# block 1

### config.mk
export PLATFORM = sky130hd
export DESIGN_NAME = bin2bcd_seq
export DESIGN_NICKNAME = d
export VERILOG_FILES = /design/src/rtl/bin2bcd_pkg.sv /design/src/rtl/bcd_add3.sv /design/src/rtl/bin2bcd_seq.sv
export SDC_FILE = /design/constraint.sdc
export NUM_CORES = 1
export LEC_CHECK = 0
export CORE_MARGIN = 2
export CORE_UTILIZATION = 40
export DETAILED_ROUTE_END_ITERATION = 10
export GPL_ROUTABILITY_DRIVEN = 1
export PLACE_DENSITY = 0.71
export SLEW_MARGIN = 10
export SYNTH_ARGS = -nofsm -noshare
export SYNTH_HDL_FRONTEND = slang
export SYNTH_SLANG_ARGS = --single-unit
### constraint.sdc
create_clock -name clk -period 3.3 [get_ports clk]
set_clock_uncertainty 0.2 [all_clocks]
set_input_delay 0.825 -clock clk [delete_from_list [all_inputs] [get_ports clk]]
set_output_delay 0.825 -clock clk [all_outputs]
set_load 0.02 [all_outputs]
### src/rtl/bin2bcd_pkg.sv
// Shared types and constants for the sequential binary-to-BCD converter.
package bin2bcd_pkg;

  typedef logic [3:0] bcd_digit_t;

  typedef enum logic [1:0] {
    IDLE  = 2'd0,
    SHIFT = 2'd1,
    LOAD  = 2'd2
  } state_e;

  localparam int unsigned BCD_MAX = 9999;

endpackage

### src/rtl/bcd_add3.sv
// Double-dabble digit correction: adds 3 to a BCD digit that is 5 or more.
module bcd_add3
  import bin2bcd_pkg::*;
(
  input  bcd_digit_t digit_i,
  output bcd_digit_t digit_o
);

  assign digit_o = (digit_i >= 4'd5) ? bcd_digit_t'(digit_i + 4'd3) : digit_i;

endmodule

### src/rtl/bin2bcd_seq.sv
// Sequential shift-add-3 binary-to-BCD converter, one bit per clock, MSB first.
// Optional overflow saturation/flag is compiled in with macro BIN2BCD_OVF_EN.
//
// state | meaning
// IDLE  | waiting for start; digit outputs hold the last result
// SHIFT | one correct-and-shift step per cycle, BIN_W steps in total
// LOAD  | result is on the digit outputs, done is high for this cycle
module bin2bcd_seq
  import bin2bcd_pkg::*;
#(
  parameter int BIN_W = 14
) (
  input  logic             clk,
  input  logic             rst,
  input  logic             start,
  input  logic [BIN_W-1:0] bin,
  output logic             busy,
  output logic             done,
  output bcd_digit_t       ones,
  output bcd_digit_t       tens,
  output bcd_digit_t       hundreds,
  output bcd_digit_t       thousands
`ifdef BIN2BCD_OVF_EN
  ,
  output logic             ovf
`endif
);

  localparam int CNT_W = $clog2(BIN_W + 1);

  state_e           state_q, state_d;
  logic [BIN_W-1:0] sr_q, sr_d;
  logic [15:0]      scr_q, scr_d, scr_adj;
  logic [CNT_W-1:0] cnt_q, cnt_d;
  logic [15:0]      bcd_q;
  logic             last_shift;

  for (genvar g = 0; g < 4; g++) begin : g_add3
    bcd_add3 u_add3 (
      .digit_i(scr_q[4*g +: 4]),
      .digit_o(scr_adj[4*g +: 4])
    );
  end

  always_comb begin
    state_d    = state_q;
    sr_d       = sr_q;
    scr_d      = scr_q;
    cnt_d      = cnt_q;
    last_shift = 1'b0;
    unique case (state_q)
      IDLE: begin
        if (start) begin
          sr_d    = bin;
          scr_d   = '0;
          cnt_d   = '0;
          state_d = SHIFT;
        end
      end
      SHIFT: begin
        // Carry out of the thousands digit falls off the top here.
        {scr_d, sr_d} = {scr_adj, sr_q} << 1;
        cnt_d         = cnt_q + CNT_W'(1);
        if (cnt_q == CNT_W'(BIN_W - 1)) begin
          last_shift = 1'b1;
          state_d    = LOAD;
        end
      end
      LOAD:    state_d = IDLE;
      default: state_d = IDLE;
    endcase
  end

`ifdef BIN2BCD_OVF_EN
  logic ovf_pend_q;
  logic ovf_q;

  always_ff @(posedge clk or posedge rst) begin
    if (rst) begin
      ovf_pend_q <= 1'b0;
      ovf_q      <= 1'b0;
      bcd_q      <= '0;
    end else begin
      if (state_q == IDLE && start) begin
        ovf_pend_q <= (32'(bin) > BCD_MAX);
      end
      // Result registers are written on the edge entering LOAD so they are
      // valid for the whole cycle in which done is high.
      if (last_shift) begin
        ovf_q <= ovf_pend_q;
        bcd_q <= ovf_pend_q ? 16'h9999 : scr_d;
      end
    end
  end

  assign ovf = ovf_q;
`else
  always_ff @(posedge clk or posedge rst) begin
    if (rst) begin
      bcd_q <= '0;
    end else if (last_shift) begin
      bcd_q <= scr_d;
    end
  end
`endif

  always_ff @(posedge clk or posedge rst) begin
    if (rst) begin
      state_q <= IDLE;
      sr_q    <= '0;
      scr_q   <= '0;
      cnt_q   <= '0;
    end else begin
      state_q <= state_d;
      sr_q    <= sr_d;
      scr_q   <= scr_d;
      cnt_q   <= cnt_d;
    end
  end

  assign busy      = (state_q == SHIFT);
  assign done      = (state_q == LOAD);
  assign thousands = bcd_q[15:12];
  assign hundreds  = bcd_q[11:8];
  assign tens      = bcd_q[7:4];
  assign ones      = bcd_q[3:0];

endmodule

# block 2

===== src/rtl/ste_led_bar_pk.sv =====
// LED bar-graph driver: scales a sample to 0..LED_NR LEDs, bar or dot
// mode, with a peak-hold LED that decays on tick_i and PWM dimming.
//
// Ports:
//   clk          system clock
//   rst_n        synchronous active-low reset
//   din_i        unsigned sample, valid when din_update_i = 1
//   din_update_i single-cycle strobe capturing din_i
//   clr_i        synchronous clear, same effect as reset
//   mode_i       0 = bar, 1 = dot
//   peak_en_i    show the peak-hold LED
//   tick_i       decay time base strobe
//   bright_i     brightness, 0 = off, >= 2^PWM_W = always on
//   led_o        registered LED drive, active high
module ste_led_bar_pk #(
    parameter int DATA_W     = 12,
    parameter int LED_NR     = 8,
    parameter int HOLD_TICKS = 8,
    parameter int PWM_W      = 4
) (
    input  logic              clk,
    input  logic              rst_n,
    input  logic [DATA_W-1:0] din_i,
    input  logic              din_update_i,
    input  logic              clr_i,
    input  logic              mode_i,
    input  logic              peak_en_i,
    input  logic              tick_i,
    input  logic [PWM_W:0]    bright_i,
    output logic [LED_NR-1:0] led_o
);

    localparam int LW = $clog2(LED_NR + 1);
    localparam int PW = DATA_W + LW;

    logic [LW-1:0]     lvl;
    logic [LW-1:0]     level_q;
    logic [LW-1:0]     peak_q;
    logic [LW-1:0]     level_new;
    logic [7:0]        hold_cnt;
    logic [PWM_W-1:0]  pwm_cnt;
    logic              pwm_on;
    logic [LED_NR-1:0] pat;
    logic [LED_NR-1:0] pk;

    // Multiply by LED_NR+1 then drop DATA_W bits: full scale maps to
    // exactly LED_NR without needing a divider.
    assign lvl = LW'((PW'(din_i) * PW'(LED_NR + 1)) >> DATA_W);

    assign level_new = din_update_i ? lvl : level_q;

    assign pwm_on = ({1'b0, pwm_cnt} < bright_i);

    always_comb begin
        pat = '0;
        pk  = '0;
        for (int i = 0; i < LED_NR; i++) begin
            if (mode_i) begin
                pat[i] = (level_q != '0) && (i == int'(level_q) - 1);
            end else begin
                pat[i] = (i < int'(level_q));
            end
            pk[i] = peak_en_i && (peak_q != '0) && (i == int'(peak_q) - 1);
        end
    end

    always_ff @(posedge clk) begin
        if (!rst_n || clr_i) begin
            level_q  <= '0;
            peak_q   <= '0;
            hold_cnt <= '0;
            pwm_cnt  <= '0;
            led_o    <= '0;
        end else begin
            pwm_cnt <= pwm_cnt + 1'b1;
            led_o   <= (pat | pk) & {LED_NR{pwm_on}};
            if (din_update_i) begin
                level_q <= lvl;
            end
            // A new higher-or-equal level restarts the hold and
            // swallows any tick arriving in the same cycle.
            if (din_update_i && (lvl >= peak_q)) begin
                peak_q   <= lvl;
                hold_cnt <= 8'(HOLD_TICKS);
            end else if (tick_i) begin
                if (hold_cnt != '0) begin
                    hold_cnt <= hold_cnt - 1'b1;
                end else if (peak_q > level_new) begin
                    peak_q <= peak_q - 1'b1;
                end
            end
        end
    end

endmodule


===== config.mk =====
export PLATFORM = sky130hd
export DESIGN_NAME = ste_led_bar_pk
export DESIGN_NICKNAME = d
export VERILOG_FILES = /design/src/rtl/ste_led_bar_pk.sv
export SDC_FILE = /design/constraint.sdc
export NUM_CORES = 1
export LEC_CHECK = 0
export CAP_MARGIN = 20
export CELL_PAD_IN_SITES_DETAIL_PLACEMENT = 1
export CELL_PAD_IN_SITES_GLOBAL_PLACEMENT = 1
export CORE_ASPECT_RATIO = 0.6
export CORE_MARGIN = 4
export CORE_UTILIZATION = 42
export CTS_BUF_LIST = sky130_fd_sc_hd__clkbuf_8
export CTS_CLUSTER_DIAMETER = 80
export DETAILED_ROUTE_END_ITERATION = 6
export GPL_ROUTABILITY_DRIVEN = 0
export PLACE_DENSITY_LB_ADDON = 0.1
export SYNTH_ARGS = -nofsm -noshare
export SYNTH_HDL_FRONTEND = slang
export SYNTH_SLANG_ARGS = --single-unit

===== constraint.sdc =====
create_clock -name clk -period 4.28 [get_ports clk]
set_input_delay 0.428 -clock clk [delete_from_list [all_inputs] [get_ports clk]]
set_output_delay 0.428 -clock clk [all_outputs]
set_load 0.01 [all_outputs]

# block 3

--- src/rtl/decode_scan.sv ---
// decode_scan: registered SEL_W-to-2**SEL_W one-hot decoder for display and
// row-select pins.
//   direct mode (mode=0): decodes a select value taken by a valid/ready handshake.
//   scan mode   (mode=1): a dwell timer steps y through channels 0..scan_last.
// Optional feature macro: SCAN_BLANK_EN. When it is defined, BLANK_CYC all-zero
// cycles are inserted between scan channels to stop ghosting on multiplexed
// displays. Without the macro the BLANK state does not exist and BLANK_CYC has
// no effect.
module decode_scan #(
   parameter  int SEL_W     = 3,
   parameter  int DWELL     = 1000,
   parameter  int BLANK_CYC = 2,
   localparam int OUT_W     = 2 ** SEL_W
) (
   input  logic             clk,
   input  logic             rst_n,
   input  logic             en,
   input  logic             mode,
   input  logic [SEL_W-1:0] sel,
   input  logic             sel_valid,
   output logic             sel_ready,
   input  logic [SEL_W-1:0] scan_last,
   output logic [OUT_W-1:0] y,
   output logic [SEL_W-1:0] idx,
   output logic             wrap
);

   // Counter widths. A one-cycle dwell or blank still gets a 1-bit counter so
   // that the compare logic stays uniform.
   localparam int                 DWELL_W   = (DWELL > 1) ? $clog2(DWELL) : 1;
   localparam logic [DWELL_W-1:0] DWELL_MAX = DWELL_W'(DWELL - 1);

`ifdef SCAN_BLANK_EN
   localparam int                 BLANK_W   = (BLANK_CYC > 1) ? $clog2(BLANK_CYC) : 1;
   localparam logic [BLANK_W-1:0] BLANK_MAX = BLANK_W'(BLANK_CYC - 1);
`endif

   // Reject parameter values that would give a zero-length dwell or blank.
   if (DWELL < 1) begin : g_bad_dwell
      $error("decode_scan: DWELL must be >= 1");
   end
   if (BLANK_CYC < 1) begin : g_bad_blank
      $error("decode_scan: BLANK_CYC must be >= 1");
   end

`ifdef SCAN_BLANK_EN
   typedef enum logic [1:0] {
      ST_OFF   = 2'd0,
      ST_DIR   = 2'd1,
      ST_SCAN  = 2'd2,
      ST_BLANK = 2'd3
   } state_t;
`else
   typedef enum logic [1:0] {
      ST_OFF  = 2'd0,
      ST_DIR  = 2'd1,
      ST_SCAN = 2'd2
   } state_t;
`endif

   state_t             state, state_nxt;
   logic [OUT_W-1:0]   y_nxt;
   logic [SEL_W-1:0]   idx_nxt;
   logic               wrap_nxt;
   logic [DWELL_W-1:0] dwell_cnt, dwell_nxt;
`ifdef SCAN_BLANK_EN
   logic [BLANK_W-1:0] blank_cnt, blank_nxt;
`endif

   logic               handshake;
   logic               scan_wrap;
   logic [SEL_W-1:0]   idx_adv;

   // Returns a vector with only bit i set.
   function automatic logic [OUT_W-1:0] onehot(input logic [SEL_W-1:0] i);
      logic [OUT_W-1:0] v;
      v    = '0;
      v[i] = 1'b1;
      return v;
   endfunction

   // Ready is purely combinational, so a select offered while the block is
   // still OFF is taken on the same edge that enters DIR.
   assign sel_ready = en & ~mode;
   assign handshake = sel_valid & sel_ready;

   // The channel that follows idx. The >= compare makes a scan_last lowered
   // below the current channel wrap to 0 at the next advance.
   assign scan_wrap = (idx >= scan_last);
   assign idx_adv   = scan_wrap ? '0 : idx + 1'b1;

   // Next-state logic and next values for the registered outputs and counters.
   always_comb begin
      // NOTE: every variable written in this block gets a default first. A path
      // that missed one would infer a latch.
      state_nxt = state;
      y_nxt     = y;
      idx_nxt   = idx;
      wrap_nxt  = 1'b0;
      dwell_nxt = dwell_cnt;
`ifdef SCAN_BLANK_EN
      blank_nxt = blank_cnt;
`endif

      if (!en) begin
         // Disabled from any state: blank the pins and clear the timers.
         // idx is kept so that software can still read where the scan stopped.
         state_nxt = ST_OFF;
         y_nxt     = '0;
         dwell_nxt = '0;
`ifdef SCAN_BLANK_EN
         blank_nxt = '0;
`endif
      end else if (!mode) begin
         // Direct mode. Coming in from any other state blanks y until the
         // first select is accepted.
         state_nxt = ST_DIR;
         if (state != ST_DIR) begin
            y_nxt     = '0;
            dwell_nxt = '0;
`ifdef SCAN_BLANK_EN
            blank_nxt = '0;
`endif
         end
         if (handshake) begin
            y_nxt   = onehot(sel);
            idx_nxt = sel;
         end
      end else if (state == ST_OFF || state == ST_DIR) begin
         // Scan entry: channel 0 is driven on this same edge, with no wrap pulse.
         state_nxt = ST_SCAN;
         y_nxt     = onehot('0);
         idx_nxt   = '0;
         dwell_nxt = '0;
`ifdef SCAN_BLANK_EN
         blank_nxt = '0;
`endif
      end else begin
         case (state)
            ST_SCAN: begin
               if (dwell_cnt == DWELL_MAX) begin
                  // Dwell finished: move to the next channel. scan_last is
                  // sampled only here.
                  idx_nxt   = idx_adv;
                  wrap_nxt  = scan_wrap;
                  dwell_nxt = '0;
`ifdef SCAN_BLANK_EN
                  // Drive nothing for a few cycles before the new channel.
                  y_nxt     = '0;
                  blank_nxt = '0;
                  state_nxt = ST_BLANK;
`else
                  y_nxt     = onehot(idx_adv);
`endif
               end else begin
                  dwell_nxt = dwell_cnt + 1'b1;
               end
            end
`ifdef SCAN_BLANK_EN
            ST_BLANK: begin
               if (blank_cnt == BLANK_MAX) begin
                  // Blanking done: drive the channel that was chosen at dwell end.
                  y_nxt     = onehot(idx);
                  dwell_nxt = '0;
                  blank_nxt = '0;
                  state_nxt = ST_SCAN;
               end else begin
                  blank_nxt = blank_cnt + 1'b1;
               end
            end
`endif
            default: begin
               // Unreachable encoding: fall back to a safe, blank state.
               state_nxt = ST_OFF;
               y_nxt     = '0;
               dwell_nxt = '0;
            end
         endcase
      end
   end

   // FSM state register.
   always_ff @(posedge clk or negedge rst_n) begin
      if (!rst_n) begin
         state <= ST_OFF;
      end else begin
         // NOTE: sequential state uses non-blocking assignments, so every
         // register samples the values that were present before the edge.
         state <= state_nxt;
      end
   end

   // Output and timer registers. The asynchronous reset clears them immediately.
   always_ff @(posedge clk or negedge rst_n) begin
      if (!rst_n) begin
         y         <= '0;
         idx       <= '0;
         wrap      <= 1'b0;
         dwell_cnt <= '0;
`ifdef SCAN_BLANK_EN
         blank_cnt <= '0;
`endif
      end else begin
         y         <= y_nxt;
         idx       <= idx_nxt;
         wrap      <= wrap_nxt;
         dwell_cnt <= dwell_nxt;
`ifdef SCAN_BLANK_EN
         blank_cnt <= blank_nxt;
`endif
      end
   end

endmodule

--- config.mk ---
export PLATFORM = sky130hd
export DESIGN_NAME = decode_scan
export DESIGN_NICKNAME = d
export VERILOG_FILES = /design/src/rtl/decode_scan.sv
export SDC_FILE = /design/constraint.sdc
export NUM_CORES = 1
export LEC_CHECK = 0
export CAP_MARGIN = 20
export CORE_MARGIN = 5
export CORE_UTILIZATION = 48
export DETAILED_ROUTE_END_ITERATION = 8
export MAX_ROUTING_LAYER = met4
export PLACE_DENSITY_LB_ADDON = 0.08
export SYNTH_ARGS = -nofsm -noshare
export SYNTH_HDL_FRONTEND = slang
export SYNTH_SLANG_ARGS = --single-unit
--- constraint.sdc ---
create_clock -name clk -period 2.1 [get_ports clk]
set_clock_uncertainty 0.2 [all_clocks]
set_input_delay 0.525 -clock clk [delete_from_list [all_inputs] [get_ports clk]]
set_output_delay 0.525 -clock clk [all_outputs]
set_load 0.01 [all_outputs]
block_1/clock_nets.png
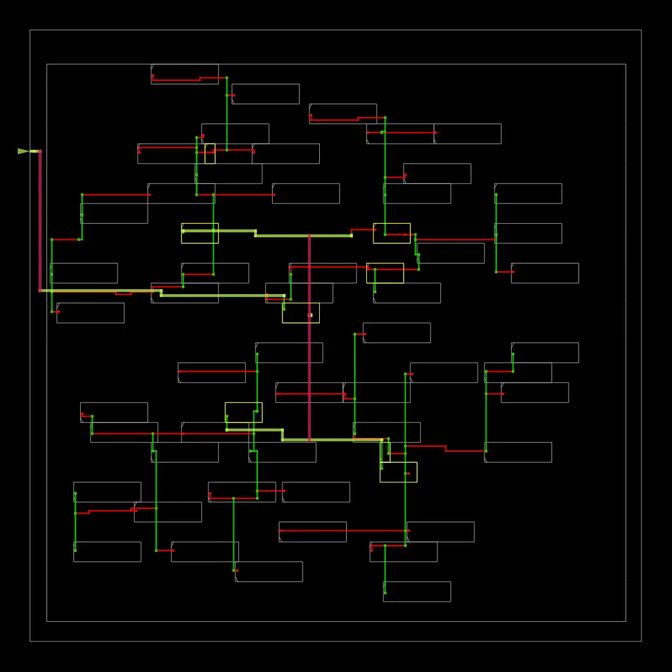
registers: 52
total CTS buffers: 5

==> results_slide.txt, block 1 <==
Implementation Results

Layout
  • Top logic cells by instance count in the layout: 52 x dfrtp_1, 45 x nand2_1, 37 x o21ai_0, 34 x clkdlybuf4s50_1, 14 x mux2i_1
  • Non-Filler Instances: 350
  • Biggest regs: bcd_q (16), scr_q (16), sr_q (14)
  • Most numerous logic cell after layout: dfrtp_1
  • Core Util, Final: 0.4956

Yosys
  • Synth async-reset ratio: 1.000
  • Chip Area, Yosys: 2531 um^2
  • Cell Type Count: 33
  • Dominant cell type by area after synthesis: dfrtp_1
  • YS warnings: 0
  • Most common cell in the synthesized netlist: dfrtp_1
  • Top cells by count, synth: 52 x dfrtp_1, 45 x nand2_1, 37 x o21ai_0
  • Synthesized flop and latch total: ~52

Worst setup path
  • Crit Path Category: reg2out
  • FF-to-FF Start: state_q[1]
  • Crit path from: state_q[0]
  • CP Depth: 3
  • Worst path slowest cell: clkdlybuf4s50_1
  • Worst reg-to-reg setup slack: 1.28 ns
  • CP required: 2.27 ns

Die
  • Row cnt: 28
  • Top Ports: 35
  • Initial core utilization: 0.4201
  • Core region area: between 6000 and 7000 um^2

Route
  • Vias per inst: roughly 5
  • Met3 Wirelength: between 150 and 200 um
  • WL/cell: between 10 and 15 um
  • Metal2 WL: about 2100 um
  • TritonRoute pass-1 iters: 4
  • Drt total wl: 4503 um
  • Iter 0 DRT Violations: 62
  • Met1 wire length: between 2000 and 2500 um

Pwr
  • Clock share of power: 0.125
  • Comb power: roughly 1.4 mW
  • Switching Fraction: 0.3956
  • Flop pwr share: 0.394

CTS
  • CTS tree: yes
  • CTS sink cnt: between 50 and 60

Final timing
  • Hold Fails Final Rpt: 0
  • Final Max Tran Viols: 0
  • Relative slew slack: 0.5670
  • Minimum clock period: 2.938 ns
  • Worst-Margin Slew: between 0.6 and 0.7 ns

Placement
  • Placed cells: 342
  • Hpwl dp: a little over 3000 um

Outcome
  • Run status: complete, no violations

Run
  • Max_cap viols: 0
  • Tool Warnings: 31

Worst hold path
  • Min-delay worst type: reg2reg
[block 1: layout make-up]
| type | instances | area, um^2 |
|---|---|---|
| flip-flops and latches | 52 | 1301 |
| well taps | 75 | 93.84 |
| inverters | 12 | 57.56 |
| multi-input cells | 165 | 1074 |
| clock buffers | 8 | 90.09 |
| repair buffers | 38 | 370.4 |
| fillers | 567 | 3039 |
[block 1: stage by stage]
stage               setup WS [ns]  area, um^2
floorplan                   1.017        2531
global route               0.2448        2987
global placement           0.7123        2897
finish                     0.3620        2987
detailed placement         0.6875        2897
CTS                        0.3413        2987
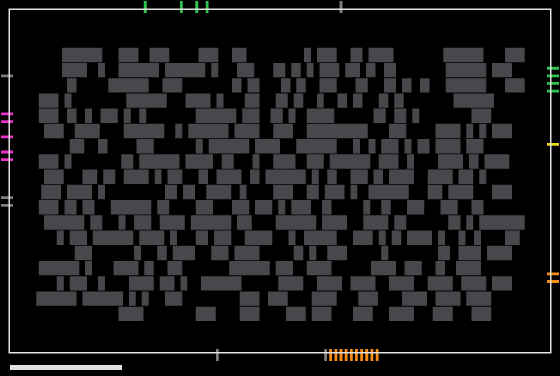
block_2/pinout.png
Bar = 20 um. Pins as bars across the die edge, other pins in gray.
Key: yellow = `peak_en_i` [pins 1, direction input, edge right]; orange = `din_i` [pins 12, direction input, edge 10 bottom, 2 right]; magenta = `bright_i` [pins 5, direction input, edge left]; green = `led_o` [pins 8, direction output, edge 4 right, 4 top]
All pins by edge: 12 bottom, 8 left, 7 right, 5 top.
PortBufs: 31
Die Wd: 96.43 um

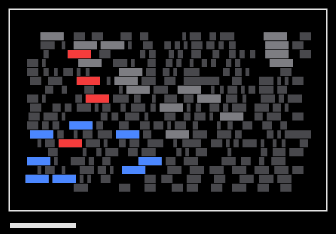
block_2/ff_map.png
Bar = 20 um.
Key: red = `pwm_cnt` [flops 4]; blue = `hold_cnt` [flops 8, where lower left]
Another 16 sequential cells are not colored.
sequential power: 292 uW
Register Area: 560.5 um^2
Core Util, Final: 0.5675
Seq/total area: 0.2296

==> results_slide.txt, block 2 <==
Implementation Results

Worst setup path
  • End of the critical path: peak_q[3]
  • Worst EP arrival: roughly 4.2 ns
  • Critical path peak fanout: 5
  • CP delay by family, top: simple AND/OR/NAND/NOR gates
  • CP most frequent cell: ha_1
  • Worst Setup End Kind: register

Worst hold path
  • Hold worst-path end: pwm_cnt[0]

Placement
  • Dpl ws: -0.1634 ns

Route
  • Highest Signal Layer: met4
  • Vias per inst: 5.401
  • WL/cell: between 15 and 20 um

Yosys
  • Yosys cell count: approximately 220
  • Post-synth area hogs: dfxtp_1 28%, ha_1 22%, nor2_1 5.9%

CTS
  • CTS sink cnt: 28
  • Total CTS buffers: 3
  • Insertion Delay late pin: approximately 0.28 ns

Outcome
  • Run status: complete, no violations

Die
  • Die Footprint: about 6000 um^2

Run
  • Max_cap viols: 0

Pwr
  • Leakage: ~1 nW
  • Pwr Total: roughly 780 uW

Final timing
  • Worst hold slack: 0.4849 ns
  • Hold Fails Final Rpt: 0

Layout
  • Non-Filler Instances: between 300 and 400
  • Area delta synth->final: 23.87%
## block 2: registers in the layout, indices dropped and copies added (netlist names)
| signal | flops |
|---|---|
| hold_cnt | 8 |
| led_o | 8 |
| peak_q | 4 |
| level_q | 4 |
| pwm_cnt | 4 |
## block 2: layout make-up
class,instances,share of cell area
inverters,12,0.01845
repair buffers,33,0.1333
well taps,60,0.03075
clock buffers,3,0.01691
flip-flops and latches,28,0.2296
multi-input cells,175,0.5587
clock inverters,1,0.01230
## block 2: power by group
part / switching (mW) / internal [mW]
Sequential: 0.0183 / 0.273
Combinational: 0.148 / 0.124
Clock: 0.0893 / 0.125
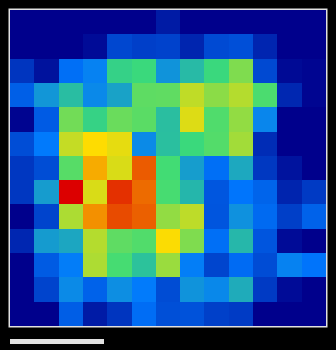
block_3/route_heat.png
Bar = 20 um. The die is cut into 13 by 13 equal tiles; dark blue is low, red is high, scaled to the fullest tile. Values are wire area over tile area, all layers added.
The densest ninth of the die: center. The mean over all tiles is 0.14. 25% of the tiles are over half the peak. 21% of the tiles are nearly empty.
GRT Total Usage: 0.1996
drt total wl: 3896 um
WL/cell: 15.58 um
vias: 1435

==> results_slide.txt, block 3 <==
Implementation Results

Outcome
  • Run status: complete, no violations

Worst setup path
  • Reg2reg path depth: 7
  • Crit Path Category: reg2out
  • FF-to-FF Start: idx[2]
  • Critical path peak fanout: 4
  • CP required: ~1.4 ns

Placement
  • PortBufs: 23
  • Cell Area, Placed: approximately 2000 um^2
  • Placed cells: about 240

CTS
  • H-tree depth: 1
  • Total CTS buffers: 3
  • # hold bufs at CTS: 0
  • Post-CTS Setup Repair Bufs: 4

Final timing
  • Worst-Margin Slew: between 0.3 and 0.4 ns
  • Final period util: 0.9677
  • Worst hold slack: between 0.3 and 0.4 ns
  • RSZ-0062 raised after global routing: true
  • Setup WS post-layout: 0.06789 ns
  • Sum Neg Setup Slack: 0 ns

Layout
  • Registers: 24
  • Most numerous logic cell after layout: buf_4
  • Final #Nets: ~220
  • Share of layout cells above drive strength 1: 0.3447

Route
  • Met3 Wirelength: 144 um
  • Met1 wire length: about 1900 um

Worst hold path
  • Hold Path Stages: 1

Yosys
  • Yosys cell count: 152
  • Xor/xnor share: 0.01689
  • Post-Synth AOI/OAI Area: 0.2196
  • Instance count of the mapped netlist: approximately 150
  • Synth Area per Inst: 10.23 um^2
  • Post-synth top area share: 0.3862
  • Chip Area, Yosys: 1555 um^2

Global routing
  • Initial antenna violation count: 0
-- block 3: cell families after synthesis --
family          Yosys count
simple gates             50
fa+ha+maj                 5
mux                       9
flops                    24
buf+inv                  16
xor+xnor                  3
compound gates           45
-- block 3: power by group --
part	switching (mW)	total [mW]	internal, mW	leakage (nW)
Sequential	0.0155	0.494	0.479	0.327
Combinational	0.169	0.344	0.175	0.648
Clock	0.137	0.204	0.0671	0.0138
Total	0.322	1.04	0.721	0.989
-- block 3: sequential cells by signal, indices dropped and copies added, names as in the netlist --
name / count
idx: 3
wrap: 1
state: 2
y: 8
dwell_cnt: 10

# block 4

block_4/clock_nets.png
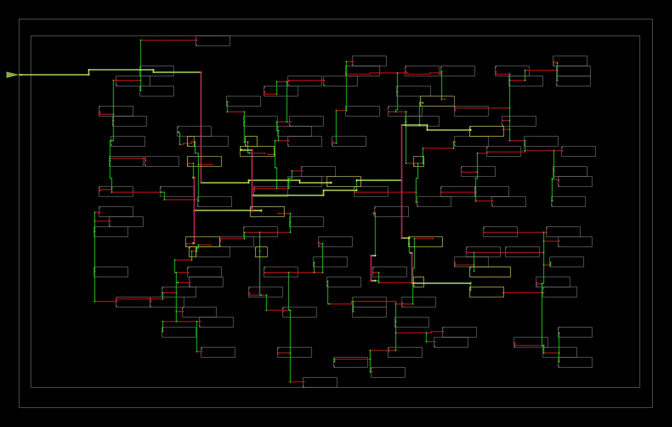

`config.mk`:
```
export PLATFORM = sky130hd
export DESIGN_NAME = pc_sequencer_flat
export DESIGN_NICKNAME = d
export VERILOG_FILES = /design/src/rtl/pc_sequencer_if.sv /design/src/rtl/pc_sequencer.sv /design/src/flat_wrapper.sv
export SDC_FILE = /design/constraint.sdc
export NUM_CORES = 1
export LEC_CHECK = 0
export CORE_ASPECT_RATIO = 0.6
export CORE_MARGIN = 3
export CORE_UTILIZATION = 35
export CTS_CLUSTER_SIZE = 28
export DETAILED_ROUTE_END_ITERATION = 12
export GPL_TIMING_DRIVEN = 0
export PLACE_DENSITY_LB_ADDON = 0.2
export SLEW_MARGIN = 20
export SYNTH_ARGS = -nofsm -noshare
export SYNTH_HDL_FRONTEND = slang
export SYNTH_SLANG_ARGS = --single-unit
```
`constraint.sdc`:
```
create_clock -name clk -period 3.6 [get_ports clk]
set_input_delay 0.72 -clock clk [delete_from_list [all_inputs] [get_ports clk]]
set_output_delay 0.72 -clock clk [all_outputs]
set_load 0.01 [all_outputs]
```
`src/rtl/pc_sequencer_if.sv`:
```
// Instruction-memory fetch bus between pc_sequencer (master) and imem (slave).
interface pc_sequencer_if;
    logic        imem_req;
    logic [31:0] imem_addr;
    logic        imem_ready;

    modport master (output imem_req, output imem_addr, input imem_ready);
    modport slave  (input imem_req, input imem_addr, output imem_ready);
endinterface

```
`src/rtl/pc_sequencer.sv`:
```
// Fetch-side PC owner: sequences imem fetches, applies stalls/redirects/timeout.
// Optional macro PC_MISALIGN_TRAP_EN traps misaligned redirect targets instead of aligning them.
module pc_sequencer #(
    parameter logic [31:0] RESET_VECTOR   = 32'h0000_0000,
    parameter int          TIMEOUT_CYCLES = 16
) (
    input  logic                   clk,
    input  logic                   rst,
    input  logic                   stall,
    input  logic                   br_taken,
    input  logic [31:0]            br_target,
    input  logic                   jump,
    input  logic [31:0]            jump_target,
    pc_sequencer_if.master         imem,
    output logic                   if_valid,
    output logic [31:0]            if_pc,
    output logic [31:0]            pc_out,
`ifdef PC_MISALIGN_TRAP_EN
    output logic                   misalign,
    output logic [31:0]            fault_addr,
`endif
    output logic                   fetch_err
);

    localparam logic [1:0] S_BOOT  = 2'd0;
    localparam logic [1:0] S_FETCH = 2'd1;
    localparam logic [1:0] S_HOLD  = 2'd2;
    localparam logic [1:0] S_ERR   = 2'd3;

    localparam logic [7:0] TO_LAST = 8'(TIMEOUT_CYCLES - 1);

    logic [1:0]  state;
    logic [31:0] pend_target;
    logic        pend_flag;
    logic [7:0]  to_cnt;

    logic        redirect;
    logic [31:0] raw_target;
    logic [31:0] target;

    // Jump outranks branch whenever both resolve in the same cycle.
    assign redirect   = jump | br_taken;
    assign raw_target = jump ? jump_target : br_target;

`ifdef PC_MISALIGN_TRAP_EN
    logic pend_bad;
    logic target_bad;
    assign target     = raw_target;
    assign target_bad = redirect && (raw_target[1:0] != 2'b00);
`else
    assign target     = raw_target & ~32'h0000_0003;
`endif

    assign imem.imem_req  = (state == S_FETCH);
    assign imem.imem_addr = pc_out;

    always_ff @(posedge clk or negedge rst) begin
        if (!rst) begin
            state       <= S_BOOT;
            pc_out      <= RESET_VECTOR;
            pend_target <= 32'h0;
            pend_flag   <= 1'b0;
            to_cnt      <= 8'h0;
            if_valid    <= 1'b0;
            if_pc       <= 32'h0;
            fetch_err   <= 1'b0;
`ifdef PC_MISALIGN_TRAP_EN
            pend_bad    <= 1'b0;
            misalign    <= 1'b0;
            fault_addr  <= 32'h0;
`endif
        end else begin
            if_valid <= 1'b0;
            case (state)
                S_BOOT: state <= stall ? S_HOLD : S_FETCH;

                S_FETCH: begin
                    if (imem.imem_ready) begin
                        to_cnt    <= 8'h0;
                        pend_flag <= 1'b0;
                        if_pc     <= pc_out;
                        if_valid  <= !(redirect || pend_flag);
`ifdef PC_MISALIGN_TRAP_EN
                        pend_bad  <= 1'b0;
                        // A newer aligned redirect supersedes a misaligned pending one.
                        if (target_bad || (!redirect && pend_flag && pend_bad)) begin
                            state      <= S_ERR;
                            fetch_err  <= 1'b1;
                            misalign   <= 1'b1;
                            fault_addr <= target_bad ? raw_target : pend_target;
                        end else
`endif
                        begin
                            if (redirect)
                                pc_out <= target;
                            else if (pend_flag)
                                pc_out <= pend_target;
                            else
                                pc_out <= pc_out + 32'd4;
                            state <= stall ? S_HOLD : S_FETCH;
                        end
                    end else begin
                        if (redirect) begin
                            pend_target <= target;
                            pend_flag   <= 1'b1;
`ifdef PC_MISALIGN_TRAP_EN
                            pend_bad    <= target_bad;
`endif
                        end
                        if (to_cnt == TO_LAST) begin
                            state     <= S_ERR;
                            fetch_err <= 1'b1;
                        end else begin
                            to_cnt <= to_cnt + 8'd1;
                        end
                    end
                end

                S_HOLD: begin
`ifdef PC_MISALIGN_TRAP_EN
                    if (target_bad) begin
                        state      <= S_ERR;
                        fetch_err  <= 1'b1;
                        misalign   <= 1'b1;
                        fault_addr <= raw_target;
                    end else
`endif
                    begin
                        if (redirect)
                            pc_out <= target;
                        if (!stall)
                            state <= S_FETCH;
                    end
                end

                default: state <= S_ERR;
            endcase
        end
    end

endmodule

```
`src/flat_wrapper.sv`:
```
// flat-port wrapper written by rule: the top's interface ports become plain ports
module pc_sequencer_flat 
#(
    parameter logic [31:0] RESET_VECTOR   = 32'h0000_0000,
    parameter int          TIMEOUT_CYCLES = 16
)
  (clk, rst, stall, br_taken, br_target, jump, jump_target, if_valid, if_pc, pc_out, fetch_err, imem_imem_req, imem_imem_addr, imem_imem_ready);
  pc_sequencer_if imem_i ();
  input  logic clk;
  input  logic rst;
  input  logic stall;
  input  logic br_taken;
  input  logic [31:0] br_target;
  input  logic jump;
  input  logic [31:0] jump_target;
  output logic if_valid;
  output logic [31:0] if_pc;
  output logic [31:0] pc_out;
  output logic fetch_err;
  output wire logic [$bits(imem_i.imem_req)-1:0] imem_imem_req;
  output wire logic [$bits(imem_i.imem_addr)-1:0] imem_imem_addr;
  input wire logic [$bits(imem_i.imem_ready)-1:0] imem_imem_ready;
  assign imem_imem_req = imem_i.imem_req;
  assign imem_imem_addr = imem_i.imem_addr;
  assign imem_i.imem_ready = imem_imem_ready;
  pc_sequencer #(.RESET_VECTOR(RESET_VECTOR), .TIMEOUT_CYCLES(TIMEOUT_CYCLES)) u_core (.clk(clk), .rst(rst), .stall(stall), .br_taken(br_taken), .br_target(br_target), .jump(jump), .jump_target(jump_target), .imem(imem_i), .if_valid(if_valid), .if_pc(if_pc), .pc_out(pc_out), .fetch_err(fetch_err));
endmodule
```
# block 5

[src/rtl/pipe_ctrl_pkg.sv]
// Shared definitions for the pipeline sequencing controller: FSM encoding,
// widths, latch-control bundle and a saturating-increment helper.
package pipe_ctrl_pkg;

   localparam int REG_W = 3;
   localparam int CNT_W = 16;

   typedef enum logic [1:0] {
      RUN      = 2'b00,
      MEM_WAIT = 2'b01,
      HALTED   = 2'b10
   } state_t;

   typedef struct packed {
      logic pc_en;
      logic f2d_en;
      logic d2e_en;
      logic e2m_en;
      logic m2w_en;
      logic f2d_flush;
      logic d2e_flush;
      logic e2m_flush;
      logic m2w_flush;
   } ctrl_t;

   localparam ctrl_t CTRL_RUN    = 9'b11111_0000;
   localparam ctrl_t CTRL_FREEZE = 9'b00000_0000;
   localparam ctrl_t CTRL_MEM    = 9'b00000_0001;
   localparam ctrl_t CTRL_BRANCH = 9'b11111_1100;
   // d2e is enabled so the injected bubble actually lands in execute
   localparam ctrl_t CTRL_LDUSE  = 9'b00111_0100;
   localparam ctrl_t CTRL_ISTALL = 9'b01111_1000;

   function automatic logic [CNT_W-1:0] sat_inc(input logic [CNT_W-1:0] v);
      return (&v) ? v : v + 1'b1;
   endfunction

endpackage

[src/rtl/dff.sv]
// Generic register with synchronous active-high reset to a parameterised value.
module dff #(
   parameter int           W       = 1,
   parameter logic [W-1:0] RST_VAL = '0
) (
   input  logic         clk,
   input  logic         rst,
   input  logic [W-1:0] d,
   output logic [W-1:0] q
);

   always_ff @(posedge clk) begin
      if (rst) q <= RST_VAL;
      else     q <= d;
   end

endmodule

[src/rtl/pipe_ctrl_hazard.sv]
// Combinational load-use comparator; also used by the forwarding unit.
module pipe_ctrl_hazard
   import pipe_ctrl_pkg::*;
(
   input  logic [REG_W-1:0] read_reg1,
   input  logic [REG_W-1:0] read_reg2,
   input  logic             read1_valid,
   input  logic             read2_valid,
   input  logic [REG_W-1:0] write_reg,
   input  logic             mem_read,
   input  logic             reg_wrt,
   output logic             load_use
);

   assign load_use = mem_read & reg_wrt &
                     ((read1_valid & (read_reg1 == write_reg)) |
                      (read2_valid & (read_reg2 == write_reg)));

endmodule

[src/rtl/pipe_ctrl.sv]
// Pipeline sequencing controller: owns PC/f2d/d2e/e2m/m2w enable and flush.
// Optional macro PIPE_CTRL_PERF_EN adds stallCnt/flushCnt perf counters.
module pipe_ctrl
   import pipe_ctrl_pkg::*;
#(
   parameter int TIMEOUT_CYCLES = 64
) (
   input  logic             clk,
   input  logic             rst,
   input  logic [REG_W-1:0] readReg1D,
   input  logic [REG_W-1:0] readReg2D,
   input  logic             read1ValidD,
   input  logic             read2ValidD,
   input  logic [REG_W-1:0] writeRegE,
   input  logic             memReadE,
   input  logic             regWrtE,
   input  logic             branchTakenE,
   input  logic             instStallF,
   input  logic             memStallM,
   input  logic             haltM,
   output logic             pcEn,
   output logic             f2dEn,
   output logic             d2eEn,
   output logic             e2mEn,
   output logic             m2wEn,
   output logic             f2dFlush,
   output logic             d2eFlush,
   output logic             e2mFlush,
   output logic             m2wFlush,
   output logic             haltedOut,
   output logic             errOut
`ifdef PIPE_CTRL_PERF_EN
   ,
   output logic [CNT_W-1:0] stallCnt,
   output logic [CNT_W-1:0] flushCnt
`endif
);

   localparam logic [CNT_W-1:0] TIMEOUT = CNT_W'(TIMEOUT_CYCLES);

   logic [1:0]       state_q, state_d;
   state_t           state, state_nxt;
   logic             load_use, halted, mem_stall;
   logic [CNT_W-1:0] wd_q, wd_d;
   logic             err_d;
   ctrl_t            ctrl;

   pipe_ctrl_hazard u_hazard (
      .read_reg1   (readReg1D),
      .read_reg2   (readReg2D),
      .read1_valid (read1ValidD),
      .read2_valid (read2ValidD),
      .write_reg   (writeRegE),
      .mem_read    (memReadE),
      .reg_wrt     (regWrtE),
      .load_use    (load_use)
   );

   assign state     = state_t'(state_q);
   assign halted    = (state == HALTED);
   // once halted every input is ignored, including the data-memory stall
   assign mem_stall = memStallM & ~halted;

   always_comb begin
      state_nxt = state;
      case (state)
         RUN, MEM_WAIT: begin
            if (memStallM)  state_nxt = MEM_WAIT;
            else if (haltM) state_nxt = HALTED;
            else            state_nxt = RUN;
         end
         HALTED:  state_nxt = HALTED;
         default: state_nxt = RUN;
      endcase
   end
   assign state_d = state_nxt;

   dff #(.W(2), .RST_VAL(RUN)) u_state (.clk, .rst, .d(state_d), .q(state_q));

   always_comb begin
      ctrl = CTRL_RUN;
      if (rst)               ctrl = CTRL_RUN;
      else if (halted)       ctrl = CTRL_FREEZE;
      else if (memStallM)    ctrl = CTRL_MEM;
      else if (branchTakenE) ctrl = CTRL_BRANCH;
      else if (load_use)     ctrl = CTRL_LDUSE;
      else if (instStallF)   ctrl = CTRL_ISTALL;
   end

   assign {pcEn, f2dEn, d2eEn, e2mEn, m2wEn,
           f2dFlush, d2eFlush, e2mFlush, m2wFlush} = ctrl;

   // watchdog: run length of consecutive data-memory stalls, saturating
   assign wd_d  = mem_stall ? sat_inc(wd_q) : '0;
   assign err_d = errOut | (wd_d >= TIMEOUT);

   dff #(.W(CNT_W)) u_wd  (.clk, .rst, .d(wd_d),  .q(wd_q));
   dff #(.W(1))     u_err (.clk, .rst, .d(err_d), .q(errOut));

   assign haltedOut = halted;

`ifdef PIPE_CTRL_PERF_EN
   logic [CNT_W-1:0] stall_d, flush_d;
   logic             stall_inc, flush_inc;

   assign stall_inc = ~rst & ~halted & ~pcEn;
   assign flush_inc = ~halted & ~memStallM & branchTakenE;
   assign stall_d   = stall_inc ? sat_inc(stallCnt) : stallCnt;
   assign flush_d   = flush_inc ? sat_inc(flushCnt) : flushCnt;

   dff #(.W(CNT_W)) u_stall_cnt (.clk, .rst, .d(stall_d), .q(stallCnt));
   dff #(.W(CNT_W)) u_flush_cnt (.clk, .rst, .d(flush_d), .q(flushCnt));
`endif

endmodule

[config.mk]
export PLATFORM = sky130hd
export DESIGN_NAME = pipe_ctrl
export DESIGN_NICKNAME = d
export VERILOG_FILES = /design/src/rtl/pipe_ctrl_pkg.sv /design/src/rtl/dff.sv /design/src/rtl/pipe_ctrl_hazard.sv /design/src/rtl/pipe_ctrl.sv
export SDC_FILE = /design/constraint.sdc
export NUM_CORES = 1
export LEC_CHECK = 0
export CORE_ASPECT_RATIO = 1.75
export CORE_MARGIN = 5
export CORE_UTILIZATION = 40
export CTS_CLUSTER_SIZE = 30
export DETAILED_ROUTE_END_ITERATION = 16
export GPL_TIMING_DRIVEN = 0
export HOLD_SLACK_MARGIN = 0.1
export PLACE_DENSITY_LB_ADDON = 0.2
export SETUP_SLACK_MARGIN = 0.15
export SYNTH_ARGS = -nofsm -noshare
export SYNTH_HDL_FRONTEND = slang
export SYNTH_SLANG_ARGS = --single-unit
[constraint.sdc]
create_clock -name clk -period 2.2 [get_ports clk]
set_clock_uncertainty 0.05 [all_clocks]
set_input_delay 0.44 -clock clk [delete_from_list [all_inputs] [get_ports clk]]
set_output_delay 0.44 -clock clk [all_outputs]
set_load 0.03 [all_outputs]
# block 6

`src/rtl/bp_perf_monitor.sv`:
```
// Multi-channel branch-prediction performance monitor: per-channel saturating
// event counters over a programmable window, with start/stop/clear and registered readout.
module bp_perf_monitor #(
    parameter int unsigned NUM_CH = 4,
    parameter int unsigned CNT_W  = 32,
    parameter int unsigned CH_W   = 2
) (
    input  logic              clk_i,
    input  logic              rst_ni,
    input  logic [NUM_CH-1:0] instr_vld_i,
    input  logic [NUM_CH-1:0] br_instr_i,
    input  logic [NUM_CH-1:0] br_miss_i,
    input  logic              start_i,
    input  logic              stop_i,
    input  logic              clear_i,
    input  logic [CNT_W-1:0]  window_len_i,
    input  logic [CH_W-1:0]   rd_ch_i,
    input  logic [1:0]        rd_sel_i,
    output logic [CNT_W-1:0]  rd_data_o,
    output logic              busy_o,
    output logic              done_o,
    output logic [NUM_CH-1:0] ovf_o,
    output logic [NUM_CH-1:0] anom_o
);

    localparam logic [CNT_W-1:0] CNT_MAX  = '1;
    localparam logic [CNT_W-1:0] CNT_ONE  = CNT_W'(1);
    localparam logic [CNT_W-1:0] CNT_LAST = CNT_MAX - CNT_ONE;

    typedef enum logic [1:0] {IDLE, RUN, DONE} state_t;

    state_t            state;
    logic [CNT_W-1:0]  win_q;
    logic [CNT_W-1:0]  cyc_cnt;
    logic [CNT_W-1:0]  instr_cnt [NUM_CH];
    logic [CNT_W-1:0]  br_cnt    [NUM_CH];
    logic [CNT_W-1:0]  miss_cnt  [NUM_CH];

    logic              run_c;
    logic              start_go_c;
    logic              zero_c;
    logic              cyc_sat_c;
    logic              win_end_c;
    logic              finish_c;
    logic [NUM_CH-1:0] miss_inc_c;
    logic [NUM_CH-1:0] anom_c;
    logic [NUM_CH-1:0] ch_sat_c;
    logic [CNT_W-1:0]  rd_mux_c;

    function automatic logic [CNT_W-1:0] sat_inc(input logic [CNT_W-1:0] cnt, input logic inc);
        return (cnt == CNT_MAX) ? cnt : cnt + CNT_W'(inc);
    endfunction

    assign run_c      = (state == RUN);
    assign start_go_c = start_i && !run_c;
    assign zero_c     = clear_i || start_go_c;
    // The window-1 cycle is the last counted one, so the final cycle count equals the window.
    assign win_end_c  = (win_q != '0) && (cyc_cnt == win_q - CNT_ONE);
    assign cyc_sat_c  = (cyc_cnt == CNT_LAST);
    assign finish_c   = stop_i || win_end_c || cyc_sat_c;
    assign miss_inc_c = br_miss_i & br_instr_i;
    assign anom_c     = br_miss_i & ~br_instr_i;

    // A channel saturates when any of its counters reaches the top value this cycle.
    always_comb begin
        ch_sat_c = '0;
        for (int c = 0; c < NUM_CH; c++) begin
            ch_sat_c[c] = (instr_vld_i[c] && (instr_cnt[c] >= CNT_LAST))
                       || (br_instr_i[c]  && (br_cnt[c]    >= CNT_LAST))
                       || (miss_inc_c[c]  && (miss_cnt[c]  >= CNT_LAST));
        end
    end

    // Control state, cycle counter and sticky flags.
    always_ff @(posedge clk_i or negedge rst_ni) begin
        if (!rst_ni) begin
            state   <= IDLE;
            busy_o  <= 1'b0;
            done_o  <= 1'b0;
            win_q   <= '0;
            cyc_cnt <= '0;
            ovf_o   <= '0;
            anom_o  <= '0;
        end else begin
            done_o <= 1'b0;
            if (clear_i) begin
                state   <= IDLE;
                busy_o  <= 1'b0;
                cyc_cnt <= '0;
                ovf_o   <= '0;
                anom_o  <= '0;
            end else if (start_go_c) begin
                state   <= RUN;
                busy_o  <= 1'b1;
                win_q   <= window_len_i;
                cyc_cnt <= '0;
                ovf_o   <= '0;
                anom_o  <= '0;
            end else if (run_c) begin
                cyc_cnt <= cyc_cnt + CNT_ONE;
                ovf_o   <= cyc_sat_c ? '1 : (ovf_o | ch_sat_c);
                anom_o  <= anom_o | anom_c;
                if (finish_c) begin
                    state  <= DONE;
                    busy_o <= 1'b0;
                    done_o <= 1'b1;
                end
            end
        end
    end

    // Per-channel event counters.
    always_ff @(posedge clk_i or negedge rst_ni) begin
        if (!rst_ni) begin
            for (int c = 0; c < NUM_CH; c++) begin
                instr_cnt[c] <= '0;
                br_cnt[c]    <= '0;
                miss_cnt[c]  <= '0;
            end
        end else if (zero_c) begin
            for (int c = 0; c < NUM_CH; c++) begin
                instr_cnt[c] <= '0;
                br_cnt[c]    <= '0;
                miss_cnt[c]  <= '0;
            end
        end else if (run_c) begin
            for (int c = 0; c < NUM_CH; c++) begin
                instr_cnt[c] <= sat_inc(instr_cnt[c], instr_vld_i[c]);
                br_cnt[c]    <= sat_inc(br_cnt[c], br_instr_i[c]);
                miss_cnt[c]  <= sat_inc(miss_cnt[c], miss_inc_c[c]);
            end
        end
    end

    // Readout mux; an out-of-range channel reads as zero for every select.
    always_comb begin
        rd_mux_c = '0;
        for (int c = 0; c < NUM_CH; c++) begin
            if (rd_ch_i == CH_W'(c)) begin
                case (rd_sel_i)
                    2'd0:    rd_mux_c = instr_cnt[c];
                    2'd1:    rd_mux_c = br_cnt[c];
                    2'd2:    rd_mux_c = miss_cnt[c];
                    default: rd_mux_c = cyc_cnt;
                endcase
            end
        end
    end

    always_ff @(posedge clk_i or negedge rst_ni) begin
        if (!rst_ni) rd_data_o <= '0;
        else         rd_data_o <= rd_mux_c;
    end

endmodule

```
`config.mk`:
```
export PLATFORM = sky130hd
export DESIGN_NAME = bp_perf_monitor
export DESIGN_NICKNAME = d
export VERILOG_FILES = /design/src/rtl/bp_perf_monitor.sv
export SDC_FILE = /design/constraint.sdc
export NUM_CORES = 1
export LEC_CHECK = 0
export ABC_CLOCK_PERIOD_IN_PS = 6200
export CAP_MARGIN = 20
export CORE_AREA = 2 2 221 223
export CTS_CLUSTER_SIZE = 16
export DETAILED_ROUTE_END_ITERATION = 16
export DIE_AREA = 0 0 223 225
export PLACE_DENSITY = 0.88
export SETUP_SLACK_MARGIN = 0.2
export SKIP_CTS_REPAIR_TIMING = 1
export SLEW_MARGIN = 20
export SYNTH_ARGS = -nofsm -noshare
export SYNTH_HDL_FRONTEND = slang
export SYNTH_SLANG_ARGS = --single-unit
```
`constraint.sdc`:
```
create_clock -name clk_i -period 6.2 [get_ports clk_i]
set_input_delay 0.62 -clock clk_i [delete_from_list [all_inputs] [get_ports clk_i]]
set_output_delay 0.62 -clock clk_i [all_outputs]
set_load 0.005 [all_outputs]
```
block_4/ff_map.png
Bar = 50 um.
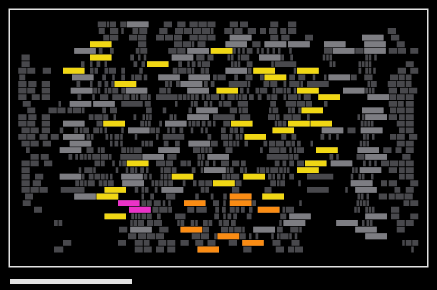
Key: yellow = `u_core.imem.imem_addr` [flops 30]; orange = `u_core.to_cnt` [flops 8, where bottom center]; magenta = `u_core.state` [flops 2]
Seq/total area: 0.3258
Register Area: 2577 um^2

## Picture notes: block_4/clock_nets.png
Insertion Delay late pin: 0.35 ns
total CTS buffers: 9
clkbuf count: 9

==> results_slide.txt, block 4 <==
Implementation Results

Outcome
  • Run status: complete, no violations

Worst hold path
  • Min-delay worst type: in2async

Placement
  • Cell Area, Placed: roughly 7600 um^2
  • GP Congestion: approximately 0.9

Yosys
  • Flip-flops with a built-in enable: 0
  • Most common cell in the synthesized netlist: nand2_1
  • Mux frac, synth: 0.06366
  • Synth async-reset ratio: 1.000
  • Post-synth area hogs: dfrtp_1 45%, nand2_1 8.2%, mux2i_1 5.6%
  • Post-Synth AOI/OAI Area: 0.1554

Final timing
  • Setup-failing EPs final: 0
  • Final period util: 0.8553
  • Worst hold slack: between 0.3 and 0.4 ns
  • Minimum clock period: between 3 and 4 ns
  • Hold Fails Final Rpt: 0
  • Max Clk Rate: between 0.3 and 0.4 GHz
  • Relative slew slack: 0.3904

Pwr
  • Clock share of power: 0.162
  • Comb power: between 2 and 3 mW
  • Leakage: ~3.4 nW
  • Logic pwr share: 0.465
  • Switching power: roughly 2.4 mW

Worst setup path
  • Crit path from: imem_imem_ready
  • CP Depth: 7
  • CP delay by family, top: buffers and inverters

Route
  • Drt total wl: ~20000 um
  • Vias: approximately 5600
  • Metal2 WL: between 8000 and 9000 um
  • DR DRC count: 0
  • DRT antenna net count: 0
  • Vias per inst: ~5.4

Die
  • Initial core utilization: 0.3661
  • Die Wd: around 170 um
  • Core region area: 15680 um^2

Global routing
  • Overflow after GRT: 0
  • First-pass GRT wire length: about 31000 um
  • Met2 usage: 0.3075
  • Vias in the first global route: around 5400

Run
  • Tool Warnings: 30

CTS
  • Clock Tree Root: clkbuf_16
  • Post-CTS Setup Repair Bufs: 0

Layout
  • Share of layout cells above drive strength 1: 0.1000
  • Diode count: 0
[block 4: layout make-up]
type,count,share of cell area
inverter,5,0.002373
clock buffer,9,0.02847
timing repair buffer,158,0.2023
multi-input combinational,484,0.3455
tap,203,0.03211
clock inverter,7,0.009174
buffer,74,0.05426
sequential,103,0.3258
[block 4: worst register-to-register path: stages (launching register included)]
cell	delay, ns
dfrtp_1	0.60
ha_1	0.38
nand2_1	0.17
or3_1	0.38
nor3_1	0.64
a221o_1	0.25
a22o_1	0.14
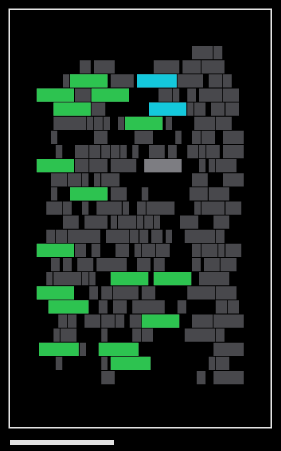
block_5/ff_map.png
Bar = 20 um.
Key: green = `u_wd.q` [flops 16]; cyan = `u_state.q` [flops 2]
Another 1 sequential cells are not colored.
Seq/total area: 0.2370
Register Area: 386.6 um^2
sequential power: 353 uW
Core Util, Final: 0.5995

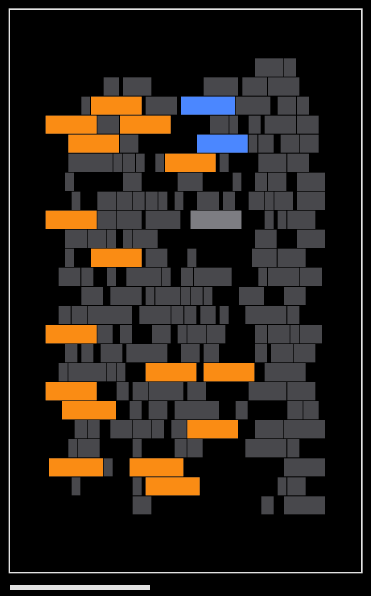
block_5/blocks.png
Bar = 20 um.
Key: orange = `u_wd` [flops 16]; blue = `u_state` [flops 2]
Another 1 sequential cells are not colored.

==> results_slide.txt, block 5 <==
Implementation Results

Outcome
  • Run status: complete, no violations

Layout
  • Most numerous logic cell after layout: nor2_1
  • Filler Cells Inserted: approximately 240
  • Comb_multi_in: 108
  • Top logic cells by instance count in the layout: 20 x nor2_1, 14 x dfxtp_1, 11 x buf_4, 8 x nand2_1, 8 x buf_2

Worst setup path
  • Critical path peak fanout: 3
  • CP most frequent cell: a21oi_2
  • Worst EP arrival: around 1.5 ns
  • Crit path from: readReg2D[2]

CTS
  • Clock transition at path regs: around 0.07 ns
  • Total CTS buffers: 3
  • H-tree depth: 1

Pwr
  • Top pwr grp: registers
  • Flop pwr share: 0.474
  • Comb power: between 100 and 150 uW
  • Switching Fraction: 0.2602
  • Switching power: between 150 and 200 uW

Global routing
  • Largest net degree at the start of global routing: 11
  • Vias in the first global route: roughly 1200
  • GRT Total Usage: 0.1561
  • Initial antenna violation count: 0

Yosys
  • Instance count of the mapped netlist: about 140
  • Post-synth top area share: 0.3367
  • Most common cell in the synthesized netlist: nor2_1
  • Main logic family after synthesis: simple AND/OR/NAND/NOR gates
  • Synthesized area: 1130 um^2
  • Cell Type Count: just over 40
  • Chip Area, Yosys: ~1100 um^2
  • Xor/xnor share: 0.08527
  • Register share after synthesis: 0.3367
  • Post-Syn Nets: ~160

Placement
  • Placed cells: 194

Final timing
  • Final period util: 0.9185
  • Worst hold slack: 0.3701 ns

Worst hold path
  • Min-delay worst type: reg2reg

Die
  • Row cnt: 25
  • Die Footprint: between 4000 and 5000 um^2
  • DIE HEIGHT: 80.31 um
block 5: flip-flops by register name, indices dropped and copies added (netlist names):
signal / cells
u_state.q: 2
u_err.q: 1
u_wd.q: 16
block 5: routing by layer:
metal | GRT usage | wire length (um) | share of wire
met1 | 0.1435 | 1069 | 0.35
met4 | 0.07087 | 68 | 0.022
met5 | 0 | 0 | 0
met2 | 0.3060 | 1652 | 0.55
met3 | 0.03525 | 235 | 0.078
block 5: worst paths after layout:
kind,depth (start not counted),endpoint
hold reg to reg,1,u_state.q[0]
hold / removal,1,u_state.q[0]
setup reg to reg,8,u_err.q
setup / recovery,8,f2dFlush
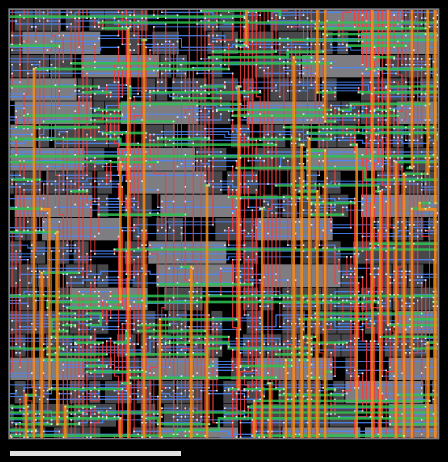
block_6/closeup.png
Bar = 20 um. Region (86, 132) to (136, 182) um. Cells in gray, sequential cells in the stronger gray; small squares are vias.
Key: blue = M1; green = M3; orange = M4; red = M2
238 logic cells have their middle in the window. Most frequent: nor2_1 (35), dfrtp_1 (30), o21ai_0 (26). Sequential cells in the window: 30. Netlist names of flops here include `miss_cnt` (22), `br_cnt` (7).

==> results_slide.txt, block 6 <==
Implementation Results

Outcome
  • Run status: complete, no violations

Die
  • Core region area: 47550 um^2
  • DIE HEIGHT: between 200 and 250 um
  • Tap Count: 615

Yosys
  • Top cells by count, synth: 491 x dfrtp_1, 484 x nor2_1, 275 x nand2_1
  • Mux frac, synth: 0.05086
  • Synthesized area: ~28000 um^2
  • Flip-flops with a built-in enable: 0
  • Instance count of the mapped netlist: 3227
  • Post-synth top area share: 0.4328
  • Post-synth area hogs: dfrtp_1 43%, xor2_1 6.8%, nor2_1 6.4%
  • Xor/xnor share: 0.1145
  • Synth async-reset ratio: 1.000
  • Cell Type Count: 92

Worst setup path
  • Worst EP arrival: roughly 4.2 ns
  • Worst reg-to-reg setup slack: about 2.8 ns
  • WP buf/inv: 3
  • CP required: roughly 6.7 ns
  • Startpoint Class: input pin
  • Crit Path Category: in2reg
  • CP cell instances: clkdlybuf4s50_1, inv_1, nand3_1, buf_4, nand2_1, a2111oi_2, nor3b_1, and4_1, xnor2_1, nor2_1

Layout
  • Logic area: between 15000 and 20000 um^2
  • Final instance area: 31500 um^2
  • Filler Cells Inserted: ~3600
  • Signal buf overhead: 0.03738
  • Comb_multi_in: ~2500
  • Logic share of the area: 0.4826
  • Area delta synth->final: 10.97%
  • ClkCell Share: 0.05597
  • Dominant kind of cell: logic gates

CTS
  • Total CTS buffers: between 50 and 60
  • Insertion Delay late pin: 0.65 ns
  • Clock transition at path regs: 0.06 ns
  • Clk buf depth: 3

Global routing
  • Met3 Use GR: 0.07927
  • Overflow after GRT: 0

Placement
  • GP Congestion: around 1.1
  • Cell Area, Placed: 29720 um^2

Route
  • DRT antenna net count: 0
  • DR DRC count: 0
  • Vias per inst: around 6.6

Pwr
  • Leakage: around 13 nW
  • Pwr Total: 7.331 mW
  • Pint: approximately 5.4 mW
  • VDD IR max: 197.3 uV
  • Flop pwr share: 0.459
  • Logic pwr share: 0.098
  • Switching power: roughly 2 mW

Final timing
  • Hold Fails Final Rpt: 0
  • Worst-Margin Slew: around 1.1 ns
  • Relative slew slack: 0.2385
  • Max Clk Rate: approximately 0.27 GHz

Run
  • Tool Warnings: around 47
==> block 6: final timing paths <==
kind                       depth (start not counted)      start          end
min in group clk_i                                 2  anom_o[0]    anom_o[0]
max reg2reg                                       10   state[1]  br_cnt[123]
min reg2reg                                        2  anom_o[0]    anom_o[0]
max in group asynchronous                          2     rst_ni  br_cnt[114]
min                                                1     rst_ni   br_cnt[39]
max                                               10    clear_i  br_cnt[123]
==> block 6: worst reg2reg max path, delay by kind of cell, from the launching register on <==
kind,cells,cell delay (ns)
flops,1,0.45
compound gates,1,0.66
xor+xnor,1,0.12
buf+inv,2,0.63
simple gates,6,1.43

==> screenshots <==
Signal wires on met1.
picture 1
Bar = 50 um.
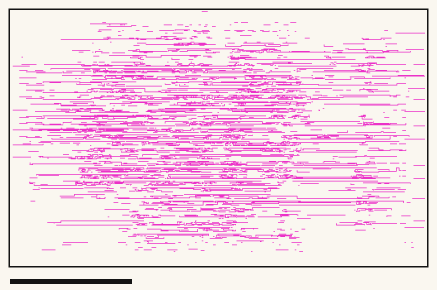
picture 2
Bar = 20 um.
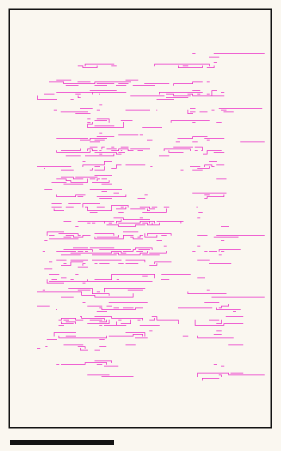
picture 3
Bar = 50 um.
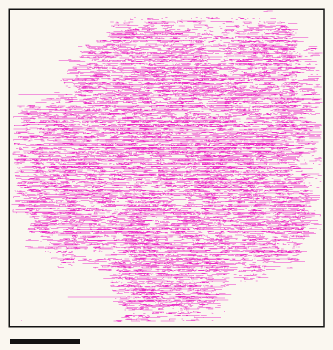
| picture | from |
|---|---|
| picture 1 | block 4 |
| picture 2 | block 5 |
| picture 3 | block 6 |
- largest die: picture 3


# block 7

block_7/closeup.png
Bar = 20 um. Region (14, 29) to (64, 79) um. Cells in gray, sequential cells in the stronger gray; small squares are vias.
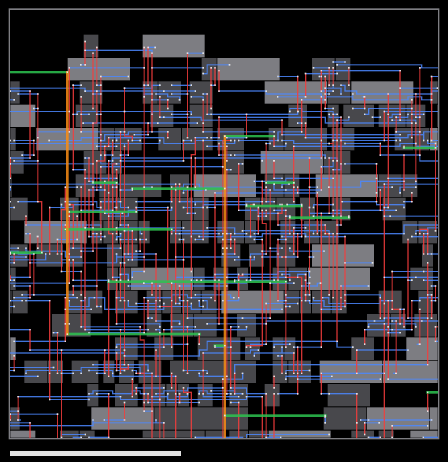

[src/rtl/game_referee.sv]
// ---------------------------------------------------------------------------
// game_referee
//   Rally/score controller that sits beside the Ball block. It watches the
//   ball position, detects ground contact and which side of the net the ball
//   landed on, keeps both scores and drives the game state back to the ball
//   and Pikachu blocks.
//
// Ports
//   clk          in   1   system clock
//   reset_n      in   1   synchronous, active-low reset
//   Ball_X       in   12  ball left edge (px)
//   Ball_Y       in   12  ball top edge (px)
//   start_btn    in   1   start/restart request (level, synchronised to clk)
//   Game_state   out  2   0 START, 1 WAIT, 2 IN_GAME, 3 GAME_END
//   who_win      out  1   0 player won last point, 1 NPC won last point
//   Player_score out  4   player points
//   NPC_score    out  4   NPC points
//   point_pulse  out  1   one-cycle strobe when a point is awarded
//
// Handshake: there is no valid/ready pair here. start_btn is a level whose
// rising edge is the only request; Ball_X/Ball_Y are sampled every cycle and
// only matter in IN_GAME once the guard window has expired.
// ---------------------------------------------------------------------------
module game_referee #(
  parameter int BALL_W       = 30,
  parameter int BALL_H       = 30,
  parameter int GROUND_Y     = 220,
  parameter int NET_X        = 160,
  parameter int NET_W        = 6,
  parameter int WIN_SCORE    = 5,
  parameter int SERVE_DELAY  = 100000000,
  parameter int GUARD_CYCLES = 4
) (
  input  logic        clk,
  input  logic        reset_n,
  input  logic [11:0] Ball_X,
  input  logic [11:0] Ball_Y,
  input  logic        start_btn,
  output logic [1:0]  Game_state,
  output logic        who_win,
  output logic [3:0]  Player_score,
  output logic [3:0]  NPC_score,
  output logic        point_pulse
);

  localparam int DW = (SERVE_DELAY > 1) ? $clog2(SERVE_DELAY) : 1;
  localparam int GW = (GUARD_CYCLES > 0) ? $clog2(GUARD_CYCLES + 1) : 1;

  localparam logic [DW-1:0] DLY_LAST   = DW'(SERVE_DELAY - 1);
  localparam logic [GW-1:0] GUARD_SAT  = GW'(GUARD_CYCLES);
  localparam logic [3:0]    WIN        = 4'(WIN_SCORE);
  localparam logic [12:0]   GROUND_LIM = 13'(GROUND_Y);
  localparam logic [12:0]   NET_CENTER = 13'(NET_X + NET_W / 2);

  typedef enum logic [1:0] {
    ST_START    = 2'd0,
    ST_WAIT     = 2'd1,
    ST_IN_GAME  = 2'd2,
    ST_GAME_END = 2'd3
  } state_t;

  state_t        state_q, state_d;
  logic [DW-1:0] dly_q, dly_d;
  logic [GW-1:0] guard_q, guard_d;
  logic [3:0]    p_score_q, p_score_d;
  logic [3:0]    n_score_q, n_score_d;
  logic          who_win_q, who_win_d;
  logic          pulse_q, pulse_d;
  logic          start_prev_q;

  logic          start_edge;
  logic          ground_hit;
  logic          left_half;
  logic [12:0]   ball_bottom;
  logic [12:0]   ball_centre;

  // Widen to 13 bits so positions near the top of the 12-bit range cannot wrap.
  assign ball_bottom = {1'b0, Ball_Y} + 13'(BALL_H);
  assign ball_centre = {1'b0, Ball_X} + 13'(BALL_W / 2);
  assign ground_hit  = (ball_bottom >= GROUND_LIM);
  // A centre exactly on the net centre counts as the right (player) half.
  assign left_half   = (ball_centre < NET_CENTER);
  assign start_edge  = start_btn & ~start_prev_q;

  always_comb begin
    state_d   = state_q;
    dly_d     = dly_q;
    guard_d   = guard_q;
    p_score_d = p_score_q;
    n_score_d = n_score_q;
    who_win_d = who_win_q;
    pulse_d   = 1'b0;

    unique case (state_q)
      ST_START: begin
        if (start_edge) begin
          state_d   = ST_WAIT;
          p_score_d = '0;
          n_score_d = '0;
          who_win_d = 1'b0;
          dly_d     = '0;
        end
      end

      ST_WAIT: begin
        if (dly_q == DLY_LAST) begin
          state_d = ST_IN_GAME;
          guard_d = '0;
        end else begin
          dly_d = dly_q + 1'b1;
        end
      end

      ST_IN_GAME: begin
        if (guard_q != GUARD_SAT) begin
          guard_d = guard_q + 1'b1;
        end else if (ground_hit) begin
          // Leaving IN_GAME right away is what limits a rally to one point.
          pulse_d = 1'b1;
          dly_d   = '0;
          if (left_half) begin
            p_score_d = p_score_q + 1'b1;
            who_win_d = 1'b0;
            state_d   = (p_score_d == WIN) ? ST_GAME_END : ST_WAIT;
          end else begin
            n_score_d = n_score_q + 1'b1;
            who_win_d = 1'b1;
            state_d   = (n_score_d == WIN) ? ST_GAME_END : ST_WAIT;
          end
        end
      end

      ST_GAME_END: begin
        // Scores stay visible until the next START->WAIT transition.
        if (start_edge) begin
          state_d = ST_START;
        end
      end

      default: state_d = ST_START;
    endcase
  end

  always_ff @(posedge clk) begin
    if (!reset_n) begin
      state_q      <= ST_START;
      dly_q        <= '0;
      guard_q      <= '0;
      p_score_q    <= '0;
      n_score_q    <= '0;
      who_win_q    <= 1'b0;
      pulse_q      <= 1'b0;
      start_prev_q <= 1'b0;
    end else begin
      state_q      <= state_d;
      dly_q        <= dly_d;
      guard_q      <= guard_d;
      p_score_q    <= p_score_d;
      n_score_q    <= n_score_d;
      who_win_q    <= who_win_d;
      pulse_q      <= pulse_d;
      start_prev_q <= start_btn;
    end
  end

  assign Game_state   = state_q;
  assign who_win      = who_win_q;
  assign Player_score = p_score_q;
  assign NPC_score    = n_score_q;
  assign point_pulse  = pulse_q;

endmodule

[config.mk]
export PLATFORM = sky130hd
export DESIGN_NAME = game_referee
export DESIGN_NICKNAME = d
export VERILOG_FILES = /design/src/rtl/game_referee.sv
export SDC_FILE = /design/constraint.sdc
export NUM_CORES = 1
export LEC_CHECK = 0
export CORE_UTILIZATION = 45
export CTS_CLUSTER_DIAMETER = 50
export CTS_CLUSTER_SIZE = 28
export DETAILED_ROUTE_END_ITERATION = 8
export DONT_BUFFER_PORTS = 1
export SETUP_SLACK_MARGIN = 0.15
export SLEW_MARGIN = 20
export SYNTH_ARGS = -nofsm -noshare
export SYNTH_HDL_FRONTEND = slang
export SYNTH_SLANG_ARGS = --single-unit
[constraint.sdc]
create_clock -name clk -period 2.9 [get_ports clk]
set_clock_uncertainty 0.15 [all_clocks]
set_input_delay 0.29 -clock clk [delete_from_list [all_inputs] [get_ports clk]]
set_output_delay 0.29 -clock clk [all_outputs]
set_load 0.02 [all_outputs]
# block 8

`config.mk`:
```
export PLATFORM = sky130hd
export DESIGN_NAME = mem_arbiter
export DESIGN_NICKNAME = d
export VERILOG_FILES = /design/src/rtl/mem_arb_pkg.sv /design/src/rtl/mem_arb_starve_cnt.sv /design/src/rtl/mem_arbiter.sv
export SDC_FILE = /design/constraint.sdc
export NUM_CORES = 1
export LEC_CHECK = 0
export CORE_MARGIN = 2
export CORE_UTILIZATION = 34
export DETAILED_ROUTE_END_ITERATION = 10
export PLACE_DENSITY = 0.87
export SLEW_MARGIN = 20
export SYNTH_ARGS = -nofsm -noshare
export SYNTH_HDL_FRONTEND = slang
export SYNTH_HIERARCHICAL = 1
export SYNTH_SLANG_ARGS = --single-unit
export TNS_END_PERCENT = 100
```
`constraint.sdc`:
```
create_clock -name clock -period 1.4 [get_ports clock]
set_clock_uncertainty 0.1 [all_clocks]
set_input_delay 0.28 -clock clock [delete_from_list [all_inputs] [get_ports clock]]
set_output_delay 0.28 -clock clock [all_outputs]
set_load 0.005 [all_outputs]
```
`src/rtl/mem_arb_pkg.sv`:
```
// mem_arb_pkg: shared types and default sizes for the single-port RAM arbiter.
//   rd_own_e : which port owns the read data returning from the RAM next cycle
//   *_DEF    : default parameter values used by mem_arbiter
package mem_arb_pkg;

  localparam int unsigned ADDR_W_DEF       = 30;
  localparam int unsigned DATA_W_DEF       = 32;
  localparam int unsigned STARVE_LIMIT_DEF = 4;

  typedef enum logic [1:0] {
    NONE   = 2'd0,
    IFETCH = 2'd1,
    DLOAD  = 2'd2
  } rd_own_e;

endpackage

```
`src/rtl/mem_arb_starve_cnt.sv`:
```
// mem_arb_starve_cnt: counts consecutive data grants taken while fetch is
// waiting, and raises fire once STARVE_LIMIT of them have happened so the
// next contested cycle goes to fetch. Only built with MEM_ARB_STARVE_EN.
// Ports:
//   clock, reset : system clock, synchronous active-high reset
//   i_req        : fetch request
//   i_gnt, d_gnt : grants issued this cycle
//   fire         : limit reached, fetch must win the next contested cycle
module mem_arb_starve_cnt
  import mem_arb_pkg::*;
#(
  parameter int unsigned STARVE_LIMIT = STARVE_LIMIT_DEF
) (
  input  logic clock,
  input  logic reset,
  input  logic i_req,
  input  logic i_gnt,
  input  logic d_gnt,
  output logic fire
);

  localparam int unsigned CNT_W = $clog2(STARVE_LIMIT + 1);
  localparam logic [CNT_W-1:0] LIMIT = CNT_W'(STARVE_LIMIT);

  logic [CNT_W-1:0] cnt_d, cnt_q;

  always_comb begin
    cnt_d = cnt_q;
    if (i_gnt || !i_req) begin
      cnt_d = '0;
    end else if (d_gnt && (cnt_q < LIMIT)) begin
      cnt_d = cnt_q + CNT_W'(1);
    end
  end

  always_ff @(posedge clock) begin
    if (reset) begin
      cnt_q <= '0;
    end else begin
      cnt_q <= cnt_d;
    end
  end

  assign fire = (cnt_q == LIMIT);

endmodule

```
`src/rtl/mem_arbiter.sv`:
```
// mem_arbiter: shares one single-port synchronous-read RAM between the
// instruction-fetch port (i_*) and the load/store port (d_*). At most one
// access per cycle; data wins contention. Read data returns one cycle after
// the grant on the port that issued it.
// Build option: define MEM_ARB_STARVE_EN to bound how many consecutive data
// grants may be taken while fetch waits (STARVE_LIMIT); otherwise strict
// data priority and STARVE_LIMIT has no effect.
// Ports:
//   clock, reset              : system clock, synchronous active-high reset
//   i_req/i_addr              : fetch request and word address
//   i_gnt/i_rvalid/i_rdata    : fetch accept (comb), data valid, data
//   d_req/d_we/d_addr/d_wdata : load/store request, command, address, data
//   d_gnt/d_rvalid/d_rdata    : data accept (comb), load valid, load data
//   m_en/m_we/m_addr/m_wdata  : RAM strobe, write enable, address, write data
//   m_rdata                   : RAM read data, one cycle after a read strobe
//
// rd_own state  | meaning
// --------------+----------------------------------------------
// NONE          | no read data returning this cycle
// IFETCH        | m_rdata this cycle belongs to the fetch port
// DLOAD         | m_rdata this cycle belongs to the load port
module mem_arbiter
  import mem_arb_pkg::*;
#(
  parameter int unsigned ADDR_W       = ADDR_W_DEF,
  parameter int unsigned DATA_W       = DATA_W_DEF,
  parameter int unsigned STARVE_LIMIT = STARVE_LIMIT_DEF
) (
  input  logic              clock,
  input  logic              reset,
  input  logic              i_req,
  input  logic [ADDR_W-1:0] i_addr,
  output logic              i_gnt,
  output logic              i_rvalid,
  output logic [DATA_W-1:0] i_rdata,
  input  logic              d_req,
  input  logic              d_we,
  input  logic [ADDR_W-1:0] d_addr,
  input  logic [DATA_W-1:0] d_wdata,
  output logic              d_gnt,
  output logic              d_rvalid,
  output logic [DATA_W-1:0] d_rdata,
  output logic              m_en,
  output logic              m_we,
  output logic [ADDR_W-1:0] m_addr,
  output logic [DATA_W-1:0] m_wdata,
  input  logic [DATA_W-1:0] m_rdata
);

  logic              starve_fire;
  rd_own_e           rd_own_d, rd_own_q;
  logic [DATA_W-1:0] i_hold_d, i_hold_q;
  logic [DATA_W-1:0] d_hold_d, d_hold_q;

`ifdef MEM_ARB_STARVE_EN
  mem_arb_starve_cnt #(
    .STARVE_LIMIT (STARVE_LIMIT)
  ) u_starve_cnt (
    .clock (clock),
    .reset (reset),
    .i_req (i_req),
    .i_gnt (i_gnt),
    .d_gnt (d_gnt),
    .fire  (starve_fire)
  );
`else
  // Strict data priority: the guard never fires, whatever the limit.
  assign starve_fire = 1'b0 && (STARVE_LIMIT == 0);
`endif

  // Grants are held off entirely during reset so nothing touches the RAM.
  always_comb begin
    i_gnt = 1'b0;
    d_gnt = 1'b0;
    if (!reset) begin
      if (d_req && !(i_req && starve_fire)) begin
        d_gnt = 1'b1;
      end else if (i_req) begin
        i_gnt = 1'b1;
      end
    end
  end

  always_comb begin
    m_en    = i_gnt | d_gnt;
    m_we    = d_gnt & d_we;
    m_addr  = '0;
    m_wdata = '0;
    if (d_gnt) begin
      m_addr  = d_addr;
      m_wdata = d_wdata;
    end else if (i_gnt) begin
      m_addr  = i_addr;
    end
  end

  always_comb begin
    rd_own_d = NONE;
    if (i_gnt) begin
      rd_own_d = IFETCH;
    end else if (d_gnt && !d_we) begin
      rd_own_d = DLOAD;
    end
  end

  // Reset masks the returning read so a grant just before reset never
  // surfaces as rvalid in the reset cycle.
  assign i_rvalid = !reset && (rd_own_q == IFETCH);
  assign d_rvalid = !reset && (rd_own_q == DLOAD);

  always_comb begin
    i_hold_d = i_rvalid ? m_rdata : i_hold_q;
    d_hold_d = d_rvalid ? m_rdata : d_hold_q;
  end

  always_comb begin
    i_rdata = '0;
    d_rdata = '0;
    if (!reset) begin
      i_rdata = i_rvalid ? m_rdata : i_hold_q;
      d_rdata = d_rvalid ? m_rdata : d_hold_q;
    end
  end

  always_ff @(posedge clock) begin
    if (reset) begin
      rd_own_q <= NONE;
      i_hold_q <= '0;
      d_hold_q <= '0;
    end else begin
      rd_own_q <= rd_own_d;
      i_hold_q <= i_hold_d;
      d_hold_q <= d_hold_d;
    end
  end

endmodule

```

## Gallery

Where the registers sit.
Bar = 20 um.
panel A
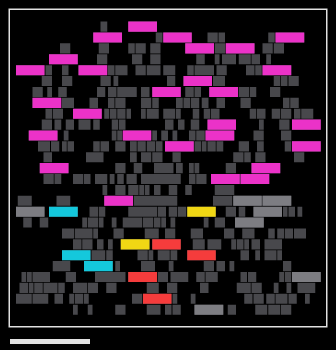
panel B
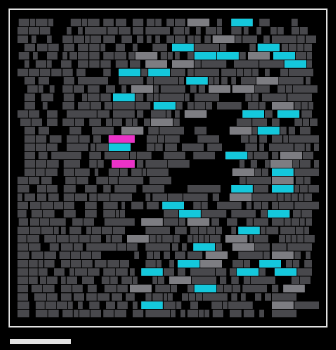
Panel B comes from block 8.
Panel A comes from block 7.
- most sequential cells: panel B
- largest die: panel B

block_8/m1.png
Bar = 20 um.
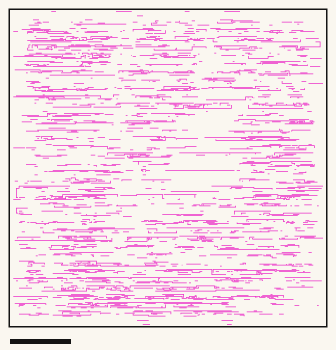
721 nets have wire on it. The wires run mostly horizontal. The longest straight run is 32.7 um. The layer holds 34% of the routed length. The layer carries 5240 um of wire.
drt total wl: 15410 um
met1 usage: 0.2720
vias: 3948

==> results_slide.txt, block 8 <==
Implementation Results

Outcome
  • Run status: finished, violations left
  • Violated checks: negative setup slack

Final timing
  • Setup-failing EPs final: around 140
  • Setup WS post-layout: -0.5531 ns

Worst hold path
  • Min-delay worst type: in2reg

Yosys
  • Post-Synth AOI/OAI Area: 0.08942
  • Synthesized flop and latch total: 66
  • Cell Type Count: 14
  • Post-synth area hogs: dfxtp_1 39%, mux2i_1 19%, nand2b_1 18%
  • Register share after synthesis: 0.3934
  • Most common cell in the synthesized netlist: nand2b_1
  • Flip-flops with a built-in enable: 0
  • Xor/xnor share: 0

CTS
  • CTS tree: yes

Global routing
  • Overflow after GRT: 0

Pwr
  • Clock share of power: 0.316
  • Switching Fraction: 0.2435

Layout
  • Area delta synth->final: 127.2%
  • Biggest regs: d_hold_q (32), i_hold_q (32), rd_own_q (2)

Route
  • TritonRoute pass-1 iters: 4

Placement
  • Hpwl dp: 9835 um
-- block 8: path summary, 6_finish.rpt --
path / start / slack [ns] / endpoint
setup reg to reg: rd_own_q[0] / -0.36 / i_hold_q[13]
hold / removal: reset / 0.29 / rd_own_q[0]
setup / recovery: rd_own_q[0] / -0.55 / i_rdata[23]
hold reg to reg: i_hold_q[8] / 0.38 / i_hold_q[8]
-- block 8: per-layer routing --
metal / up-vias / GRT usage / share of wire
met5: - / 0 / 0
met4: 0 / 0.1498 / 0.040
met3: 51 / 0.06452 / 0.069
met2: 193 / 0.5082 / 0.55
met1: 1873 / 0.2720 / 0.34
li1: 1831 / - / -
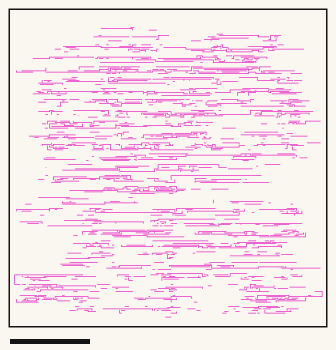
block_7/m1.png
Bar = 20 um.
The wires run mostly horizontal. The longest straight run is 23.9 um.
vias: 2479
met1 usage: 0.2960

## Picture notes: block_7/closeup.png
Key: blue = M1; green = M3; red = M2; orange = M4
Netlist names of flops here include `dly_q` (18), `who_win` (1). 151 logic cells have their middle in the window. Most frequent: dfxtp_1 (19), nand3_1 (14), a21oi_1 (13). Sequential cells in the window: 19.

==> results_slide.txt, block 7 <==
Implementation Results

Final timing
  • Setup-failing EPs final: 0
  • Sum Neg Setup Slack: 0 ns
  • Worst-Margin Slew: between 0.5 and 0.6 ns
  • Worst hold slack: about 0.017 ns
  • Hold Fails Final Rpt: 0
  • Setup WS post-layout: around 0.47 ns
  • Max Clk Rate: between 0.4 and 0.5 GHz

Yosys
  • Dominant cell type by area after synthesis: dfxtp_1
  • Top cells by count, synth: 43 x dfxtp_1, 29 x nand2_1, 23 x a21oi_1
  • Yosys cell count: ~330
  • Chip Area, Yosys: ~2700 um^2
  • Instance count of the mapped netlist: around 330
  • Synthesized area: between 2000 and 3000 um^2
  • Dominant register cell: dfxtp_1
  • Synthesized flop and latch total: ~43

Pwr
  • Sequential power: ~620 uW
  • Switching power: 403.7 uW
  • Pwr Total: about 1.4 mW
  • VDD IR max: around 260 uV
  • Clk. pwr: between 400 and 500 uW

Die
  • Top Ports: 39
  • Core region area: roughly 5600 um^2

Placement
  • Dpl ws: roughly 0.14 ns
  • Hpwl dp: between 4000 and 5000 um
  • GP Congestion: between 0.7 and 0.8

Layout
  • Clkbuf count: 6
  • Final instance area: 2902 um^2
  • Non-clock buffer count: 15
  • Registers: ~43
  • Dominant kind of cell: logic gates
  • Logic inverters: 11
  • Signal buf overhead: 0.04485

CTS
  • Total CTS buffers: 5
  • H-tree depth: 2

Worst setup path
  • Worst Setup End Kind: register
  • CP delay by family, top: AND-OR/OR-AND gates
  • RR Endpoint: Player_score[3]
  • Reg2reg path depth: 7
  • Worst path slowest cell: dfxtp_1
  • WP buf/inv: 2
  • Worst reg-to-reg setup slack: approximately 0.47 ns

Route
  • WL/cell: ~15 um
  • Drt total wl: about 6100 um
  • DR DRC count: 0

Global routing
  • Met3 Use GR: 0.04023
  • Vias in the first global route: 2215
  • Grt peak-use layer: met2
  • Initial antenna violation count: 0
  • Overflow after GRT: 0

Outcome
  • Run status: complete, no violations

Run
  • Tool Warnings: 28
-- block 7: flip-flops by register name (all words and copies together) (netlist names) --
signal,flops
start_prev_q,1
guard_q,3
who_win,1
point_pulse,1
Game_state,2
Player_score,4
NPC_score,4
dly_q,27
-- block 7: cells by family (layout without fill, tap and decap cells) --
kind of cell / count (synthesis) / in the layout / synth area share
fa+ha+maj: 7 / 7 / 0.03286
buf+inv: 29 / 34 / 0.05351
compound gates: 96 / 96 / 0.2615
xor+xnor: 2 / 2 / 0.006574
simple gates: 150 / 150 / 0.3225
flops: 43 / 43 / 0.3230

# block 9

block_9/pinout.png
Bar = 50 um. Pins as bars across the die edge, other pins in gray.
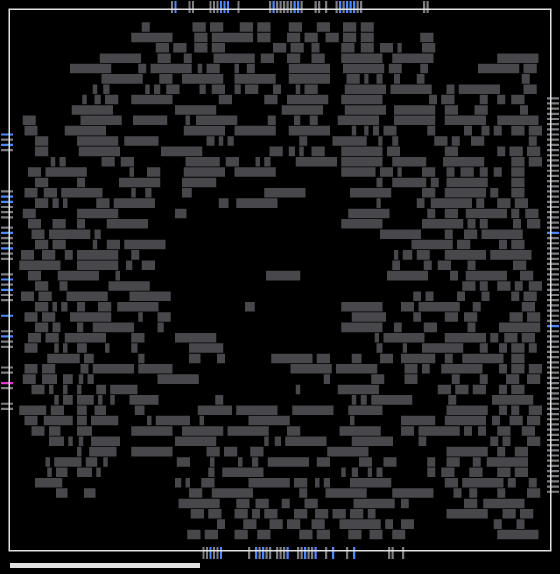

<file path="src/rtl/fetch_req_ctrl_if.sv">
// Fetch-request bus bundle: PC-register handshake, ICB command/response channels and the IF_ID output.
// The slave modport is the controller side; the master modport is the surrounding pipeline/bus side.
interface fetch_req_ctrl_if #(
    parameter int PC_WIDTH    = 32,
    parameter int INSTR_WIDTH = 32
);
    logic                   fetch_valid_i;
    logic                   fetch_ready_o;
    logic [PC_WIDTH-1:0]    fetch_pc_i;
    logic                   flush_i;
    logic                   icb_cmd_valid_o;
    logic                   icb_cmd_ready_i;
    logic [PC_WIDTH-1:0]    icb_cmd_addr_o;
    logic                   icb_rsp_valid_i;
    logic                   icb_rsp_ready_o;
    logic                   icb_rsp_err_i;
    logic [INSTR_WIDTH-1:0] icb_rsp_rdata_i;
    logic                   if_valid_o;
    logic                   if_ready_i;
    logic [PC_WIDTH-1:0]    if_pc_o;
    logic [INSTR_WIDTH-1:0] if_instr_o;
    logic                   if_excp_misalign_o;
    logic                   if_excp_bus_err_o;

    modport slave (
        input  fetch_valid_i, fetch_pc_i, flush_i, icb_cmd_ready_i, icb_rsp_valid_i,
               icb_rsp_err_i, icb_rsp_rdata_i, if_ready_i,
        output fetch_ready_o, icb_cmd_valid_o, icb_cmd_addr_o, icb_rsp_ready_o,
               if_valid_o, if_pc_o, if_instr_o, if_excp_misalign_o, if_excp_bus_err_o
    );

    modport master (
        output fetch_valid_i, fetch_pc_i, flush_i, icb_cmd_ready_i, icb_rsp_valid_i,
               icb_rsp_err_i, icb_rsp_rdata_i, if_ready_i,
        input  fetch_ready_o, icb_cmd_valid_o, icb_cmd_addr_o, icb_rsp_ready_o,
               if_valid_o, if_pc_o, if_instr_o, if_excp_misalign_o, if_excp_bus_err_o
    );
endinterface

</file>
<file path="src/rtl/fetch_req_ctrl.sv">
// Instruction fetch sequencer: pipelined ICB commands, in-order PC FIFO, flush drop and exceptions.
// Optional macro FETCH_REQ_CTRL_RSP_BYPASS_EN forwards a response straight to IF_ID when the out register is empty.
module fetch_req_ctrl #(
    parameter int PC_WIDTH    = 32,
    parameter int INSTR_WIDTH = 32,
    parameter int MAX_OST     = 2
) (
    input  logic              clk_i,
    input  logic              rst_i,
    fetch_req_ctrl_if.slave   bus
);
    localparam int PTR_W = (MAX_OST > 1) ? $clog2(MAX_OST) : 1;
    localparam int CNT_W = $clog2(MAX_OST + 1);
    localparam logic [CNT_W-1:0] MAX_CNT  = CNT_W'(MAX_OST);
    localparam logic [PTR_W-1:0] LAST_PTR = PTR_W'(MAX_OST - 1);

    typedef enum logic [1:0] {IDLE, BUSY, DROP, MISA} state_e;

    state_e                 state_q, state_d;
    logic [CNT_W-1:0]       ost_cnt_q, ost_cnt_d;
    logic [PTR_W-1:0]       wr_ptr_q, wr_ptr_d, rd_ptr_q, rd_ptr_d;
    logic [PC_WIDTH-1:0]    pc_fifo_q [MAX_OST];

    logic                   out_vld_q, out_vld_d;
    logic [PC_WIDTH-1:0]    out_pc_q, out_pc_d;
    logic [INSTR_WIDTH-1:0] out_instr_q, out_instr_d;
    logic                   out_misa_q, out_misa_d;
    logic                   out_err_q, out_err_d;

    logic                   aligned, cmd_valid, cmd_hs, misa_acc;
    logic                   rsp_ready, rsp_hs, rsp_keep, byp, byp_taken;
    logic [PC_WIDTH-1:0]    head_pc;
    logic [INSTR_WIDTH-1:0] rsp_instr;

    function automatic logic [PTR_W-1:0] next_ptr(input logic [PTR_W-1:0] p);
        return (p == LAST_PTR) ? '0 : p + 1'b1;
    endfunction

    assign head_pc   = pc_fifo_q[rd_ptr_q];
    assign rsp_instr = bus.icb_rsp_err_i ? '0 : bus.icb_rsp_rdata_i;
    assign aligned   = (bus.fetch_pc_i[1:0] == 2'b00);

    assign cmd_valid = bus.fetch_valid_i & aligned & (ost_cnt_q < MAX_CNT) &
                       (state_q != DROP) & (state_q != MISA) & ~bus.flush_i;
    assign cmd_hs    = cmd_valid & bus.icb_cmd_ready_i;
    // A misaligned PC never reaches the bus; it lands in the out register at the accepting edge.
    assign misa_acc  = bus.fetch_valid_i & ~aligned & (state_q == IDLE) &
                       (~out_vld_q | bus.if_ready_i) & ~bus.flush_i;

    // Never ready with nothing outstanding, so stray responses are ignored.
    assign rsp_ready = (ost_cnt_q != '0) & ((state_q == DROP) | ~out_vld_q | bus.if_ready_i);
    assign rsp_hs    = bus.icb_rsp_valid_i & rsp_ready;
    assign rsp_keep  = rsp_hs & ~bus.flush_i & (state_q != DROP);

`ifdef FETCH_REQ_CTRL_RSP_BYPASS_EN
    assign byp       = rsp_keep & ~out_vld_q;
`else
    assign byp       = 1'b0;
`endif
    assign byp_taken = byp & bus.if_ready_i;

    always_comb begin
        ost_cnt_d = ost_cnt_q;
        wr_ptr_d  = wr_ptr_q;
        rd_ptr_d  = rd_ptr_q;
        if (cmd_hs) wr_ptr_d = next_ptr(wr_ptr_q);
        if (rsp_hs) rd_ptr_d = next_ptr(rd_ptr_q);
        if (cmd_hs && !rsp_hs)      ost_cnt_d = ost_cnt_q + 1'b1;
        else if (!cmd_hs && rsp_hs) ost_cnt_d = ost_cnt_q - 1'b1;
    end

    always_comb begin
        state_d = state_q;
        if (bus.flush_i) begin
            state_d = (ost_cnt_d != '0) ? DROP : IDLE;
        end else begin
            case (state_q)
                DROP:       if (ost_cnt_d == '0) state_d = IDLE;
                MISA:       state_d = IDLE;
                IDLE, BUSY: if (misa_acc) state_d = MISA;
                            else          state_d = (ost_cnt_d != '0) ? BUSY : IDLE;
                default:    state_d = IDLE;
            endcase
        end
    end

    always_comb begin
        out_vld_d   = out_vld_q;
        out_pc_d    = out_pc_q;
        out_instr_d = out_instr_q;
        out_misa_d  = out_misa_q;
        out_err_d   = out_err_q;
        if (bus.flush_i) begin
            out_vld_d = 1'b0;
        end else if (misa_acc) begin
            out_vld_d   = 1'b1;
            out_pc_d    = bus.fetch_pc_i;
            out_instr_d = '0;
            out_misa_d  = 1'b1;
            out_err_d   = 1'b0;
        end else if (rsp_keep && !byp_taken) begin
            out_vld_d   = 1'b1;
            out_pc_d    = head_pc;
            out_instr_d = rsp_instr;
            out_misa_d  = 1'b0;
            out_err_d   = bus.icb_rsp_err_i;
        end else if (bus.if_ready_i) begin
            out_vld_d = 1'b0;
        end
    end

    always_ff @(posedge clk_i) begin
        if (rst_i) begin
            state_q   <= IDLE;
            ost_cnt_q <= '0;
            wr_ptr_q  <= '0;
            rd_ptr_q  <= '0;
            out_vld_q <= 1'b0;
        end else begin
            state_q   <= state_d;
            ost_cnt_q <= ost_cnt_d;
            wr_ptr_q  <= wr_ptr_d;
            rd_ptr_q  <= rd_ptr_d;
            out_vld_q <= out_vld_d;
        end
    end

    // Datapath registers carry no reset; outputs are qualified by out_vld_q instead.
    always_ff @(posedge clk_i) begin
        if (cmd_hs) pc_fifo_q[wr_ptr_q] <= bus.fetch_pc_i;
        out_pc_q    <= out_pc_d;
        out_instr_q <= out_instr_d;
        out_misa_q  <= out_misa_d;
        out_err_q   <= out_err_d;
    end

    assign bus.icb_cmd_valid_o = cmd_valid;
    assign bus.icb_cmd_addr_o  = bus.fetch_pc_i;
    assign bus.fetch_ready_o   = cmd_hs | misa_acc;
    assign bus.icb_rsp_ready_o = rsp_ready;

    always_comb begin
        if (byp) begin
            bus.if_valid_o         = 1'b1;
            bus.if_pc_o            = head_pc;
            bus.if_instr_o         = rsp_instr;
            bus.if_excp_misalign_o = 1'b0;
            bus.if_excp_bus_err_o  = bus.icb_rsp_err_i;
        end else begin
            bus.if_valid_o         = out_vld_q;
            bus.if_pc_o            = out_vld_q ? out_pc_q : '0;
            bus.if_instr_o         = out_vld_q ? out_instr_q : '0;
            bus.if_excp_misalign_o = out_vld_q & out_misa_q;
            bus.if_excp_bus_err_o  = out_vld_q & out_err_q;
        end
    end
endmodule

</file>
<file path="src/flat_wrapper.sv">
// flat-port wrapper written by rule: the top's interface ports become plain ports
module fetch_req_ctrl_flat 
#(
    parameter int PC_WIDTH    = 32,
    parameter int INSTR_WIDTH = 32,
    parameter int MAX_OST     = 2
)
  (clk_i, rst_i, bus_fetch_valid_i, bus_fetch_pc_i, bus_flush_i, bus_icb_cmd_ready_i, bus_icb_rsp_valid_i, bus_icb_rsp_err_i, bus_icb_rsp_rdata_i, bus_if_ready_i, bus_fetch_ready_o, bus_icb_cmd_valid_o, bus_icb_cmd_addr_o, bus_icb_rsp_ready_o, bus_if_valid_o, bus_if_pc_o, bus_if_instr_o, bus_if_excp_misalign_o, bus_if_excp_bus_err_o);
  fetch_req_ctrl_if #(.PC_WIDTH(PC_WIDTH), .INSTR_WIDTH(INSTR_WIDTH)) bus_i ();
  input  logic clk_i;
  input  logic rst_i;
  input wire logic [$bits(bus_i.fetch_valid_i)-1:0] bus_fetch_valid_i;
  input wire logic [$bits(bus_i.fetch_pc_i)-1:0] bus_fetch_pc_i;
  input wire logic [$bits(bus_i.flush_i)-1:0] bus_flush_i;
  input wire logic [$bits(bus_i.icb_cmd_ready_i)-1:0] bus_icb_cmd_ready_i;
  input wire logic [$bits(bus_i.icb_rsp_valid_i)-1:0] bus_icb_rsp_valid_i;
  input wire logic [$bits(bus_i.icb_rsp_err_i)-1:0] bus_icb_rsp_err_i;
  input wire logic [$bits(bus_i.icb_rsp_rdata_i)-1:0] bus_icb_rsp_rdata_i;
  input wire logic [$bits(bus_i.if_ready_i)-1:0] bus_if_ready_i;
  output wire logic [$bits(bus_i.fetch_ready_o)-1:0] bus_fetch_ready_o;
  output wire logic [$bits(bus_i.icb_cmd_valid_o)-1:0] bus_icb_cmd_valid_o;
  output wire logic [$bits(bus_i.icb_cmd_addr_o)-1:0] bus_icb_cmd_addr_o;
  output wire logic [$bits(bus_i.icb_rsp_ready_o)-1:0] bus_icb_rsp_ready_o;
  output wire logic [$bits(bus_i.if_valid_o)-1:0] bus_if_valid_o;
  output wire logic [$bits(bus_i.if_pc_o)-1:0] bus_if_pc_o;
  output wire logic [$bits(bus_i.if_instr_o)-1:0] bus_if_instr_o;
  output wire logic [$bits(bus_i.if_excp_misalign_o)-1:0] bus_if_excp_misalign_o;
  output wire logic [$bits(bus_i.if_excp_bus_err_o)-1:0] bus_if_excp_bus_err_o;
  assign bus_i.fetch_valid_i = bus_fetch_valid_i;
  assign bus_i.fetch_pc_i = bus_fetch_pc_i;
  assign bus_i.flush_i = bus_flush_i;
  assign bus_i.icb_cmd_ready_i = bus_icb_cmd_ready_i;
  assign bus_i.icb_rsp_valid_i = bus_icb_rsp_valid_i;
  assign bus_i.icb_rsp_err_i = bus_icb_rsp_err_i;
  assign bus_i.icb_rsp_rdata_i = bus_icb_rsp_rdata_i;
  assign bus_i.if_ready_i = bus_if_ready_i;
  assign bus_fetch_ready_o = bus_i.fetch_ready_o;
  assign bus_icb_cmd_valid_o = bus_i.icb_cmd_valid_o;
  assign bus_icb_cmd_addr_o = bus_i.icb_cmd_addr_o;
  assign bus_icb_rsp_ready_o = bus_i.icb_rsp_ready_o;
  assign bus_if_valid_o = bus_i.if_valid_o;
  assign bus_if_pc_o = bus_i.if_pc_o;
  assign bus_if_instr_o = bus_i.if_instr_o;
  assign bus_if_excp_misalign_o = bus_i.if_excp_misalign_o;
  assign bus_if_excp_bus_err_o = bus_i.if_excp_bus_err_o;
  fetch_req_ctrl #(.PC_WIDTH(PC_WIDTH), .INSTR_WIDTH(INSTR_WIDTH), .MAX_OST(MAX_OST)) u_core (.clk_i(clk_i), .rst_i(rst_i), .bus(bus_i));
endmodule
</file>
<file path="config.mk">
export PLATFORM = sky130hd
export DESIGN_NAME = fetch_req_ctrl_flat
export DESIGN_NICKNAME = d
export VERILOG_FILES = /design/src/rtl/fetch_req_ctrl_if.sv /design/src/rtl/fetch_req_ctrl.sv /design/src/flat_wrapper.sv
export SDC_FILE = /design/constraint.sdc
export NUM_CORES = 1
export LEC_CHECK = 0
export ABC_CLOCK_PERIOD_IN_PS = 5300
export CAP_MARGIN = 10
export CELL_PAD_IN_SITES_DETAIL_PLACEMENT = 1
export CELL_PAD_IN_SITES_GLOBAL_PLACEMENT = 2
export CORE_MARGIN = 2
export CORE_UTILIZATION = 31
export CTS_CLUSTER_DIAMETER = 40
export DETAILED_ROUTE_END_ITERATION = 7
export HOLD_SLACK_MARGIN = 0.12
export PLACE_DENSITY = 0.82
export SYNTH_ARGS = -nofsm -noshare
export SYNTH_HDL_FRONTEND = slang
export SYNTH_SLANG_ARGS = --single-unit
export TNS_END_PERCENT = 30
</file>
<file path="constraint.sdc">
create_clock -name clk_i -period 5.3 [get_ports clk_i]
set_input_delay 1.325 -clock clk_i [delete_from_list [all_inputs] [get_ports clk_i]]
set_output_delay 1.325 -clock clk_i [all_outputs]
set_load 0.03 [all_outputs]
</file>
# block 10

### src/rtl/pwm_dead_time.sv
// Complementary gate driver with programmable dead time, edge-swallowing and a sticky fault latch.
// The gates are registered from a one-hot view of the next state, so they can never overlap.
module pwm_dead_time #(
  parameter int unsigned DT_W = 4
) (
  input  logic            clk,
  input  logic            rst,
  input  logic            en,
  input  logic            pwm_in,
  input  logic [DT_W-1:0] dead_time,
  input  logic            fault,
  input  logic            fault_clr,
  output logic            gate_hi,
  output logic            gate_lo,
  output logic            fault_latched,
  output logic            swallowed
);

  typedef enum logic [2:0] {
    S_IDLE  = 3'd0,
    S_LO_ON = 3'd1,
    S_DT_LH = 3'd2,
    S_HI_ON = 3'd3,
    S_DT_HL = 3'd4
  } state_t;

  state_t          r_state;
  state_t          w_next;
  logic            r_pwm_q;
  logic [DT_W-1:0] r_cnt;
  logic [DT_W-1:0] w_cnt_nxt;
  logic            r_from_idle;
  logic            w_from_idle_nxt;
  logic            w_enter;
  logic            w_enter_hi;
  logic            w_swallow;
  logic            w_fault_nxt;
  logic            w_gate_hi_nxt;
  logic            w_gate_lo_nxt;

  // State, counter and registered outputs
  always_ff @(posedge clk) begin
    if (rst) begin
      r_state       <= S_IDLE;
      r_pwm_q       <= 1'b0;
      r_cnt         <= '0;
      r_from_idle   <= 1'b0;
      gate_hi       <= 1'b0;
      gate_lo       <= 1'b0;
      fault_latched <= 1'b0;
      swallowed     <= 1'b0;
    end else begin
      r_state       <= w_next;
      r_pwm_q       <= pwm_in;
      r_cnt         <= w_cnt_nxt;
      r_from_idle   <= w_from_idle_nxt;
      gate_hi       <= w_gate_hi_nxt;
      gate_lo       <= w_gate_lo_nxt;
      fault_latched <= w_fault_nxt;
      swallowed     <= w_swallow;
    end
  end

  // Next-state logic; fault beats enable, which beats normal sequencing
  always_comb begin
    w_next          = r_state;
    w_cnt_nxt       = r_cnt;
    w_from_idle_nxt = r_from_idle;
    w_enter         = 1'b0;
    w_enter_hi      = 1'b0;
    w_swallow       = 1'b0;
    w_fault_nxt     = fault | (fault_latched & ~fault_clr);

    if (fault || fault_latched || !en) begin
      w_next          = S_IDLE;
      w_cnt_nxt       = '0;
      w_from_idle_nxt = 1'b0;
    end else begin
      unique case (r_state)
        S_IDLE: begin
          w_enter         = 1'b1;
          w_enter_hi      = r_pwm_q;
          w_from_idle_nxt = 1'b1;
        end
        S_LO_ON: begin
          w_enter         = r_pwm_q;
          w_enter_hi      = 1'b1;
          w_from_idle_nxt = 1'b0;
        end
        S_HI_ON: begin
          w_enter         = ~r_pwm_q;
          w_enter_hi      = 1'b0;
          w_from_idle_nxt = 1'b0;
        end
        S_DT_LH: begin
          if (!r_pwm_q && !r_from_idle) begin
            w_next    = S_LO_ON;
            w_cnt_nxt = '0;
            w_swallow = 1'b1;
          end else if (r_cnt <= DT_W'(1)) begin
            w_next    = S_HI_ON;
            w_cnt_nxt = '0;
          end else begin
            w_cnt_nxt = r_cnt - DT_W'(1);
          end
        end
        S_DT_HL: begin
          if (r_pwm_q && !r_from_idle) begin
            w_next    = S_HI_ON;
            w_cnt_nxt = '0;
            w_swallow = 1'b1;
          end else if (r_cnt <= DT_W'(1)) begin
            w_next    = S_LO_ON;
            w_cnt_nxt = '0;
          end else begin
            w_cnt_nxt = r_cnt - DT_W'(1);
          end
        end
        default: begin
          w_next = S_IDLE;
        end
      endcase

      // A zero dead time skips the dead state and swaps gates on one edge
      if (w_enter) begin
        w_cnt_nxt = dead_time;
        if (dead_time == '0) begin
          w_next = w_enter_hi ? S_HI_ON : S_LO_ON;
        end else begin
          w_next = w_enter_hi ? S_DT_LH : S_DT_HL;
        end
      end
    end
  end

  // Gate drives decoded from the next state
  always_comb begin
    w_gate_hi_nxt = 1'b0;
    w_gate_lo_nxt = 1'b0;
    if (w_next == S_HI_ON) w_gate_hi_nxt = 1'b1;
    if (w_next == S_LO_ON) w_gate_lo_nxt = 1'b1;
  end

endmodule

### config.mk
export PLATFORM = sky130hd
export DESIGN_NAME = pwm_dead_time
export DESIGN_NICKNAME = d
export VERILOG_FILES = /design/src/rtl/pwm_dead_time.sv
export SDC_FILE = /design/constraint.sdc
export NUM_CORES = 1
export LEC_CHECK = 0
export CORE_AREA = 2 2 51 53
export DETAILED_ROUTE_END_ITERATION = 16
export DIE_AREA = 0 0 53 55
export REMOVE_ABC_BUFFERS = 1
export SETUP_SLACK_MARGIN = 0.1
export SYNTH_ARGS = -nofsm -noshare
export SYNTH_HDL_FRONTEND = slang
export SYNTH_SLANG_ARGS = --single-unit
### constraint.sdc
create_clock -name clk -period 1.9 [get_ports clk]
set_input_delay 0.38 -clock clk [delete_from_list [all_inputs] [get_ports clk]]
set_output_delay 0.38 -clock clk [all_outputs]
set_load 0.1 [all_outputs]
block_10/clock_nets.png
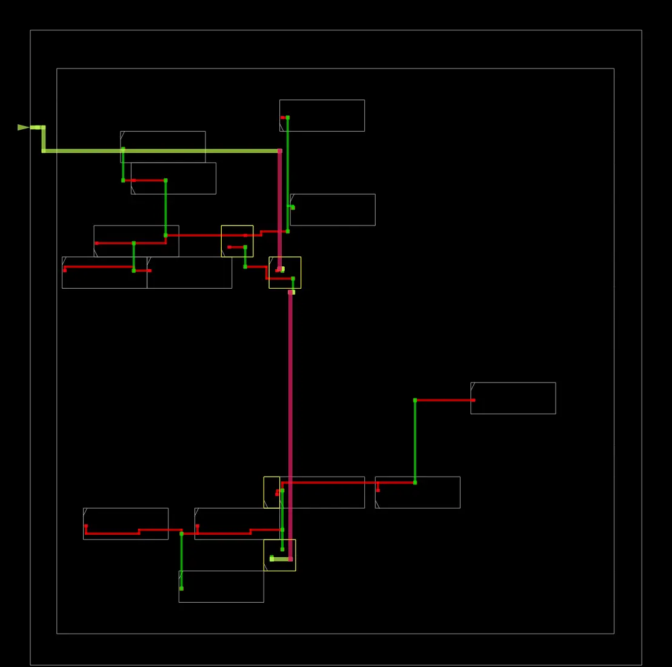
CTS sink cnt: 13
total CTS buffers: 3

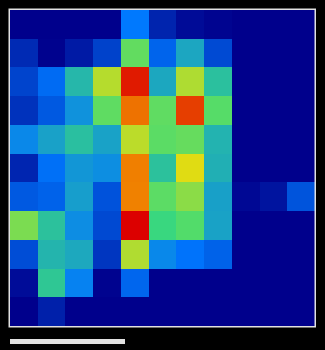
block_10/route_heat.png
Bar = 20 um. The die is cut into 11 by 11 equal tiles; dark blue is low, red is high, scaled to the fullest tile. Values are wire area over tile area, all layers added.
The densest ninth of the die: center. The mean over all tiles is 0.089. 40% of the tiles are nearly empty. 17% of the tiles are over half the peak. The emptiest ninth of the die: lower right. The fullest tile reaches 0.39.
vias: 695
GRT Total Usage: 0.1352
drt total wl: 1620 um

==> results_slide.txt, block 10 <==
Implementation Results

Yosys
  • Instance count of the mapped netlist: 91
  • Dominant register cell: dfxtp_1
  • Yosys simple share: 0.2633
  • Register share after synthesis: 0.3260
  • Post-synth area hogs: dfxtp_1 33%, nor2_1 5.2%, xor2_1 4.4%
  • Synthesized area: ~800 um^2
  • Cell Type Count: roughly 41

Layout
  • ClkCell Share: 0.02685
  • Registers: 13
  • Area delta synth->final: 22.57%
  • Top logic cells by instance count in the layout: 13 x dfxtp_1, 11 x nor2_1, 9 x clkdlybuf4s50_1, 7 x buf_4, 6 x inv_1
  • Final instance area: a little under 1000 um^2
  • Comb_multi_in: between 60 and 70
  • Final #Nets: around 120
  • Non-clock buffer count: 17

Worst setup path
  • Crit path from: r_cnt[0]
  • Critical path peak fanout: 4
  • RR Endpoint: gate_lo

Final timing
  • Setup WS post-layout: roughly 0.24 ns
  • Final period util: 0.8737
  • Minimum clock period: ~1.7 ns
  • Worst hold slack: approximately 0.49 ns
  • Final Max Tran Viols: 0
  • Setup-failing EPs final: 0

Global routing
  • Initial antenna violation count: 0

Die
  • Tap Count: 30
  • Core region area: around 2400 um^2
  • Initial core utilization: 0.3376
  • Die Footprint: between 2000 and 3000 um^2
  • Die Wd: approximately 53 um

CTS
  • Post-CTS sizing: 0
  • CTS tree: yes
  • H-tree depth: 1

Placement
  • Placed cells: 132
  • GP Congestion: about 0.85
  • Cell Area, Placed: around 950 um^2

Outcome
  • Run status: complete, no violations

Pwr
  • Flop pwr share: 0.513

Route
  • DRT antenna net count: 0
  • Iter 0 DRT Violations: 6
## block 10: power by group through the flow
stage          registers [mW]  logic, mW  clock network, mW
3_5_place_dp            0.298      0.106                  0
3_3_place_gp            0.298      0.105                  0
5_1_grt                 0.293      0.116              0.193
2_1_floorplan           0.308     0.0507                  0
6_report                0.292      0.106              0.171
4_1_cts                 0.292      0.106              0.176
## block 10: registers in the layout (all words and copies together), names as in the netlist
register       count
fault_latched      1
gate_hi            1
gate_lo            1
r_cnt              4
r_from_idle        1
r_pwm_q            1
r_state            3
swallowed          1
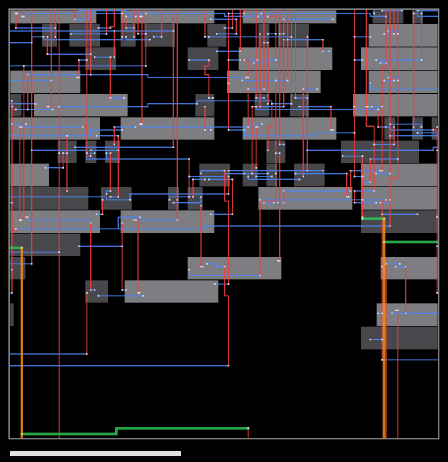
block_9/closeup.png
Bar = 20 um. Region (46, 74) to (96, 124) um. Cells in gray, sequential cells in the stronger gray; small squares are vias.
Key: orange = M4; green = M3; blue = M1; red = M2
Sequential cells in the window: 23. Netlist names of flops here include `u_core.pc_fifo_q` (18), `u_core.out_pc_q` (5). 58 logic cells have their middle in the window. Most frequent: edfxtp_1 (23), nand2_1 (7).

About block_9/pinout.png:
Key: blue = `bus_icb_cmd_addr_o` [pins 32, direction output, edge 11 top, 10 left, 9 bottom, 2 right]; magenta = `bus_fetch_valid_i` [pins 1, direction input, edge left]
Die Wd: 141.9 um
PortBufs: 173
DIE HEIGHT: 141.9 um

==> results_slide.txt, block 9 <==
Implementation Results

Layout
  • Most numerous logic cell after layout: clkdlybuf4s50_1
  • Area delta synth->final: 38.66%
  • Filler Cells Inserted: between 1500 and 2000
  • Logic share of the area: 0.1838
  • Diode count: 0

Global routing
  • Vias in the first global route: around 4000
  • GRT Total Usage: 0.1384

Route
  • WL/cell: between 15 and 20 um
  • Iter 0 DRT Violations: 148
  • TritonRoute pass-1 iters: 4

Outcome
  • Run status: complete, no violations

Pwr
  • Pint: 2.153 mW
  • Switching Fraction: 0.2543
  • Leakage: 2.713 nW

CTS
  • Post-CTS sizing: 0
  • CTS tree: yes

Yosys
  • Synthesized flop and latch total: 138
  • Dominant register cell: edfxtp_1
  • Synth async-reset ratio: 0
  • YS warnings: 0
  • Synth Area per Inst: roughly 14 um^2
  • Post-synth top area share: 0.6627
  • Post-Syn Nets: ~500
  • Xor/xnor share: 0.005947

Final timing
  • Sum Neg Setup Slack: 0 ns
  • Max Clk Rate: about 0.21 GHz
  • Layout Skew: between 0.006 and 0.007 ns
  • Setup-failing EPs final: 0
  • Final period util: 0.8929

Worst setup path
  • RR Endpoint: u_core.out_instr_q[7]
  • Critical path peak fanout: 4
  • Startpoint Class: input pin

Die
  • Row cnt: 50
[block 9: worst max-delay path, delay by kind of cell]
kind          cells  cell delay, ns
buf+inv           2            1.13
simple gates      4            0.95
[block 9: per-stage QoR]
step	total power, mW	instance area [um^2]	worst slack, ns
2_1_floorplan	1.675	5891	1.097
3_3_place_gp	1.852	7652	0.6109
3_5_place_dp	1.871	7652	0.5685
4_1_cts	2.932	8168	0.5606
5_1_grt	3.010	8168	0.4940
6_report	2.887	8168	0.5678
[block 9: per-layer routing]
metal,track usage,vias up
li1,-,1750
met1,0.1674,1796
met2,0.2384,137
met3,0.03476,21
met4,0.05263,0
met5,0,-

==> gallery <==
Signal wires on met1.
shot_01.png
Bar = 20 um.
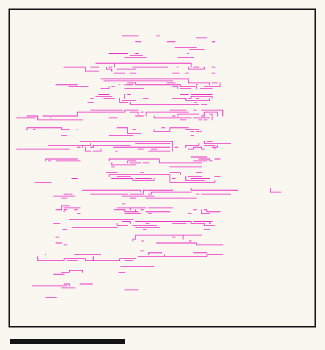
shot_02.png
Bar = 50 um.
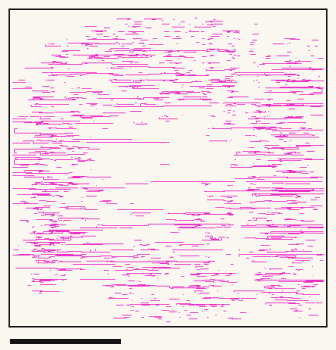
block 10 -> shot_01.png
block 9 -> shot_02.png


# block 11

block_11/pinout.png
Bar = 50 um. Pins as bars across the die edge, other pins in gray.
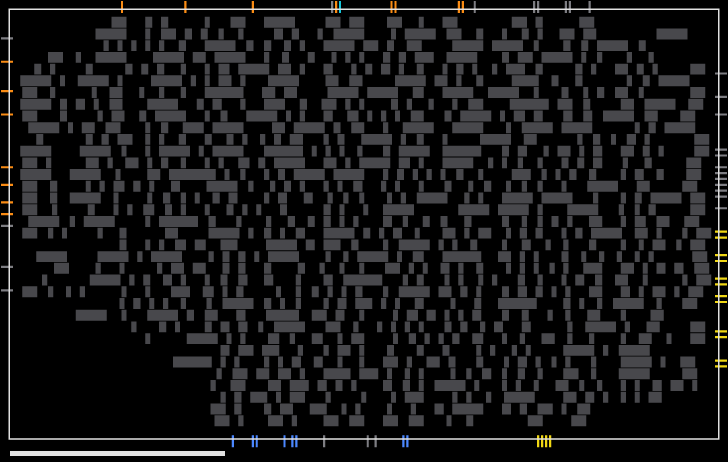
block_11/m1.png
Bar = 50 um.
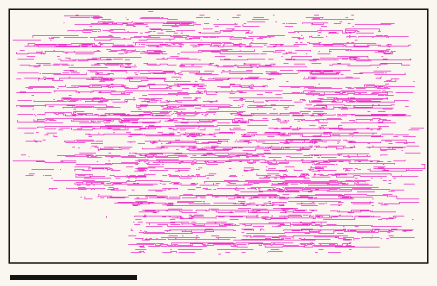
block_11/ff_map.png
Bar = 50 um.
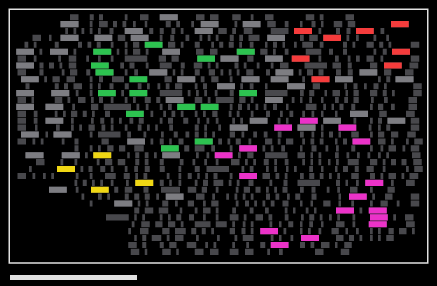
### src/rtl/tlu_pkg.sv
// Shared definitions for the TLU trigger handshake (master tlu_tx and DUT responder).
package tlu_pkg;

  localparam int unsigned TLU_TRIG_ID_WIDTH = 15;
  // Sampling at the end of the high phase needs room for the synchronizer and TLU turnaround.
  localparam int unsigned TLU_MIN_CLK_DIV   = 4;

  typedef enum logic [2:0] {
    StIdle,
    StWaitLow,
    StClkHi,
    StClkLo,
    StStore,
    StRelease
  } tlu_state_e;

endpackage

### src/rtl/tlu_sync_edge.sv
// N-stage synchronizer for an asynchronous level, with a rising-edge strobe on the synced value.
module tlu_sync_edge #(
  parameter int unsigned Stages = 2
) (
  input  logic clk_i,
  input  logic rst_i,
  input  logic d_i,
  output logic q_o,
  output logic rise_o
);

  logic [Stages-1:0] sync_q, sync_d;
  logic              prev_q, prev_d;

  // Shift the raw input down the chain and remember the last synced level for edge detection.
  always_comb begin
    sync_d[0] = d_i;
    for (int i = 1; i < Stages; i++) begin
      sync_d[i] = sync_q[i-1];
    end
    prev_d = sync_q[Stages-1];
  end

  // Synchronizer and edge-detect registers.
  always_ff @(posedge clk_i) begin
    if (rst_i) begin
      sync_q <= '0;
      prev_q <= 1'b0;
    end else begin
      sync_q <= sync_d;
      prev_q <= prev_d;
    end
  end

  assign q_o    = sync_q[Stages-1];
  assign rise_o = sync_q[Stages-1] & ~prev_q;

endmodule

### src/rtl/tlu_dut_responder.sv
// DUT side of the TLU trigger handshake: busy/clock generation, serial ID capture,
// one-entry valid/ready output buffer and ID continuity checking.
module tlu_dut_responder
  import tlu_pkg::*;
#(
  parameter int unsigned TRIG_ID_WIDTH = TLU_TRIG_ID_WIDTH,
  parameter int unsigned SYNC_STAGES   = 2
) (
  input  logic                     SYS_CLK,
  input  logic                     SYS_RST,
  input  logic                     ENABLE,
  input  logic [7:0]               CONF_CLK_DIV,
  input  logic [15:0]              CONF_TIMEOUT,
  input  logic                     DUT_BUSY,
  input  logic                     TLU_TRIGGER,
  input  logic                     TLU_RESET,
  output logic                     TLU_BUSY,
  output logic                     TLU_CLOCK,
  output logic                     TRIG_VALID,
  input  logic                     TRIG_READY,
  output logic [TRIG_ID_WIDTH-1:0] TRIG_ID,
  output logic                     TRIG_ERR,
  output logic [7:0]               TIMEOUT_CNT,
  output logic [7:0]               MISMATCH_CNT
);

  localparam int unsigned BitCntW = $clog2(TRIG_ID_WIDTH + 1);

  logic trig, trig_rise, rst_lvl, rst_rise;
  logic unused_sync;

  tlu_sync_edge #(.Stages(SYNC_STAGES)) u_sync_trig (
    .clk_i  (SYS_CLK),
    .rst_i  (SYS_RST),
    .d_i    (TLU_TRIGGER),
    .q_o    (trig),
    .rise_o (trig_rise)
  );

  tlu_sync_edge #(.Stages(SYNC_STAGES)) u_sync_rst (
    .clk_i  (SYS_CLK),
    .rst_i  (SYS_RST),
    .d_i    (TLU_RESET),
    .q_o    (rst_lvl),
    .rise_o (rst_rise)
  );

  assign unused_sync = trig_rise ^ rst_lvl;

  tlu_state_e               state_q, state_d;
  logic [15:0]              cnt_q, cnt_d;
  logic [BitCntW-1:0]       bit_cnt_q, bit_cnt_d;
  logic [TRIG_ID_WIDTH-1:0] sr_q, sr_d;
  logic [TRIG_ID_WIDTH-1:0] id_q, id_d;
  logic [TRIG_ID_WIDTH-1:0] exp_q, exp_d;
  logic                     err_q, err_d;
  logic                     valid_q, valid_d;
  logic                     first_q, first_d;
  logic [7:0]               tmo_cnt_q, tmo_cnt_d;
  logic [7:0]               mis_cnt_q, mis_cnt_d;

  logic [7:0]               div;
  logic                     phase_end;
  logic                     id_err;
  logic [TRIG_ID_WIDTH:0]   sr_ext;

  assign div       = (CONF_CLK_DIV < 8'(TLU_MIN_CLK_DIV)) ? 8'(TLU_MIN_CLK_DIV) : CONF_CLK_DIV;
  assign phase_end = (cnt_q == {8'h00, div - 8'd1});
  assign id_err    = !first_q && (sr_q != exp_q);
  // New bit enters at the MSB; after all bits the first (LSB) one sits at bit 0.
  assign sr_ext    = {trig, sr_q};

  // Handshake FSM, shift register, output buffer and ID check next-state logic.
  always_comb begin
    state_d   = state_q;
    cnt_d     = cnt_q;
    bit_cnt_d = bit_cnt_q;
    sr_d      = sr_q;
    id_d      = id_q;
    exp_d     = exp_q;
    err_d     = err_q;
    valid_d   = valid_q;
    first_d   = first_q;
    tmo_cnt_d = tmo_cnt_q;
    mis_cnt_d = mis_cnt_q;

    if (valid_q && TRIG_READY) valid_d = 1'b0;

    unique case (state_q)
      StIdle: begin
        if (ENABLE && trig) begin
          state_d = StWaitLow;
          cnt_d   = '0;
        end
      end
      StWaitLow: begin
        if (!trig) begin
          state_d   = StClkHi;
          cnt_d     = '0;
          bit_cnt_d = '0;
        end else if ((CONF_TIMEOUT != 16'h0000) && (cnt_q == CONF_TIMEOUT)) begin
          if (tmo_cnt_q != 8'hff) tmo_cnt_d = tmo_cnt_q + 8'd1;
          state_d = StRelease;
        end else begin
          cnt_d = cnt_q + 16'd1;
        end
      end
      StClkHi: begin
        if (phase_end) begin
          sr_d      = sr_ext[TRIG_ID_WIDTH:1];
          bit_cnt_d = bit_cnt_q + BitCntW'(1);
          cnt_d     = '0;
          state_d   = StClkLo;
        end else begin
          cnt_d = cnt_q + 16'd1;
        end
      end
      StClkLo: begin
        if (phase_end) begin
          cnt_d   = '0;
          state_d = (bit_cnt_q == BitCntW'(TRIG_ID_WIDTH)) ? StStore : StClkHi;
        end else begin
          cnt_d = cnt_q + 16'd1;
        end
      end
      StStore: begin
        if (!valid_q || TRIG_READY) begin
          id_d    = sr_q;
          err_d   = id_err;
          exp_d   = sr_q + 1'b1;
          first_d = 1'b0;
          valid_d = 1'b1;
          if (id_err && (mis_cnt_q != 8'hff)) mis_cnt_d = mis_cnt_q + 8'd1;
          state_d = StRelease;
        end
      end
      StRelease: begin
        if (!DUT_BUSY && !trig) state_d = StIdle;
      end
      default: state_d = StIdle;
    endcase

    // A TLU reset restarts continuity checking without disturbing a running transaction.
    if (rst_rise) first_d = 1'b1;
  end

  // State registers with synchronous reset.
  always_ff @(posedge SYS_CLK) begin
    if (SYS_RST) begin
      state_q   <= StIdle;
      cnt_q     <= '0;
      bit_cnt_q <= '0;
      sr_q      <= '0;
      id_q      <= '0;
      exp_q     <= '0;
      err_q     <= 1'b0;
      valid_q   <= 1'b0;
      first_q   <= 1'b1;
      tmo_cnt_q <= '0;
      mis_cnt_q <= '0;
    end else begin
      state_q   <= state_d;
      cnt_q     <= cnt_d;
      bit_cnt_q <= bit_cnt_d;
      sr_q      <= sr_d;
      id_q      <= id_d;
      exp_q     <= exp_d;
      err_q     <= err_d;
      valid_q   <= valid_d;
      first_q   <= first_d;
      tmo_cnt_q <= tmo_cnt_d;
      mis_cnt_q <= mis_cnt_d;
    end
  end

  assign TLU_BUSY     = (state_q != StIdle);
  assign TLU_CLOCK    = (state_q == StClkHi);
  assign TRIG_VALID   = valid_q;
  assign TRIG_ID      = id_q;
  assign TRIG_ERR     = err_q;
  assign TIMEOUT_CNT  = tmo_cnt_q;
  assign MISMATCH_CNT = mis_cnt_q;

endmodule
### config.mk
export PLATFORM = sky130hd
export DESIGN_NAME = tlu_dut_responder
export DESIGN_NICKNAME = d
export VERILOG_FILES = /design/src/rtl/tlu_pkg.sv /design/src/rtl/tlu_sync_edge.sv /design/src/rtl/tlu_dut_responder.sv
export SDC_FILE = /design/constraint.sdc
export NUM_CORES = 1
export LEC_CHECK = 0
export ABC_AREA = 1
export ABC_CLOCK_PERIOD_IN_PS = 3800
export CELL_PAD_IN_SITES_DETAIL_PLACEMENT = 2
export CELL_PAD_IN_SITES_GLOBAL_PLACEMENT = 2
export CORE_ASPECT_RATIO = 0.6
export CORE_UTILIZATION = 34
export DETAILED_ROUTE_END_ITERATION = 10
export PLACE_DENSITY = 0.95
export SYNTH_ARGS = -nofsm -noshare
export SYNTH_HDL_FRONTEND = slang
export SYNTH_SLANG_ARGS = --single-unit
### constraint.sdc
create_clock -name SYS_CLK -period 3.8 [get_ports SYS_CLK]
set_input_delay 0.38 -clock SYS_CLK [delete_from_list [all_inputs] [get_ports SYS_CLK]]
set_output_delay 0.38 -clock SYS_CLK [all_outputs]
set_load 0.05 [all_outputs]
==> results_slide.txt <==
Implementation Results

Outcome
  • Run status: complete, no violations

Placement
  • PortBufs: ~65
  • Hpwl dp: roughly 13000 um

Global routing
  • First-pass GRT wire length: slightly above 30000 um
  • Met3 Use GR: 0.04212

Worst setup path
  • CP cell instances: clkdlybuf4s50_1, nor2_2, nand3_4, nand2_2, ha_1, xnor2_1, nor2_1, nand2_2, nor2_2, nand3_2, nor2_4, nand4_4, o21ai_1, nor2_1
  • Startpoint Class: input pin
  • Worst EP arrival: 3.23 ns

CTS
  • Clock Tree Root: clkbuf_16
  • Total CTS buffers: 9
  • Clk buf depth: 2
  • Post-CTS sizing: 0

Yosys
  • Post-synth top area share: 0.3426
  • Most common cell in the synthesized netlist: nand2_1

Final timing
  • Max Clk Rate: around 0.33 GHz
  • Minimum clock period: around 3 ns

Route
  • Highest Signal Layer: met4

Die
  • Die Footprint: 16330 um^2

Pwr
  • VDD IR max: a little under 200 uV

Worst hold path
  • Min-delay worst type: reg2reg

Layout
  • Logic share of the area: 0.4637
Notes on block_11/pinout.png above:
Key: orange = `TRIG_ID` [pins 15, direction output, edge 8 top, 7 left]; blue = `CONF_CLK_DIV` [pins 8, direction input, edge bottom]; cyan = `TRIG_READY` [pins 1, direction input, edge top]; yellow = `CONF_TIMEOUT` [pins 16, direction input, edge 12 right, 4 bottom]

Notes on block_11/m1.png above:
The longest straight run is 52.0 um. The layer carries 9630 um of wire. The wires run mostly horizontal. The layer holds 50% of the routed length. 808 nets have wire on it.
vias: 5355
met1 usage: 0.3386
drt total wl: 19230 um

Notes on block_11/ff_map.png above:
Key: yellow = `bit_cnt_q` [flops 4]; magenta = `cnt_q` [flops 16]; red = `TIMEOUT_CNT` [flops 8, where upper right]; green = `sr_q` [flops 15]
Another 49 sequential cells are not colored.

metrics by stage:
stage / setup slack [ns] / area (um^2) / power [mW]
after CTS: 0.8145 / 6481 / 3.173
after floorplan: 1.625 / 5375 / 1.826
after global placement: 0.6202 / 6162 / 2.099
final: 0.8107 / 6481 / 3.155
after global routing: 0.5838 / 6481 / 3.299
after detailed placement: 0.4739 / 6162 / 2.154
report_power, final:
part,internal [mW],leakage [nW],switching (mW)
Combinational,0.296,1.78,0.719
Sequential,1.05,0.745,0.0917
Clock,0.556,0.154,0.440
Total,1.90,2.68,1.25


==> layout pictures side by side <==
Signal wires on met1.
Bar = 20 um.
(a)
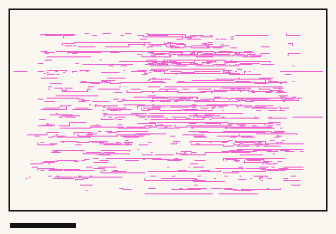
(b)
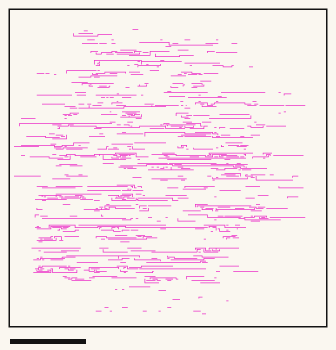
(c)
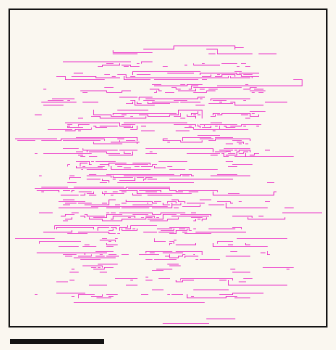
| picture | from |
|---|---|
| (a) | block 2 |
| (c) | block 3 |
| (b) | block 1 |
Of these, smallest die: (c)
Of these, largest die: (b)


==> layout pictures side by side <==
Close-up of the layout.
image #1
Bar = 20 um. Region (61, 49) to (111, 99) um. Cells in gray, sequential cells in the stronger gray; small squares are vias.
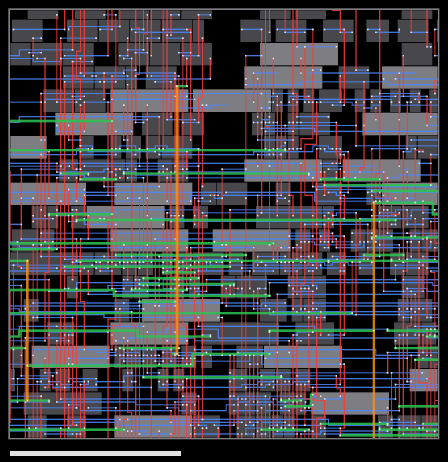
image #2
Bar = 20 um. Region (17, 33) to (67, 83) um. Cells in gray, sequential cells in the stronger gray; small squares are vias.
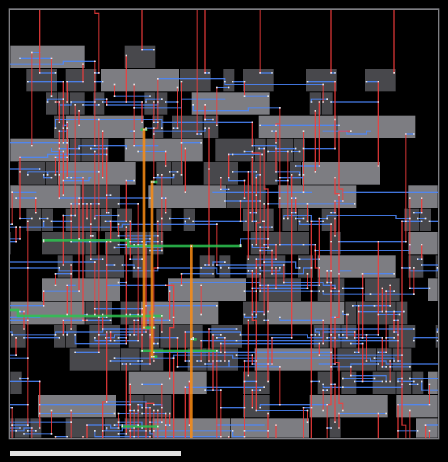
image #3
Bar = 20 um. Region (57, 45) to (107, 95) um. Cells in gray, sequential cells in the stronger gray; small squares are vias.
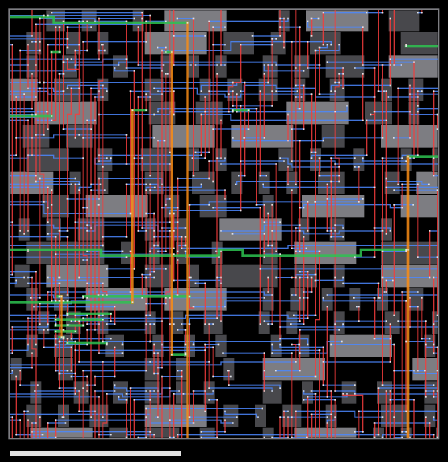
image #4
Bar = 20 um. Region (27, 47) to (77, 97) um. Cells in gray, sequential cells in the stronger gray; small squares are vias.
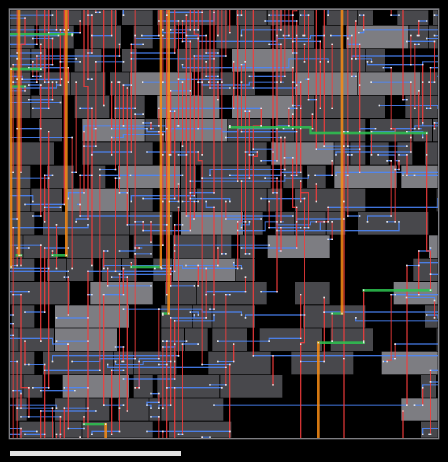
Image #4 is block 8.
Image #2 is block 1.
Image #3 is block 11.
Image #1 is block 4.
- smallest die: image #2

Key to image #2:
Key: green = M3; blue = M1; red = M2; orange = M4
Sequential cells in the window: 26. 137 logic cells have their middle in the window. Most frequent: nand2_1 (26), dfrtp_1 (26), o21ai_0 (20). Netlist names of flops here include `scr_q` (13), `bcd_q` (9), `sr_q` (2).

Power figures rest on the tool's default switching activity, not on a simulated workload.
